=== block 1 ===
Fig. 1: block 1, M3 wires
Drawn at 3 px/um.
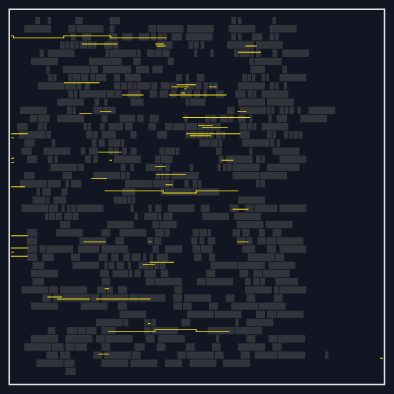

==> config.mk <==
export PLATFORM = sky130hd
export DESIGN_NAME = block_checker_multi
export DESIGN_NICKNAME = d
export VERILOG_FILES = /design/src/rtl/block_checker_pkg.sv /design/src/rtl/kw_tokenizer.sv /design/src/rtl/block_checker_multi.sv
export SDC_FILE = /design/constraint.sdc
export NUM_CORES = 1
export LEC_CHECK = 0
export ABC_CLOCK_PERIOD_IN_PS = 5000
export CAP_MARGIN = 25
export CORE_MARGIN = 2
export CORE_UTILIZATION = 35
export CTS_CLUSTER_DIAMETER = 80
export DETAILED_ROUTE_END_ITERATION = 16
export HOLD_SLACK_MARGIN = 0.06
export MAX_ROUTING_LAYER = met4
export PLACE_DENSITY = 0.49
export RECOVER_POWER = 25
export SYNTH_ARGS = -nofsm -noshare
export SYNTH_HDL_FRONTEND = slang
export SYNTH_SLANG_ARGS = --single-unit
==> constraint.sdc <==
create_clock -name clk -period 5 [get_ports clk]
set_input_delay 0.75 -clock clk [delete_from_list [all_inputs] [get_ports clk]]
set_output_delay 0.75 -clock clk [all_outputs]
set_load 0.005 [all_outputs]
==> src/rtl/block_checker_pkg.sv <==
// Shared types and constants for the keyword-nesting checker: keyword strings,
// pair/token enums, error codes and the word classifier.
package block_checker_pkg;

  localparam int unsigned WORD_CHARS = 7;
  localparam int unsigned WORD_W     = 8 * WORD_CHARS;
  localparam int unsigned LEN_W      = 3;

  localparam logic [7:0] DELIM     = 8'h20;
  localparam logic [7:0] CASE_FOLD = 8'h20;

  // Keywords right-aligned and zero-padded to the word buffer width
  localparam logic [WORD_W-1:0] KW_BEGIN   = {16'h0, "begin"};
  localparam logic [WORD_W-1:0] KW_END     = {32'h0, "end"};
  localparam logic [WORD_W-1:0] KW_CASE    = {24'h0, "case"};
  localparam logic [WORD_W-1:0] KW_ENDCASE = "endcase";
  localparam logic [WORD_W-1:0] KW_FORK    = {24'h0, "fork"};
  localparam logic [WORD_W-1:0] KW_JOIN    = {24'h0, "join"};

  typedef enum logic [1:0] {
    PT_BEGIN = 2'd0,
    PT_CASE  = 2'd1,
    PT_FORK  = 2'd2
  } pair_t;

  typedef enum logic [1:0] {
    TC_NONE  = 2'd0,
    TC_OPEN  = 2'd1,
    TC_CLOSE = 2'd2
  } tok_class_t;

  typedef struct packed {
    tok_class_t cls;
    pair_t      ptype;
  } token_t;

  localparam logic [1:0] ERR_NONE     = 2'b00;
  localparam logic [1:0] ERR_UNDER    = 2'b01;
  localparam logic [1:0] ERR_MISMATCH = 2'b10;
  localparam logic [1:0] ERR_OVER     = 2'b11;

  // Bytes are already case-folded and non-zero, so zero padding encodes length
  function automatic token_t classify_word(input logic [WORD_W-1:0] w,
                                           input logic              lng,
                                           input logic [2:0]        en);
    token_t t;
    t.cls   = TC_NONE;
    t.ptype = PT_BEGIN;
    if (!lng) begin
      if (en[0] && w == KW_BEGIN)        begin t.cls = TC_OPEN;  t.ptype = PT_BEGIN; end
      else if (en[0] && w == KW_END)     begin t.cls = TC_CLOSE; t.ptype = PT_BEGIN; end
      else if (en[1] && w == KW_CASE)    begin t.cls = TC_OPEN;  t.ptype = PT_CASE;  end
      else if (en[1] && w == KW_ENDCASE) begin t.cls = TC_CLOSE; t.ptype = PT_CASE;  end
      else if (en[2] && w == KW_FORK)    begin t.cls = TC_OPEN;  t.ptype = PT_FORK;  end
      else if (en[2] && w == KW_JOIN)    begin t.cls = TC_CLOSE; t.ptype = PT_FORK;  end
    end
    return t;
  endfunction

endpackage

==> src/rtl/kw_tokenizer.sv <==
// Word buffer for the nesting checker: folds case, tracks over-long words and
// classifies the partial word every cycle; strobes a commit on the delimiter.
module kw_tokenizer
  import block_checker_pkg::*;
#(
  parameter logic [2:0] PAIR_EN = 3'b111
) (
  input  logic       clk,
  input  logic       reset_n,
  input  logic       i_valid,
  input  logic [7:0] i_char,
  output token_t     o_pend_c,
  output logic       o_commit_c,
  output token_t     o_commit_tok_c
);

  logic [WORD_W-1:0] r_word;
  logic [LEN_W-1:0]  r_len;
  logic              r_long;
  logic              w_delim;

  assign w_delim        = (i_char == DELIM);
  assign o_pend_c       = classify_word(r_word, r_long, PAIR_EN);
  // Empty words from repeated delimiters never strobe
  assign o_commit_c     = i_valid && w_delim && (r_len != '0);
  assign o_commit_tok_c = o_pend_c;

  always_ff @(posedge clk or negedge reset_n) begin
    if (!reset_n) begin
      r_word <= '0;
      r_len  <= '0;
      r_long <= 1'b0;
    end else if (i_valid) begin
      if (w_delim) begin
        r_word <= '0;
        r_len  <= '0;
        r_long <= 1'b0;
      end else if (r_len == LEN_W'(WORD_CHARS)) begin
        r_long <= 1'b1;
      end else begin
        r_word <= {r_word[WORD_W-9:0], i_char | CASE_FOLD};
        r_len  <= r_len + LEN_W'(1);
      end
    end
  end

endmodule

==> src/rtl/block_checker_multi.sv <==
// Streaming begin/end, case/endcase, fork/join nesting checker with a typed
// stack, sticky first-error capture and a live tentative "balanced" result.
module block_checker_multi
  import block_checker_pkg::*;
#(
  parameter int unsigned STACK_DEPTH = 16,
  parameter int unsigned DEPTH_W     = $clog2(STACK_DEPTH + 1),
  parameter logic [2:0]  PAIR_EN     = 3'b111
) (
  input  logic               clk,
  input  logic               reset_n,
  input  logic               in_valid,
  input  logic [7:0]         in,
  output logic               result,
  output logic               error,
  output logic [1:0]         err_code,
  output logic [DEPTH_W-1:0] depth
);

  localparam int unsigned        IDX_W = (STACK_DEPTH > 1) ? $clog2(STACK_DEPTH) : 1;
  localparam logic [DEPTH_W-1:0] FULL  = DEPTH_W'(STACK_DEPTH);

  pair_t              r_stack [STACK_DEPTH];
  logic [DEPTH_W-1:0] r_depth;
  logic               r_error;
  logic [1:0]         r_err_code;

  token_t             w_pend;
  logic               w_commit;
  token_t             w_commit_tok;
  logic [IDX_W-1:0]   w_top_idx;
  pair_t              w_top;
  logic               w_push;
  logic               w_pop;
  logic               w_err_set;
  logic [1:0]         w_err_code;

  kw_tokenizer #(
    .PAIR_EN (PAIR_EN)
  ) u_tok (
    .clk            (clk),
    .reset_n        (reset_n),
    .i_valid        (in_valid),
    .i_char         (in),
    .o_pend_c       (w_pend),
    .o_commit_c     (w_commit),
    .o_commit_tok_c (w_commit_tok)
  );

  assign w_top_idx = (r_depth == '0) ? '0 : IDX_W'(r_depth - DEPTH_W'(1));
  assign w_top     = r_stack[w_top_idx];

  // Commit decision for a completed word; frozen once an error is latched
  always_comb begin
    w_push     = 1'b0;
    w_pop      = 1'b0;
    w_err_set  = 1'b0;
    w_err_code = ERR_NONE;
    if (!r_error && w_commit) begin
      case (w_commit_tok.cls)
        TC_OPEN: begin
          if (r_depth == FULL) begin
            w_err_set  = 1'b1;
            w_err_code = ERR_OVER;
          end else begin
            w_push = 1'b1;
          end
        end
        TC_CLOSE: begin
          if (r_depth == '0) begin
            w_err_set  = 1'b1;
            w_err_code = ERR_UNDER;
          end else if (w_top != w_commit_tok.ptype) begin
            w_err_set  = 1'b1;
            w_err_code = ERR_MISMATCH;
          end else begin
            w_pop = 1'b1;
          end
        end
        default: ;
      endcase
    end
  end

  always_ff @(posedge clk or negedge reset_n) begin
    if (!reset_n) begin
      for (int i = 0; i < STACK_DEPTH; i++) r_stack[i] <= PT_BEGIN;
      r_depth    <= '0;
      r_error    <= 1'b0;
      r_err_code <= ERR_NONE;
    end else begin
      if (w_err_set) begin
        r_error    <= 1'b1;
        r_err_code <= w_err_code;
      end
      if (w_push) begin
        r_stack[IDX_W'(r_depth)] <= w_commit_tok.ptype;
        r_depth                  <= r_depth + DEPTH_W'(1);
      end else if (w_pop) begin
        r_depth <= r_depth - DEPTH_W'(1);
      end
    end
  end

  // Treat the partial word as if the stream ended now
  always_comb begin
    result = 1'b0;
    if (!r_error) begin
      case (w_pend.cls)
        TC_OPEN:  result = 1'b0;
        TC_CLOSE: result = (r_depth == DEPTH_W'(1)) && (w_top == w_pend.ptype);
        default:  result = (r_depth == '0);
      endcase
    end
  end

  assign error    = r_error;
  assign err_code = r_err_code;
  assign depth    = r_depth;

endmodule

=== block 2 ===
File: config.mk
export PLATFORM = sky130hd
export DESIGN_NAME = inst_cycle_ctrl
export DESIGN_NICKNAME = d
export VERILOG_FILES = /design/src/rtl/inst_cycle_ctrl.sv
export SDC_FILE = /design/constraint.sdc
export NUM_CORES = 1
export LEC_CHECK = 0
export CORE_UTILIZATION = 47
export DETAILED_ROUTE_END_ITERATION = 16
export GPL_TIMING_DRIVEN = 0
export PLACE_DENSITY = 0.81
export SYNTH_ARGS = -nofsm -noshare
export SYNTH_HDL_FRONTEND = slang
export SYNTH_SLANG_ARGS = --single-unit
File: constraint.sdc
create_clock -name clk -period 2.7 [get_ports clk]
set_input_delay 0.54 -clock clk [delete_from_list [all_inputs] [get_ports clk]]
set_output_delay 0.54 -clock clk [all_outputs]
set_load 0.01 [all_outputs]
File: src/rtl/inst_cycle_ctrl.sv
// Multi-cycle instruction sequencer: owns the PC and steps each instruction
// through FETCH/WAIT/DECODE/EXEC/WB with a fetch handshake, halt and trap states.
module inst_cycle_ctrl #(
    parameter logic [31:0] PC_RESET = 32'h80000000,
    parameter logic [7:0]  TIMEOUT  = 8'd255,
    parameter int          CNT_W    = 32
) (
    input  logic             clk,
    input  logic             reset,
    input  logic             run_en,
    output logic             ifu_req,
    output logic [31:0]      ifu_addr,
    input  logic             ifu_rvalid,
    input  logic [31:0]      ifu_rdata,
    output logic [31:0]      inst_q,
    output logic [31:0]      pc,
    output logic             rf_wen,
    output logic             pc_wen,
    output logic [2:0]       state,
    output logic             halted,
    output logic             err,
    output logic [1:0]       err_code,
    output logic [CNT_W-1:0] instret
);

    typedef enum logic [2:0] {
        S_IDLE   = 3'd0,
        S_FETCH  = 3'd1,
        S_WAIT   = 3'd2,
        S_DECODE = 3'd3,
        S_EXEC   = 3'd4,
        S_WB     = 3'd5,
        S_HALT   = 3'd6,
        S_ERR    = 3'd7
    } state_t;

    state_t           state_reg, state_next;
    logic [31:0]      pc_reg;
    logic [31:0]      inst_reg;
    logic [7:0]       wait_cnt_reg;
    logic [CNT_W-1:0] instret_reg;
    logic             halted_reg;
    logic             err_reg;
    logic [1:0]       err_code_reg;

    logic is_ebreak;
    logic is_addi;
    logic wait_expired;

    assign is_ebreak    = (inst_reg == 32'h00100073);
    assign is_addi      = (inst_reg[6:0] == 7'b0010011) && (inst_reg[14:12] == 3'b000);
    assign wait_expired = !ifu_rvalid && (wait_cnt_reg == TIMEOUT);

    always_ff @(posedge clk) begin
        if (!reset) begin
            state_reg <= S_IDLE;
        end else begin
            state_reg <= state_next;
        end
    end

    always_comb begin
        state_next = state_reg;
        case (state_reg)
            S_IDLE:   if (run_en) state_next = S_FETCH;
            S_FETCH:  state_next = S_WAIT;
            S_WAIT: begin
                if (ifu_rvalid)        state_next = S_DECODE;
                else if (wait_expired) state_next = S_ERR;
            end
            S_DECODE: begin
                if (is_ebreak)    state_next = S_HALT;
                else if (is_addi) state_next = S_EXEC;
                else              state_next = S_ERR;
            end
            S_EXEC:   state_next = S_WB;
            S_WB:     state_next = run_en ? S_FETCH : S_IDLE;
            S_HALT:   state_next = S_HALT;
            S_ERR:    state_next = S_ERR;
            default:  state_next = S_IDLE;
        endcase
    end

    // Datapath registers only change in the state that owns them, so HALT/ERR freeze everything.
    always_ff @(posedge clk) begin
        if (!reset) begin
            pc_reg       <= PC_RESET;
            inst_reg     <= 32'd0;
            wait_cnt_reg <= 8'd0;
            instret_reg  <= '0;
            halted_reg   <= 1'b0;
            err_reg      <= 1'b0;
            err_code_reg <= 2'd0;
        end else begin
            case (state_reg)
                S_FETCH: wait_cnt_reg <= 8'd0;
                S_WAIT: begin
                    if (ifu_rvalid) begin
                        inst_reg     <= ifu_rdata;
                        wait_cnt_reg <= 8'd0;
                    end else if (wait_expired) begin
                        err_reg      <= 1'b1;
                        err_code_reg <= 2'd1;
                    end else begin
                        wait_cnt_reg <= wait_cnt_reg + 8'd1;
                    end
                end
                S_DECODE: begin
                    if (is_ebreak) begin
                        halted_reg  <= 1'b1;
                        instret_reg <= instret_reg + {{(CNT_W-1){1'b0}}, 1'b1};
                    end else if (!is_addi) begin
                        err_reg      <= 1'b1;
                        err_code_reg <= 2'd2;
                    end
                end
                S_WB: begin
                    pc_reg      <= pc_reg + 32'd4;
                    instret_reg <= instret_reg + {{(CNT_W-1){1'b0}}, 1'b1};
                end
                default: ;
            endcase
        end
    end

    assign state    = state_reg;
    assign ifu_req  = (state_reg == S_FETCH);
    assign ifu_addr = pc_reg;
    assign inst_q   = inst_reg;
    assign pc       = pc_reg;
    assign rf_wen   = (state_reg == S_WB) && (inst_reg[11:7] != 5'd0);
    assign pc_wen   = (state_reg == S_WB);
    assign halted   = halted_reg;
    assign err      = err_reg;
    assign err_code = err_code_reg;
    assign instret  = instret_reg;

endmodule
=== block 3 ===
==> config.mk <==
export PLATFORM = sky130hd
export DESIGN_NAME = fetch_pc_unit
export DESIGN_NICKNAME = d
export VERILOG_FILES = /design/src/rtl/fetch_pc_unit.sv
export SDC_FILE = /design/constraint.sdc
export NUM_CORES = 1
export LEC_CHECK = 0
export CORE_MARGIN = 3
export CORE_UTILIZATION = 54
export CTS_CLUSTER_DIAMETER = 100
export DETAILED_ROUTE_END_ITERATION = 10
export PLACE_DENSITY = 0.86
export SYNTH_ARGS = -nofsm -noshare
export SYNTH_HDL_FRONTEND = slang
export SYNTH_SLANG_ARGS = --single-unit
==> constraint.sdc <==
create_clock -name clk -period 3.8 [get_ports clk]
set_clock_uncertainty 0.15 [all_clocks]
set_input_delay 0.57 -clock clk [delete_from_list [all_inputs] [get_ports clk]]
set_output_delay 0.57 -clock clk [all_outputs]
set_load 0.005 [all_outputs]
==> src/rtl/fetch_pc_unit.sv <==
// Instruction-fetch front end: program counter, req/ack fetch sequencing,
// redirect (branch) handling and a sticky memory-timeout error state.
module fetch_pc_unit #(
  parameter int WIDTH    = 8,
  parameter int INSTR_W  = 16,
  parameter int RESET_PC = 0,
  parameter int MAX_WAIT = 15
) (
  input  logic               clk,
  input  logic               rst,
  input  logic               stall,
  input  logic               branch_taken,
  input  logic [WIDTH-1:0]   branch_target,
  input  logic               mem_ack,
  input  logic [INSTR_W-1:0] instr_in,
  output logic               mem_req,
  output logic [WIDTH-1:0]   pc_out,
  output logic               pc_sel,
  output logic [INSTR_W-1:0] instr_out,
  output logic               instr_valid,
  output logic               timeout
);

  typedef enum logic [1:0] {IDLE = 2'd0, REQ = 2'd1, HOLD = 2'd2, ERR = 2'd3} state_t;

  localparam logic [WIDTH-1:0] RESET_PC_V = WIDTH'(RESET_PC);
  localparam logic [7:0]       LAST_WAIT  = 8'(MAX_WAIT - 1);

  state_t           state;
  logic [7:0]       wait_cnt;
  logic             pend_valid;
  logic [WIDTH-1:0] pend_target;
  logic [WIDTH-1:0] pc_inc;
  logic [WIDTH-1:0] next_pc;

  assign pc_inc = pc_out + WIDTH'(1);

  // The mux select is live in every state but ERR; a same-cycle branch beats a pending one.
  always_comb begin
    pc_sel  = 1'b0;
    next_pc = pc_inc;
    if (!rst && state != ERR) begin
      pc_sel = branch_taken | pend_valid;
      if (branch_taken) begin
        next_pc = branch_target;
      end else if (pend_valid) begin
        next_pc = pend_target;
      end else begin
        next_pc = pc_inc;
      end
    end else begin
      pc_sel  = 1'b0;
      next_pc = pc_inc;
    end
  end

  // Fetch sequencer: state, PC, pending redirect, output registers and wait counter.
  always_ff @(posedge clk or posedge rst) begin
    if (rst) begin
      state       <= IDLE;
      pc_out      <= RESET_PC_V;
      mem_req     <= 1'b0;
      instr_out   <= '0;
      instr_valid <= 1'b0;
      timeout     <= 1'b0;
      pend_valid  <= 1'b0;
      pend_target <= '0;
      wait_cnt    <= 8'd0;
    end else begin
      case (state)
        IDLE: begin
          state   <= REQ;
          mem_req <= 1'b1;
          if (branch_taken) begin
            pend_valid  <= 1'b1;
            pend_target <= branch_target;
          end
        end
        REQ: begin
          if (mem_ack) begin
            wait_cnt <= 8'd0;
            if (pc_sel) begin
              // The returned word belongs to the abandoned path.
              pc_out      <= next_pc;
              pend_valid  <= 1'b0;
              instr_valid <= 1'b0;
            end else begin
              instr_out   <= instr_in;
              instr_valid <= 1'b1;
              if (stall) begin
                state   <= HOLD;
                mem_req <= 1'b0;
              end else begin
                pc_out <= pc_inc;
              end
            end
          end else begin
            instr_valid <= 1'b0;
            wait_cnt    <= wait_cnt + 8'd1;
            if (branch_taken) begin
              pend_valid  <= 1'b1;
              pend_target <= branch_target;
            end
            if (wait_cnt == LAST_WAIT) begin
              state   <= ERR;
              timeout <= 1'b1;
              mem_req <= 1'b0;
            end
          end
        end
        HOLD: begin
          if (branch_taken || !stall) begin
            // A redirect here discards the held word even while stalled.
            pc_out      <= next_pc;
            pend_valid  <= 1'b0;
            instr_valid <= 1'b0;
            state       <= REQ;
            mem_req     <= 1'b1;
          end
        end
        ERR: begin
          mem_req <= 1'b0;
          timeout <= 1'b1;
        end
        default: begin
          state   <= IDLE;
          mem_req <= 1'b0;
        end
      endcase
    end
  end

endmodule

=== block 4 ===
===== src/rtl/adder_4.sv =====
// 4-bit carry-lookahead adder with registered sum, carry-out and group generate/propagate.
// Latency 1 cycle, one result per cycle; no handshake, so there is no backpressure.
module adder_4 (
    input  logic       clk,
    input  logic       rst_n,
    input  logic [3:0] A,
    input  logic [3:0] B,
    input  logic       Ci,
    output logic [3:0] S,
    output logic       Co,
    output logic       Go,
    output logic       Po
);

    logic [3:0] w_g;
    logic [3:0] w_p;
    logic [3:0] w_c;
    logic [3:0] w_sum;
    logic       w_gn;
    logic       w_pn;
    logic       w_con;

    logic [3:0] r_s;
    logic       r_co;
    logic       r_go;
    logic       r_po;

    assign w_g = A & B;
    assign w_p = A ^ B;

    // Every carry is a flat sum-of-products so no carry waits on another.
    assign w_c[0] = Ci;
    assign w_c[1] = w_g[0]
                  | (w_p[0] & Ci);
    assign w_c[2] = w_g[1]
                  | (w_p[1] & w_g[0])
                  | (w_p[1] & w_p[0] & Ci);
    assign w_c[3] = w_g[2]
                  | (w_p[2] & w_g[1])
                  | (w_p[2] & w_p[1] & w_g[0])
                  | (w_p[2] & w_p[1] & w_p[0] & Ci);

    assign w_gn = w_g[3]
                | (w_p[3] & w_g[2])
                | (w_p[3] & w_p[2] & w_g[1])
                | (w_p[3] & w_p[2] & w_p[1] & w_g[0]);
    assign w_pn  = &w_p;
    assign w_con = w_gn | (w_pn & Ci);
    assign w_sum = w_p ^ w_c;

    always_ff @(posedge clk or negedge rst_n) begin
        if (!rst_n) begin
            r_s  <= 4'h0;
            r_co <= 1'b0;
            r_go <= 1'b0;
            r_po <= 1'b0;
        end else begin
            r_s  <= w_sum;
            r_co <= w_con;
            r_go <= w_gn;
            r_po <= w_pn;
        end
    end

    assign S  = r_s;
    assign Co = r_co;
    assign Go = r_go;
    assign Po = r_po;

endmodule


===== config.mk =====
export PLATFORM = sky130hd
export DESIGN_NAME = adder_4
export DESIGN_NICKNAME = d
export VERILOG_FILES = /design/src/rtl/adder_4.sv
export SDC_FILE = /design/constraint.sdc
export NUM_CORES = 1
export LEC_CHECK = 0
export ABC_AREA = 1
export CAP_MARGIN = 20
export CORE_AREA = 2 2 39 41
export CTS_BUF_LIST = sky130_fd_sc_hd__clkbuf_8
export DETAILED_ROUTE_END_ITERATION = 7
export DIE_AREA = 0 0 41 43
export PLACE_DENSITY = 0.68
export SLEW_MARGIN = 20
export SYNTH_ARGS = -nofsm -noshare
export SYNTH_HDL_FRONTEND = slang
export SYNTH_SLANG_ARGS = --single-unit

===== constraint.sdc =====
create_clock -name clk -period 0.8 [get_ports clk]
set_input_delay 0.08 -clock clk [delete_from_list [all_inputs] [get_ports clk]]
set_output_delay 0.08 -clock clk [all_outputs]
set_load 0.02 [all_outputs]

Fig. 2: block 1, clock nets
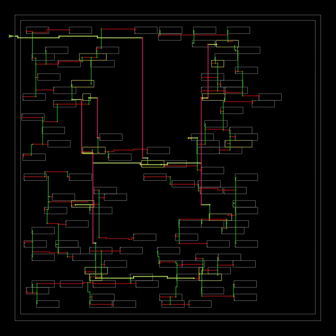
clk pwr: 0.771 mW
clk latency of the worst-skew pair: 0.36 ns

Fig. 3: block 1, cells by drive strength
Drawn at 2 px/um.
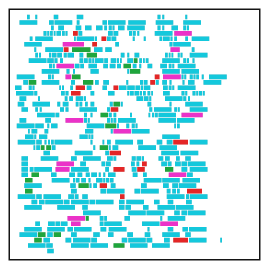
| colour | size | cells |
|---|---|---|
| red | x3 and x4 | 19 |
| magenta | x6 and larger | 15 |
| green | x2 | 24 |
| cyan | x1 and smaller | 455 |
area grow syn2layout: 15.4%
Worst Slack Setup Final: 0.304 ns

Notes on Fig. 1 above:
share of all routed wire: 3.3%
wire length on this layer: 414 um
longest straight run: 22.1 um
main direction: horizontal
nets with wire on the layer: 37
Via Count: 3980
WL final: 12400 um
met3 Resource Use GR: 2.96%

==> metrics.yaml, block 1 <==
status:
  status: "finished, violations left"
  violations: "max-capacitance violations, max-slew violations"
setup_path:
  crit_start: "depth[1]"
  reg2regPathDepth: 14
  crit_family: "AND-OR/OR-AND gates"
finish:
  n_all_inverters: 11
  finalInstanceArea_um2: 5870
  comb_cells: 357
  nets: 530
  diodes: 0
global_routing:
  grt_use_met2_pct: 24.0
  grt_pass1_wl_um: 21100
logic_synthesis:
  top_area_share_pct: 49.2
flow_run:
  drv_cap: 1
sta:
  drv_slew: 51
  finalSetupViolCount: 0
  rsz0062_at_grt: "false"
detailed_routing:
  drcViolationCount: 0
power:
  power_mw: 2.52
-- block 1: layout by cell type, fill, tap and decap left out, types with 6 or more instances in the layout --
cell type	instances
nand4_1	11
nor3_1	6
inv_1	11
clkdlybuf4s50_1	18
dfrtp_1	99
o21ai_0	40
or4_1	7
and3_1	6
a21oi_1	10
ha_1	9
nand2_1	63
mux2_2	8
nor3b_1	7
buf_4	9
nor2b_1	7
nand3_1	18
a22o_1	50
mux2i_1	8
clkbuf_16	9
nor2_1	17
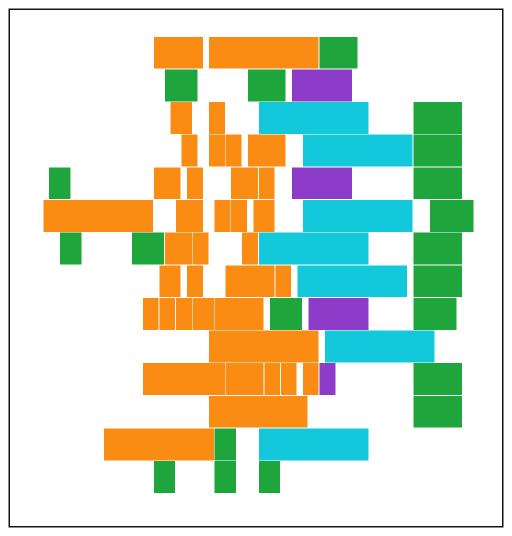
Fig. 4. Cells coloured by class (block 4).
Drawn at 12 px/um.
| colour | class | cells |
|---|---|---|
| green | remaining buffers and delay cells | 20 |
| orange | remaining logic cells | 37 |
| purple | clock drivers and dummy loads | 4 |
| cyan | sequential cells | 7 |

==> metrics.yaml, block 4 <==
setup_path:
  cp.arrival_ns: 0.71
  worst-path-stages: 1
  crit_start: "S[1]"
finish:
  seqAreaFraction_pct: 24.5
  nets: 85
  syn2layout_area_growth_pct: 84.2
  mi_logic_area_um2: 277
  fin_util_pct: 51.6
detailed_routing:
  firstDrtPassIters: 4
  route.met2.wl_um: 403
  wire_per_inst_um: 9.46
placement:
  gp_congestion: 0.791
  dpl_cell_area_um2: 631
sta:
  tightest_slew_ns: 0.298
  period_minus_slack_ns: 0.795
  hold_viol: 0
  finalSetupViolCount: 0
floorplan:
  fp_util_pct: 28.0
  die_height_um: 43
  ioPinCount: 18
logic_synthesis:
  synth_warnings: 0
  syn_area_um2: 388
  syn_nets: 60
clock_tree:
  holdBufCountCts: 0
  clkTransAtPathRegs_ns: 0.04
  cts_tree: "done"
status:
  status: "completed"
## block 4: synth_stat cells
cell      instances
o21bai_1          1
nor2_1            2
or2_0             1
ha_1              4
xnor2_1           1
nor2_2            1
fa_1              1
nand3_1           4
nand4_1           1
inv_1             7
dfrtp_1           7
a21oi_1           1
nand2_1          13
## block 4: sequential cells by signal, summed over array words and instances (netlist names)
register	count
Co	1
S	4
Go	1
Po	1
## block 4: report_power, final
part           internal [mW]  switching, mW  total (mW)
Clock                  0.330          0.133       0.463
Sequential             0.405         0.0204       0.425
Combinational          0.232          0.211       0.443
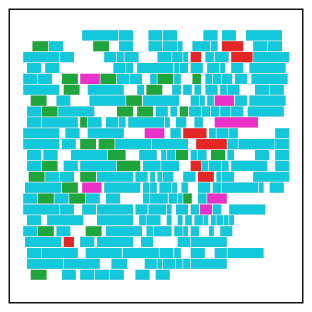
Fig. 5. Cells by drive strength (block 3).
Drawn at 4 px/um.
| colour | size | cells |
|---|---|---|
| green | x2 | 31 |
| red | x3 and x4 | 8 |
| cyan | x1 and smaller | 221 |
| magenta | x6 and larger | 7 |

==> metrics.yaml, block 3 <==
setup_path:
  critical-path-max-stage-delay_ns: 0.58
  reg2reg_from: "state[1]"
  crit_start: "state[0]"
status:
  status: "completed"
power:
  ir_drop_uv: 462
  power_combinational_mw: 1.08
  p_per_area_nw_per_um2: 753
  seq_power_share_pct: 38.0
finish:
  finalInstanceArea_um2: 3110
  buf_share_pct: 18.8
  buffers_excl_clock: 59
  seq_area_um2: 1150
  largest_class: "combinational gates"
  syn2layout_area_growth_pct: 28.4
clock_tree:
  clock_path_buffers: 2
  clkTransAtPathRegs_ns: 0.08
logic_synthesis:
  numSynthFlops: 46
  synth_warnings: 0
  ys_seq_share_pct: 47.5
floorplan:
  dieArea_um2: 5330
  rows: 23
placement:
  dpl_cell_area_um2: 3000
sta:
  hold_viol: 0
  drv_slew: 0
min_path:
  min_path_cells: 1
block 3: metrics by stage:
stage               setup slack [ns]  instances
finish                         0.875        317
global placement               0.937        309
CTS                            0.876        317
floorplan                       1.74        210
detailed placement             0.922        309
global route                   0.779        317
block 3: layer usage:
metal / share of wire (%) / vias to the layer above / track usage [%]
li1: - / 896 / -
met1: 45 / 860 / 26.2
met2: 46 / 58 / 33.1
met3: 7.2 / 10 / 7.30
met4: 1.7 / 0 / 8.20
met5: 0 / - / 0
Fig. 6: block 2, M3 wires
Drawn at 3 px/um.
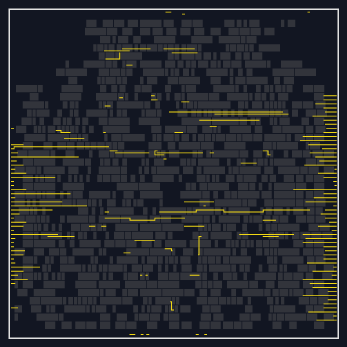
longest straight run: 37.7 um
share of all routed wire: 6.0%
wire length on this layer: 920 um

Fig. 7: block 2, clock nets
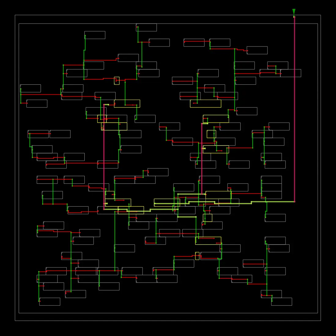
clock skew: 0.0109 ns
clk latency of the worst-skew pair: 0.34 ns
clk pwr: 1.33 mW

==> metrics.yaml, block 2 <==
status:
  status: "completed"
floorplan:
  dieArea_um2: 11900
  rows: 38
  fp_util_pct: 48.9
flow_run:
  warning_count: 26
detailed_routing:
  vias: 5462
  route.met3.wl_um: 919
  drt-met1-wl_um: 6330
placement:
  portBuffers: 168
finish:
  design.seq.count: 109
  fillerInstances: 918
  seqAreaFraction_pct: 28.9
clock_tree:
  clkTransAtPathRegs_ns: 0.07
  cts.htree.levels: 3
logic_synthesis:
  synth.largest_area_cell: "dfxtp_1"
  simple_gate_area_share_pct: 30.6
global_routing:
  globalRouteMet1Util_pct: 31.1
  grt_max_degree: 19
sta:
  drv_slew: 0
-- block 2: power by group --
part	leakage (nW)	internal, mW	total, mW	switching (mW)
Sequential	0.880	1.64	1.68	0.0383
Combinational	1.53	0.172	0.361	0.189
Clock	0.147	0.729	1.33	0.597
-- block 2: timing repair --
item / 4_1_cts / 5_1_grt
hold buffers: 0 / 0
setup endpoints to repair: 2 / 3
pin swaps: 0 / 0
setup buffers: 0 / 0
gates cloned: 0 / 0
resized: 1 / 4
-- block 2: worst min-delay path, stage by stage (launching register included) --
cell and delay (ns):
dfxtp_1 0.32, nand2_1 0.05, a21oi_1 0.05

=== block 5 ===
Fig. 8: block 5, cells by drive strength
Drawn at 4 px/um.
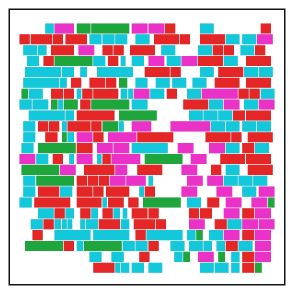

File: src/rtl/sram_arbiter.sv
// Two-requester arbiter for a single-port synchronous SRAM. A round-robin
// priority pointer settles contention; reads return data the cycle after acceptance.
module sram_arbiter #(
  parameter int ADDR_W = 8,
  parameter int DATA_W = 8
) (
  input  logic              clk,
  input  logic              rst_n,
  input  logic              req_valid_0,
  input  logic              req_we_0,
  input  logic [ADDR_W-1:0] req_addr_0,
  input  logic [DATA_W-1:0] req_wdata_0,
  output logic              req_ready_0,
  output logic              rsp_valid_0,
  output logic [DATA_W-1:0] rsp_rdata_0,
  input  logic              req_valid_1,
  input  logic              req_we_1,
  input  logic [ADDR_W-1:0] req_addr_1,
  input  logic [DATA_W-1:0] req_wdata_1,
  output logic              req_ready_1,
  output logic              rsp_valid_1,
  output logic [DATA_W-1:0] rsp_rdata_1,
  output logic              mem_we,
  output logic [ADDR_W-1:0] mem_addr,
  output logic [DATA_W-1:0] mem_wdata,
  input  logic [DATA_W-1:0] mem_rdata,
  output logic [7:0]        grant_cnt_0,
  output logic [7:0]        grant_cnt_1,
  output logic              prio_state
);

  // Handshake: a request is accepted on a rising edge where req_valid_x and
  // req_ready_x are both high; ready depends combinationally on valid and prio.
  typedef enum logic {PRIO0 = 1'b0, PRIO1 = 1'b1} prio_t;

  prio_t prio;
  logic  win_0, win_1;
  logic  rsp_pend_0, rsp_pend_1;

  // Reset gating keeps the arbiter silent while rst_n is low.
  always_comb begin
    win_0 = rst_n & req_valid_0 & (~req_valid_1 | (prio == PRIO0));
    win_1 = rst_n & req_valid_1 & (~req_valid_0 | (prio == PRIO1));
  end

  assign req_ready_0 = win_0;
  assign req_ready_1 = win_1;
  assign prio_state  = prio;

  always_comb begin
    mem_we    = 1'b0;
    mem_addr  = '0;
    mem_wdata = '0;
    if (win_0) begin
      mem_we    = req_we_0;
      mem_addr  = req_addr_0;
      mem_wdata = req_wdata_0;
    end else if (win_1) begin
      mem_we    = req_we_1;
      mem_addr  = req_addr_1;
      mem_wdata = req_wdata_1;
    end
  end

  always_ff @(posedge clk or negedge rst_n) begin
    if (!rst_n) begin
      prio <= PRIO0;
    end else begin
      case (prio)
        PRIO0:   if (win_0) prio <= PRIO1;
        PRIO1:   if (win_1) prio <= PRIO0;
        default: prio <= PRIO0;
      endcase
    end
  end

  // The SRAM registers its output on the acceptance edge, so mem_rdata is
  // valid during the cycle after a read is accepted.
  always_ff @(posedge clk or negedge rst_n) begin
    if (!rst_n) begin
      rsp_pend_0 <= 1'b0;
      rsp_pend_1 <= 1'b0;
    end else begin
      rsp_pend_0 <= win_0 & ~req_we_0;
      rsp_pend_1 <= win_1 & ~req_we_1;
    end
  end

  assign rsp_valid_0 = rsp_pend_0;
  assign rsp_valid_1 = rsp_pend_1;
  assign rsp_rdata_0 = rsp_pend_0 ? mem_rdata : '0;
  assign rsp_rdata_1 = rsp_pend_1 ? mem_rdata : '0;

  always_ff @(posedge clk or negedge rst_n) begin
    if (!rst_n) begin
      grant_cnt_0 <= 8'h00;
      grant_cnt_1 <= 8'h00;
    end else begin
      if (win_0 && grant_cnt_0 != 8'hFF) grant_cnt_0 <= grant_cnt_0 + 8'd1;
      if (win_1 && grant_cnt_1 != 8'hFF) grant_cnt_1 <= grant_cnt_1 + 8'd1;
    end
  end

endmodule

File: config.mk
export PLATFORM = sky130hd
export DESIGN_NAME = sram_arbiter
export DESIGN_NICKNAME = d
export VERILOG_FILES = /design/src/rtl/sram_arbiter.sv
export SDC_FILE = /design/constraint.sdc
export NUM_CORES = 1
export LEC_CHECK = 0
export CORE_MARGIN = 2
export CORE_UTILIZATION = 29
export DETAILED_ROUTE_END_ITERATION = 8
export HOLD_SLACK_MARGIN = 0.02
export PLACE_DENSITY = 0.87
export SKIP_LAST_GASP = 1
export SYNTH_ARGS = -nofsm -noshare
export SYNTH_HDL_FRONTEND = slang
export SYNTH_SLANG_ARGS = --single-unit
File: constraint.sdc
create_clock -name clk -period 1.4 [get_ports clk]
set_input_delay 0.28 -clock clk [delete_from_list [all_inputs] [get_ports clk]]
set_output_delay 0.28 -clock clk [all_outputs]
set_load 0.02 [all_outputs]
=== block 6 ===
[config.mk]
export PLATFORM = sky130hd
export DESIGN_NAME = rr_arb4_ctrl
export DESIGN_NICKNAME = d
export VERILOG_FILES = /design/src/rtl/arb_pkg.sv /design/src/rtl/decoder2to4.sv /design/src/rtl/rr_arb4_ctrl.sv
export SDC_FILE = /design/constraint.sdc
export NUM_CORES = 1
export LEC_CHECK = 0
export ABC_AREA = 0
export CAP_MARGIN = 5
export CORE_ASPECT_RATIO = 1.25
export CORE_UTILIZATION = 28
export DETAILED_ROUTE_END_ITERATION = 16
export MAX_ROUTING_LAYER = met4
export PLACE_DENSITY = 0.61
export RECOVER_POWER = 25
export SYNTH_ARGS = -nofsm -noshare
export SYNTH_HDL_FRONTEND = slang
export SYNTH_SLANG_ARGS = --single-unit
[constraint.sdc]
create_clock -name clk -period 1.9 [get_ports clk]
set_clock_uncertainty 0.05 [all_clocks]
set_input_delay 0.38 -clock clk [delete_from_list [all_inputs] [get_ports clk]]
set_output_delay 0.38 -clock clk [all_outputs]
set_load 0.01 [all_outputs]
[src/rtl/arb_pkg.sv]
// Shared types and helpers for the 4-way round-robin arbiter.
// Latency: n/a (package only).
// Backpressure: n/a (package only).
package arb_pkg;

    localparam int NUM_REQ = 4;
    localparam int IDX_W   = 2;

    typedef enum logic {
        IDLE  = 1'b0,
        GRANT = 1'b1
    } arb_state_t;

    // First set request found when scanning ptr, ptr+1, ... modulo NUM_REQ.
    // The 2-bit add wraps naturally, so no explicit modulo is needed.
    // Returns ptr when no request is set; callers only use it when |req.
    function automatic logic [IDX_W-1:0] next_rr_winner(
        input logic [NUM_REQ-1:0] req,
        input logic [IDX_W-1:0]   ptr
    );
        logic [IDX_W-1:0] win;
        logic [IDX_W-1:0] cand;
        logic             found;
        win   = ptr;
        found = 1'b0;
        for (int i = 0; i < NUM_REQ; i++) begin
            cand = ptr + IDX_W'(i);
            if (!found && req[cand]) begin
                win   = cand;
                found = 1'b1;
            end
        end
        return win;
    endfunction

endpackage

[src/rtl/decoder2to4.sv]
// Library 2-to-4 decoder: one-hot of a when enabled.
// Latency: combinational, zero cycles.
// Backpressure: none.
// Ports: a (2-bit select), e (enable), y (4-bit output).
// Note: with e=0 the output is 1000, not 0000; users must mask.
module decoder2to4 (
    input  logic [1:0] a,
    input  logic       e,
    output logic [3:0] y
);

    always_comb begin
        y = 4'b1000;
        if (e) begin
            y = 4'b0001 << a;
        end
    end

endmodule

[src/rtl/rr_arb4_ctrl.sv]
// Round-robin arbiter sharing one resource among 4 requesters, with hold limit.
// Latency: req sampled in cycle n gives gnt in cycle n+1; release seen one cycle after req drops.
// Backpressure: none; requesters hold req high until granted, non-owner req ignored during a grant.
// Ports: clk, rst_n (sync, active-low), req[3:0] in; gnt[3:0] one-hot,
//        gnt_idx[1:0], gnt_valid, timeout (one-cycle pulse on forced release) out.
module rr_arb4_ctrl
    import arb_pkg::*;
#(
    parameter  int MAX_HOLD = 8,
    localparam int CNT_W    = $clog2(MAX_HOLD)
) (
    input  logic               clk,
    input  logic               rst_n,
    input  logic [NUM_REQ-1:0] req,
    output logic [NUM_REQ-1:0] gnt,
    output logic [IDX_W-1:0]   gnt_idx,
    output logic               gnt_valid,
    output logic               timeout
);

    localparam logic [CNT_W-1:0] HOLD_LAST = CNT_W'(MAX_HOLD - 1);

    arb_state_t       state_q,    state_d;
    logic [IDX_W-1:0] ptr_q,      ptr_d;
    logic [IDX_W-1:0] gnt_idx_q,  gnt_idx_d;
    logic [CNT_W-1:0] hold_cnt_q, hold_cnt_d;
    logic             timeout_q,  timeout_d;
    logic [NUM_REQ-1:0] dec_y;

    // State register.
    always_ff @(posedge clk) begin
        if (!rst_n) begin
            state_q    <= IDLE;
            ptr_q      <= '0;
            gnt_idx_q  <= '0;
            hold_cnt_q <= '0;
            timeout_q  <= 1'b0;
        end else begin
            state_q    <= state_d;
            ptr_q      <= ptr_d;
            gnt_idx_q  <= gnt_idx_d;
            hold_cnt_q <= hold_cnt_d;
            timeout_q  <= timeout_d;
        end
    end

    // Next-state logic. ptr moves only on release, so each owner passes
    // priority to its successor and nobody can be starved.
    always_comb begin
        state_d    = state_q;
        ptr_d      = ptr_q;
        gnt_idx_d  = gnt_idx_q;
        hold_cnt_d = hold_cnt_q;
        timeout_d  = 1'b0;
        case (state_q)
            IDLE: begin
                if (|req) begin
                    state_d    = GRANT;
                    gnt_idx_d  = next_rr_winner(req, ptr_q);
                    hold_cnt_d = '0;
                end
            end
            GRANT: begin
                // Voluntary release takes precedence over the hold limit,
                // so a drop on the last allowed cycle is not a timeout.
                if (!req[gnt_idx_q]) begin
                    state_d    = IDLE;
                    ptr_d      = gnt_idx_q + 1'b1;
                    hold_cnt_d = '0;
                end else if (hold_cnt_q == HOLD_LAST) begin
                    state_d    = IDLE;
                    ptr_d      = gnt_idx_q + 1'b1;
                    hold_cnt_d = '0;
                    timeout_d  = 1'b1;
                end else begin
                    hold_cnt_d = hold_cnt_q + 1'b1;
                end
            end
            default: begin
                state_d = IDLE;
            end
        endcase
    end

    // Outputs come from registers only; no req-to-gnt combinational path.
    assign gnt_valid = (state_q == GRANT);
    assign gnt_idx   = gnt_idx_q;
    assign timeout   = timeout_q;

    decoder2to4 u_dec (
        .a (gnt_idx_q),
        .e (gnt_valid),
        .y (dec_y)
    );

    // The decoder idles at 1000, so the mask is what makes gnt zero when idle.
    always_comb begin
        gnt = dec_y & {NUM_REQ{gnt_valid}};
    end

endmodule

=== block 7 ===
==> src/rtl/cmp_share_arbiter.sv <==
// rtl/cmp_share_arbiter.sv - round-robin sharing of one external signed comparator
// Grants one requester per operation and returns the registered comparator result with its id.
module cmp_share_arbiter #(
   parameter int NUM_REQ = 4,
   parameter int WIDTH   = 16,
   parameter int ID_W    = 2
) (
   input  logic                     clk,
   input  logic                     rst_n,
   input  logic [NUM_REQ-1:0]       req,
   input  logic [NUM_REQ*WIDTH-1:0] a_flat,
   input  logic [NUM_REQ*WIDTH-1:0] b_flat,
   output logic [NUM_REQ-1:0]       gnt,
   output logic [WIDTH-1:0]         cmp_a,
   output logic [WIDTH-1:0]         cmp_b,
   input  logic                     cmp_gt,
   input  logic                     cmp_lt,
   input  logic                     cmp_eq,
   output logic                     rsp_valid,
   input  logic                     rsp_ready,
   output logic [ID_W-1:0]          rsp_id,
   output logic                     rsp_gt,
   output logic                     rsp_lt,
   output logic                     rsp_eq,
   output logic                     rsp_err,
   output logic                     busy
);

   typedef enum logic [1:0] {S_IDLE, S_CMP, S_RESP} state_t;

   state_t            state_q, state_d;
   logic [ID_W-1:0]   rr_ptr_q;
   logic [WIDTH-1:0]  cmp_a_q, cmp_b_q;
   logic              rsp_valid_q;
   logic [ID_W-1:0]   rsp_id_q;
   logic              rsp_gt_q, rsp_lt_q, rsp_eq_q, rsp_err_q;

   logic              hi_vld, lo_vld, pick_vld;
   logic [ID_W-1:0]   hi_idx, lo_idx, pick_idx, pick_next;
   logic [WIDTH-1:0]  pick_a, pick_b;
   logic              one_hot;

   // Two priority scans: requesters at/after the pointer first, then wrap to the lowest index.
   always_comb begin
      hi_vld = 1'b0;
      lo_vld = 1'b0;
      hi_idx = '0;
      lo_idx = '0;
      for (int i = NUM_REQ - 1; i >= 0; i--) begin
         if (req[i]) begin
            lo_vld = 1'b1;
            lo_idx = ID_W'(i);
            if (ID_W'(i) >= rr_ptr_q) begin
               hi_vld = 1'b1;
               hi_idx = ID_W'(i);
            end
         end
      end
      pick_vld  = hi_vld | lo_vld;
      pick_idx  = hi_vld ? hi_idx : lo_idx;
      pick_next = (pick_idx == ID_W'(NUM_REQ - 1)) ? '0 : pick_idx + ID_W'(1);
      pick_a    = '0;
      pick_b    = '0;
      for (int i = 0; i < NUM_REQ; i++) begin
         if (ID_W'(i) == pick_idx) begin
            pick_a = a_flat[i*WIDTH +: WIDTH];
            pick_b = b_flat[i*WIDTH +: WIDTH];
         end
      end
   end

   assign one_hot = ( cmp_gt & ~cmp_lt & ~cmp_eq) |
                    (~cmp_gt &  cmp_lt & ~cmp_eq) |
                    (~cmp_gt & ~cmp_lt &  cmp_eq);

   always_ff @(posedge clk or negedge rst_n) begin
      if (!rst_n) state_q <= S_IDLE;
      else        state_q <= state_d;
   end

   always_comb begin
      state_d = state_q;
      case (state_q)
         S_IDLE:  if (pick_vld) state_d = S_CMP;
         S_CMP:   state_d = S_RESP;
         S_RESP:  if (rsp_ready) state_d = S_IDLE;
         default: state_d = S_IDLE;
      endcase
   end

   // Grant is combinational in the IDLE cycle; masked while reset is asserted.
   always_comb begin
      gnt = '0;
      if (rst_n && state_q == S_IDLE && pick_vld) gnt[pick_idx] = 1'b1;
      busy = (state_q != S_IDLE);
   end

   always_ff @(posedge clk or negedge rst_n) begin
      if (!rst_n) begin
         rr_ptr_q    <= '0;
         cmp_a_q     <= '0;
         cmp_b_q     <= '0;
         rsp_valid_q <= 1'b0;
         rsp_id_q    <= '0;
         rsp_gt_q    <= 1'b0;
         rsp_lt_q    <= 1'b0;
         rsp_eq_q    <= 1'b0;
         rsp_err_q   <= 1'b0;
      end else begin
         case (state_q)
            S_IDLE: begin
               if (pick_vld) begin
                  cmp_a_q  <= pick_a;
                  cmp_b_q  <= pick_b;
                  rsp_id_q <= pick_idx;
                  rr_ptr_q <= pick_next;
               end
            end
            S_CMP: begin
               rsp_gt_q    <= cmp_gt & one_hot;
               rsp_lt_q    <= cmp_lt & one_hot;
               rsp_eq_q    <= cmp_eq & one_hot;
               rsp_err_q   <= ~one_hot;
               rsp_valid_q <= 1'b1;
            end
            S_RESP: if (rsp_ready) rsp_valid_q <= 1'b0;
            default: ;
         endcase
      end
   end

   assign cmp_a     = cmp_a_q;
   assign cmp_b     = cmp_b_q;
   assign rsp_valid = rsp_valid_q;
   assign rsp_id    = rsp_id_q;
   assign rsp_gt    = rsp_gt_q;
   assign rsp_lt    = rsp_lt_q;
   assign rsp_eq    = rsp_eq_q;
   assign rsp_err   = rsp_err_q;

endmodule

==> config.mk <==
export PLATFORM = sky130hd
export DESIGN_NAME = cmp_share_arbiter
export DESIGN_NICKNAME = d
export VERILOG_FILES = /design/src/rtl/cmp_share_arbiter.sv
export SDC_FILE = /design/constraint.sdc
export NUM_CORES = 1
export LEC_CHECK = 0
export CORE_MARGIN = 2
export CORE_UTILIZATION = 35
export CTS_BUF_LIST = sky130_fd_sc_hd__clkbuf_8
export CTS_CLUSTER_DIAMETER = 80
export CTS_CLUSTER_SIZE = 10
export DETAILED_ROUTE_END_ITERATION = 7
export PLACE_DENSITY = 0.87
export SLEW_MARGIN = 20
export SYNTH_ARGS = -nofsm -noshare
export SYNTH_HDL_FRONTEND = slang
export SYNTH_SLANG_ARGS = --single-unit
export TNS_END_PERCENT = 50
==> constraint.sdc <==
create_clock -name clk -period 2.9 [get_ports clk]
set_clock_uncertainty 0.15 [all_clocks]
set_input_delay 0.725 -clock clk [delete_from_list [all_inputs] [get_ports clk]]
set_output_delay 0.725 -clock clk [all_outputs]
set_load 0.05 [all_outputs]
=== block 8 ===
File: src/rtl/apb4_pkg.sv
// Shared types and constants for the APB4 initiator.
package apb4_pkg;

    typedef enum logic [1:0] {
        IDLE   = 2'b00,
        SETUP  = 2'b01,
        ACCESS = 2'b10,
        RESP   = 2'b11
    } apb_state_t;

    // Bit positions within pprot as defined by APB4.
    localparam int PPROT_PRIVILEGED  = 0;
    localparam int PPROT_NONSECURE   = 1;
    localparam int PPROT_INSTRUCTION = 2;

endpackage

File: src/rtl/apb4_master_timer.sv
// Saturating ACCESS wait counter; expire pulses on the last permitted wait cycle.
module apb4_master_timer #(
    parameter int TIMEOUT_CYCLES = 16
) (
    input  logic clk,
    input  logic rst,
    input  logic clear,
    input  logic enable,
    output logic expire
);

    generate
        if (TIMEOUT_CYCLES == 0) begin : g_off
            assign expire = 1'b0;
        end else begin : g_on
            localparam int CNT_W = $clog2(TIMEOUT_CYCLES + 1);
            localparam logic [CNT_W-1:0] LAST = CNT_W'(TIMEOUT_CYCLES - 1);
            localparam logic [CNT_W-1:0] MAX  = CNT_W'(TIMEOUT_CYCLES);

            logic [CNT_W-1:0] count_q;
            logic [CNT_W-1:0] count_d;

            always_comb begin
                count_d = count_q;
                if (clear) begin
                    count_d = '0;
                end else if (enable && (count_q != MAX)) begin
                    count_d = count_q + CNT_W'(1);
                end
            end

            always_ff @(posedge clk) begin
                if (rst) begin
                    count_q <= '0;
                end else begin
                    count_q <= count_d;
                end
            end

            assign expire = enable && (count_q == LAST);
        end
    endgenerate

endmodule

File: src/rtl/apb4_master.sv
// APB4 initiator: one command at a time through SETUP/ACCESS, response held until consumed.
module apb4_master
    import apb4_pkg::*;
#(
    parameter int ADDR_WIDTH     = 8,
    parameter int DATA_WIDTH     = 32,
    parameter int TIMEOUT_CYCLES = 16
) (
    input  logic                    clk,
    input  logic                    rst,
    input  logic                    cmd_valid,
    output logic                    cmd_ready,
    input  logic                    cmd_is_wr,
    input  logic [ADDR_WIDTH-1:0]   cmd_addr,
    input  logic [DATA_WIDTH-1:0]   cmd_wr_data,
    input  logic [DATA_WIDTH/8-1:0] cmd_wr_strb,
    input  logic [2:0]              cmd_prot,
    output logic                    rsp_valid,
    input  logic                    rsp_ready,
    output logic [DATA_WIDTH-1:0]   rsp_rd_data,
    output logic                    rsp_err,
    output logic                    rsp_timeout,
    output logic [ADDR_WIDTH-1:0]   paddr,
    output logic                    psel,
    output logic                    penable,
    output logic                    pwrite,
    output logic [DATA_WIDTH-1:0]   pwdata,
    output logic [DATA_WIDTH/8-1:0] pstrb,
    output logic [2:0]              pprot,
    input  logic [DATA_WIDTH-1:0]   prdata,
    input  logic                    pready,
    input  logic                    pslverr
);

    apb_state_t state_q, state_d;

    logic [ADDR_WIDTH-1:0]   addr_q, addr_d;
    logic [DATA_WIDTH-1:0]   wdata_q, wdata_d;
    logic [DATA_WIDTH/8-1:0] strb_q, strb_d;
    logic [2:0]              prot_q, prot_d;
    logic                    wr_q, wr_d;
    logic [DATA_WIDTH-1:0]   rd_data_q, rd_data_d;
    logic                    err_q, err_d;
    logic                    timeout_q, timeout_d;

    logic timer_clear;
    logic timer_en;
    logic timer_expire;

    apb4_master_timer #(
        .TIMEOUT_CYCLES(TIMEOUT_CYCLES)
    ) u_timer (
        .clk    (clk),
        .rst    (rst),
        .clear  (timer_clear),
        .enable (timer_en),
        .expire (timer_expire)
    );

    always_comb begin
        state_d     = state_q;
        addr_d      = addr_q;
        wdata_d     = wdata_q;
        strb_d      = strb_q;
        prot_d      = prot_q;
        wr_d        = wr_q;
        rd_data_d   = rd_data_q;
        err_d       = err_q;
        timeout_d   = timeout_q;
        timer_clear = 1'b0;
        timer_en    = 1'b0;
        cmd_ready   = 1'b0;
        psel        = 1'b0;
        penable     = 1'b0;
        rsp_valid   = 1'b0;

        case (state_q)
            IDLE: begin
                cmd_ready = !rst;
                if (cmd_valid) begin
                    addr_d      = cmd_addr;
                    wdata_d     = cmd_wr_data;
                    // Reads must present all-zero strobes on the bus.
                    strb_d      = cmd_is_wr ? cmd_wr_strb : '0;
                    prot_d      = cmd_prot;
                    wr_d        = cmd_is_wr;
                    rd_data_d   = '0;
                    err_d       = 1'b0;
                    timeout_d   = 1'b0;
                    timer_clear = 1'b1;
                    state_d     = SETUP;
                end
            end
            SETUP: begin
                psel    = 1'b1;
                state_d = ACCESS;
            end
            ACCESS: begin
                psel    = 1'b1;
                penable = 1'b1;
                if (pready) begin
                    err_d     = pslverr;
                    timeout_d = 1'b0;
                    rd_data_d = wr_q ? '0 : prdata;
                    state_d   = RESP;
                end else begin
                    timer_en = 1'b1;
                    if (timer_expire) begin
                        err_d     = 1'b1;
                        timeout_d = 1'b1;
                        rd_data_d = '0;
                        state_d   = RESP;
                    end
                end
            end
            RESP: begin
                rsp_valid = 1'b1;
                if (rsp_ready) begin
                    state_d = IDLE;
                end
            end
            default: state_d = IDLE;
        endcase
    end

    always_ff @(posedge clk) begin
        if (rst) begin
            state_q   <= IDLE;
            addr_q    <= '0;
            wdata_q   <= '0;
            strb_q    <= '0;
            prot_q    <= '0;
            wr_q      <= 1'b0;
            rd_data_q <= '0;
            err_q     <= 1'b0;
            timeout_q <= 1'b0;
        end else begin
            state_q   <= state_d;
            addr_q    <= addr_d;
            wdata_q   <= wdata_d;
            strb_q    <= strb_d;
            prot_q    <= prot_d;
            wr_q      <= wr_d;
            rd_data_q <= rd_data_d;
            err_q     <= err_d;
            timeout_q <= timeout_d;
        end
    end

    assign paddr       = addr_q;
    assign pwrite      = wr_q;
    assign pwdata      = wdata_q;
    assign pstrb       = strb_q;
    assign pprot       = prot_q;
    assign rsp_rd_data = rd_data_q;
    assign rsp_err     = err_q;
    assign rsp_timeout = timeout_q;

endmodule

File: config.mk
export PLATFORM = sky130hd
export DESIGN_NAME = apb4_master
export DESIGN_NICKNAME = d
export VERILOG_FILES = /design/src/rtl/apb4_pkg.sv /design/src/rtl/apb4_master_timer.sv /design/src/rtl/apb4_master.sv
export SDC_FILE = /design/constraint.sdc
export NUM_CORES = 1
export LEC_CHECK = 0
export CAP_MARGIN = 15
export CORE_MARGIN = 5
export CORE_UTILIZATION = 43
export DETAILED_ROUTE_END_ITERATION = 12
export PLACE_DENSITY = 0.85
export SLEW_MARGIN = 20
export SYNTH_ARGS = -nofsm -noshare
export SYNTH_HDL_FRONTEND = slang
export SYNTH_HIERARCHICAL = 1
export SYNTH_SLANG_ARGS = --single-unit
File: constraint.sdc
create_clock -name clk -period 5.8 [get_ports clk]
set_input_delay 0.87 -clock clk [delete_from_list [all_inputs] [get_ports clk]]
set_output_delay 0.87 -clock clk [all_outputs]
set_load 0.03 [all_outputs]

==> gallery <==
Clock nets.
(a)
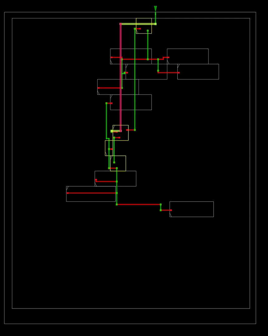
(b)
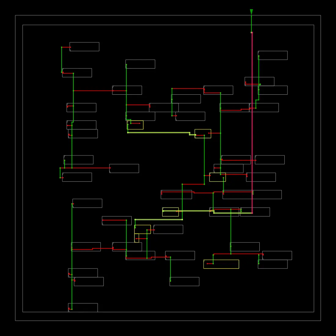
(c)
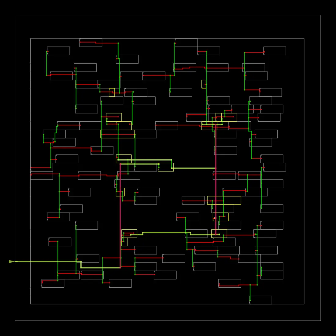
(d)
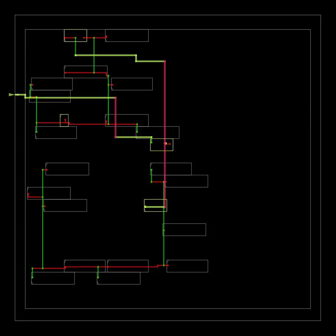
Block 6 is (a).
Block 8 is (c).
Block 5 is (d).
Block 7 is (b).
Of these, fewest sequential cells: (a)
Of these, most clock buffers: (c)

Fig. 9: block 6, cells by drive strength
Drawn at 4 px/um.
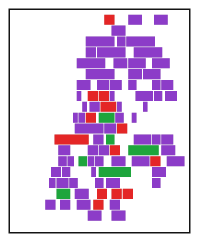
| colour | size | cells |
|---|---|---|
| red | x3 and x4 | 13 |
| green | x2 | 6 |
| purple | x1 and smaller | 69 |

==> metrics.yaml, block 6 <==
global_routing:
  grt_overflow_total: 0
  gr-max-usage-layer: "met2"
  gr-usage-met3_pct: 1.96
finish:
  buf_share_pct: 21.9
  diodes: 0
  comb_cells: 51
  comb_share_pct: 47.9
  largest_class: "combinational gates"
  drive_gt1_share_pct: 21.6
sta:
  period_minus_slack_ns: 1.79
  hold_slack_ns: 0.451
clock_tree:
  clock_latency_ns: 0.26
placement:
  pre_cts_ws_ns: -0.0104
logic_synthesis:
  synth.distinct_cells: 29
  yosys-stat-area_um2: 641
  ys_seq_share_pct: 28.1
  syn_nets: 78
floorplan:
  die_x_um: 44.8
  ioPinCount: 14
power:
  clock_power_share_pct: 29.9
  power_switching_mw: 0.135
  p_leak_nw: 0.369
setup_path:
  cp-start-kind: "input port"
  critical-path-max-stage-delay_ns: 0.62
detailed_routing:
  firstDrtPassIters: 4
  antenna_left: 0
  route.met2.wl_um: 689
status:
  status: "completed"
block 6: sequential cells by signal (all words and copies together) (netlist names):
name,count
hold_cnt_q,3
gnt_idx,2
gnt_valid,1
timeout,1
ptr_q,2
block 6: final timing paths:
kind	end	depth (start not counted)	slack, ns
setup reg to reg	gnt_valid	5	0.27
setup / recovery	hold_cnt_q[2]	4	0.11
hold reg to reg	ptr_q[0]	2	0.45
hold / removal	ptr_q[0]	2	0.45
block 6: worst max-delay path: cells and delay by family:
family          cells  cell delay, ns
simple gates        2            0.78
compound gates      1            0.17
buf+inv             1            0.61
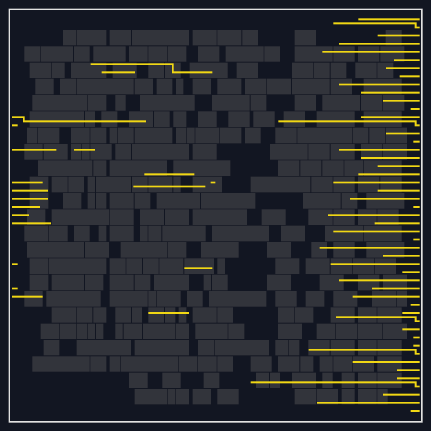
Fig. 10. M3 wires (block 5).
Drawn at 6 px/um.
main direction: horizontal
share of all routed wire: 10%
Via Count: 1622
met3 Resource Use GR: 5.68%
WL final: 5490 um

About Fig. 8:
| colour | size | cells |
|---|---|---|
| green | x2 | 23 |
| red | x3 and x4 | 96 |
| magenta | x6 and larger | 45 |
| cyan | x1 and smaller | 116 |
Non-Clock Buffer Count: 156
design area: 3140 um2

==> metrics.yaml, block 5 <==
sta:
  finalSetupViolCount: 31
  fmax_mhz: 571
  period_minus_slack_ns: 1.75
  worst_slack_ns: -0.351
setup_path:
  critical-path-max-stage-delay_ns: 0.43
  crit_fanout: 10
  worst-setup-path-type: "reg2out"
floorplan:
  coreArea_um2: 4000
  ioPinCount: 100
  die_height_um: 68.5
clock_tree:
  post_cts_buffers: 10
status:
  status: "finished, violations left"
  violations: "negative setup slack"
global_routing:
  globalRouteMet1Util_pct: 21.2
  grt_pass1_vias: 1535
  grt_use_met2_pct: 38.6
finish:
  diodes: 0
logic_synthesis:
  simple_gate_area_share_pct: 24.2
  synthCells: 124
  xor_share_pct: 4.35
  async_flop_share_pct: 100
  aoi_share_pct: 18.4
  numSynthFlops: 19
placement:
  pre_cts_ws_ns: -1.00
power:
  p_per_area_nw_per_um2: 1140
[block 5: area by class of cell]
cell class                 instances  area [um2]
tap                               50        62.6
fill                             255         861
inverter                           7        33.8
clock buffer                       3        41.3
multi-input combinational         94        1010
clock inverter                     1        5.00
sequential                        19         489
timing repair buffer             156        1490
[block 5: state kept, by name (all words and copies together) (netlist names)]
register	cells
prio_state	1
rsp_valid_1	1
rsp_valid_0	1
grant_cnt_0	8
grant_cnt_1	8
[block 5: where the power goes]
group,switching [mW],internal (mW),leakage (nW)
clock network,0.196,0.199,0.0255
logic,0.975,1.15,1.28
registers,0.290,0.753,0.225
Fig. 11: block 8, M3 wires
Drawn at 4 px/um.
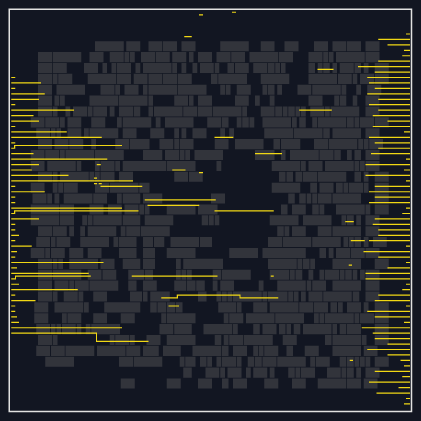
wire length on this layer: 1030 um
nets with wire on the layer: 130
longest straight run: 30.8 um
main direction: horizontal
Via Count: 3331
WL final: 10100 um
met3 Resource Use GR: 7.51%

==> metrics.yaml, block 8 <==
power:
  power_leader: "sequential cells"
  p_leak_nw: 2.02
  seq_power_mw: 0.736
  clk-power_mw: 0.449
  clock_power_share_pct: 23.6
placement:
  gp_congestion: 0.827
finish:
  design.seq.count: 89
  layout_top_cell: "clkdlybuf4s50_1"
  fin_util_pct: 69.6
  drive_gt1_share_pct: 4.73
  comb_share_pct: 28.4
clock_tree:
  cts_resized: 0
  clock_path_buffers: 2
  cts_made_buffers: 9
status:
  status: "completed"
logic_synthesis:
  xor_share_pct: 0.501
  ys_seq_share_pct: 50.9
  ff_type: "dfxtp_1"
  topCellsByArea: "dfxtp_1 (51%), nand2_1 (18%), mux2i_1 (10%)"
  yosys-stat-area_um2: 3500
global_routing:
  grt_overflow_total: 0
  gr-max-usage-layer: "met2"
sta:
  rsz0062_at_grt: "false"
  hold_slack_ns: 0.452
setup_path:
  regToRegEndpoint: "rsp_rd_data[17]"
  reg2reg_from: "state_q[0]"
  critPathRequiredTime_ns: 4.93
block 8: worst min-delay path by stage:
stage	from	end	slack (ns)	cells after the start
global placement	pstrb[0]	pstrb[0]	0.44	2
global route	pstrb[0]	pstrb[0]	0.48	2
finish	pstrb[0]	pstrb[0]	0.45	2
floorplan	u_timer/g_on.count_q[1]	u_timer/g_on.count_q[1]	0.47	2
CTS	pstrb[0]	pstrb[0]	0.45	2
detailed placement	pstrb[0]	pstrb[0]	0.44	2
block 8: critical path: stages:
cell and delay [ns]:
buf_2 0.75, nor2b_1 0.10, clkdlybuf4s50_1 0.63
Fig. 12: block 7, cells by drive strength
Drawn at 3 px/um.
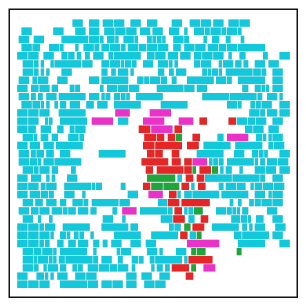
| colour | size | cells |
|---|---|---|
| magenta | x6 and larger | 12 |
| red | x3 and x4 | 37 |
| green | x2 | 13 |
| cyan | x1 and smaller | 473 |

==> metrics.yaml, block 7 <==
setup_path:
  cp.arrival_ns: 1.99
  crit_start: "req[0]"
  crit_path_cell_trace: "buf_2, nand2_2, nor2_1, or3_4, ha_4, and3_4, buf_12"
status:
  status: "completed"
finish:
  buf_share_pct: 39.1
  drive_gt1_share_pct: 11.6
  nets: 677
  seqAreaFraction_pct: 21.0
sta:
  tightest_slew_ns: 0.645
  setup_tns_ns: 0
logic_synthesis:
  top_area_share_pct: 36.7
  syn_nets: 504
  ys_cells: 362
floorplan:
  die_x_um: 95.5
  rows: 33
detailed_routing:
  viasPerCell: 5.39
global_routing:
  grt_overflow_total: 0
block 7: routing by layer:
layer  global-route usage [%]  wire length [um]  up-vias
met5                        0                 0        -
met4                     8.21               229        0
met3                     5.45               929       16
met2                     40.8              5410      158
met1                     23.3              3840     1615
li1                         -                 -     1660
block 7: worst max-delay path: cells and delay by family:
kind | cells | cell delay, ns
fa+ha+maj | 1 | 0.17
simple gates | 4 | 0.80
buf+inv | 2 | 0.28
block 7: timing repair:
item                       4_1_cts  5_1_grt
setup endpoints to repair       36        4
resized                         28        8
setup buffers                    3        0
pin swaps                        6        2


==> screenshots <==
Routed metal per tile.
panel A
Drawn at 6 px/um. The die is cut into 14 by 14 equal tiles; dark purple is low, yellow is high, scaled to the fullest tile. Values are wire area over tile area, all layers added.
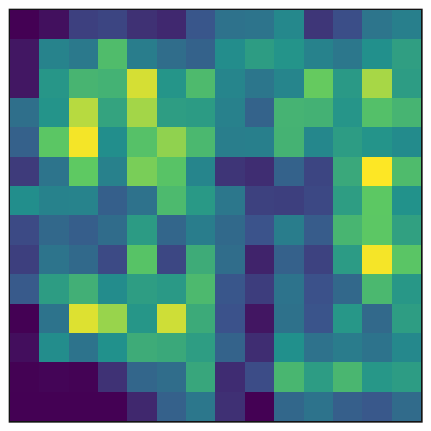
panel B
Drawn at 4 px/um. The die is cut into 15 by 15 equal tiles; dark purple is low, yellow is high, scaled to the fullest tile. Values are wire area over tile area, all layers added.
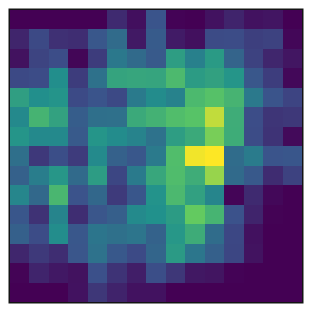
panel C
Drawn at 3 px/um. The die is cut into 25 by 25 equal tiles; dark purple is low, yellow is high, scaled to the fullest tile. Values are wire area over tile area, all layers added.
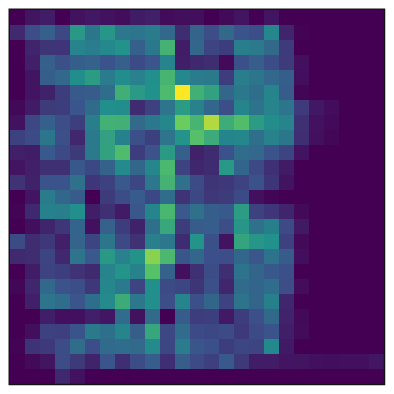
panel D
Drawn at 4 px/um. The die is cut into 20 by 20 equal tiles; dark purple is low, yellow is high, scaled to the fullest tile. Values are wire area over tile area, all layers added.
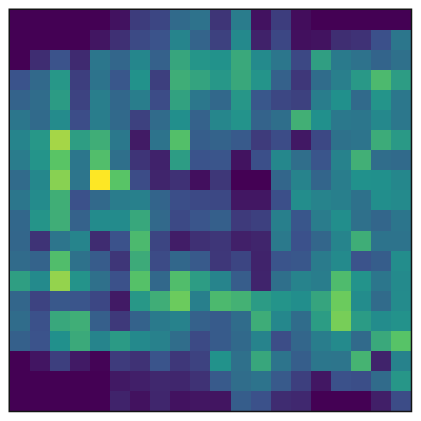
panel E
Drawn at 8 px/um. The die is cut into 8 by 9 equal tiles; dark purple is low, yellow is high, scaled to the fullest tile. Values are wire area over tile area, all layers added.
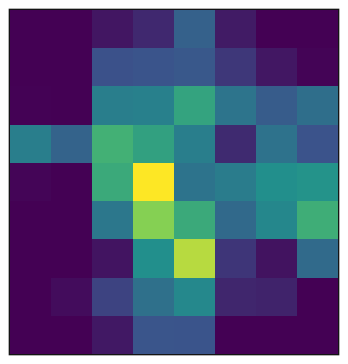
panel F
Drawn at 6 px/um. The die is cut into 9 by 11 equal tiles; dark purple is low, yellow is high, scaled to the fullest tile. Values are wire area over tile area, all layers added.
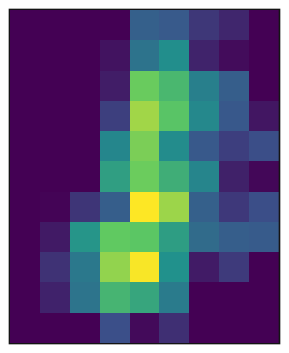
Panel E comes from block 4.
Panel A comes from block 5.
Panel F comes from block 6.
Panel D comes from block 8.
Panel B comes from block 3.
Panel C comes from block 1.
The one with the largest die is panel C.
The one with the smallest die is panel E.


==> layout pictures side by side <==
M3 wires.
image #1
Drawn at 8 px/um.
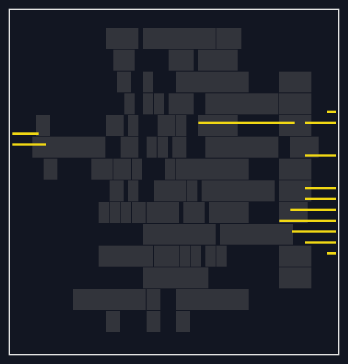
image #2
Drawn at 6 px/um.
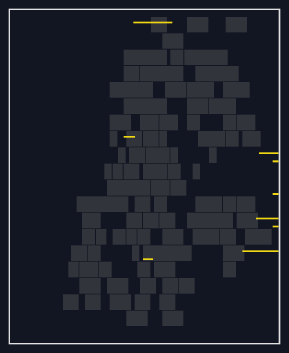
image #3
Drawn at 4 px/um.
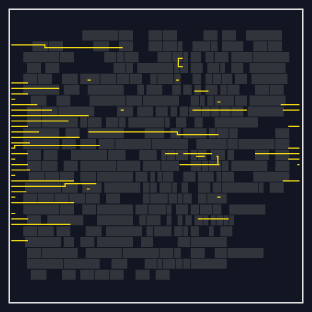
image #4
Drawn at 4 px/um.
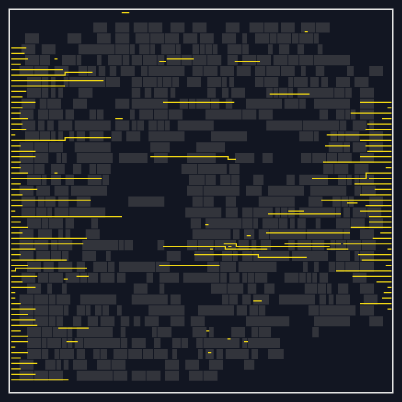
- largest die: image #4
For block 6, see image #2.
For block 4, see image #1.
For block 3, see image #3.
For block 7, see image #4.

Power is estimated from default activity; no workload was simulated.
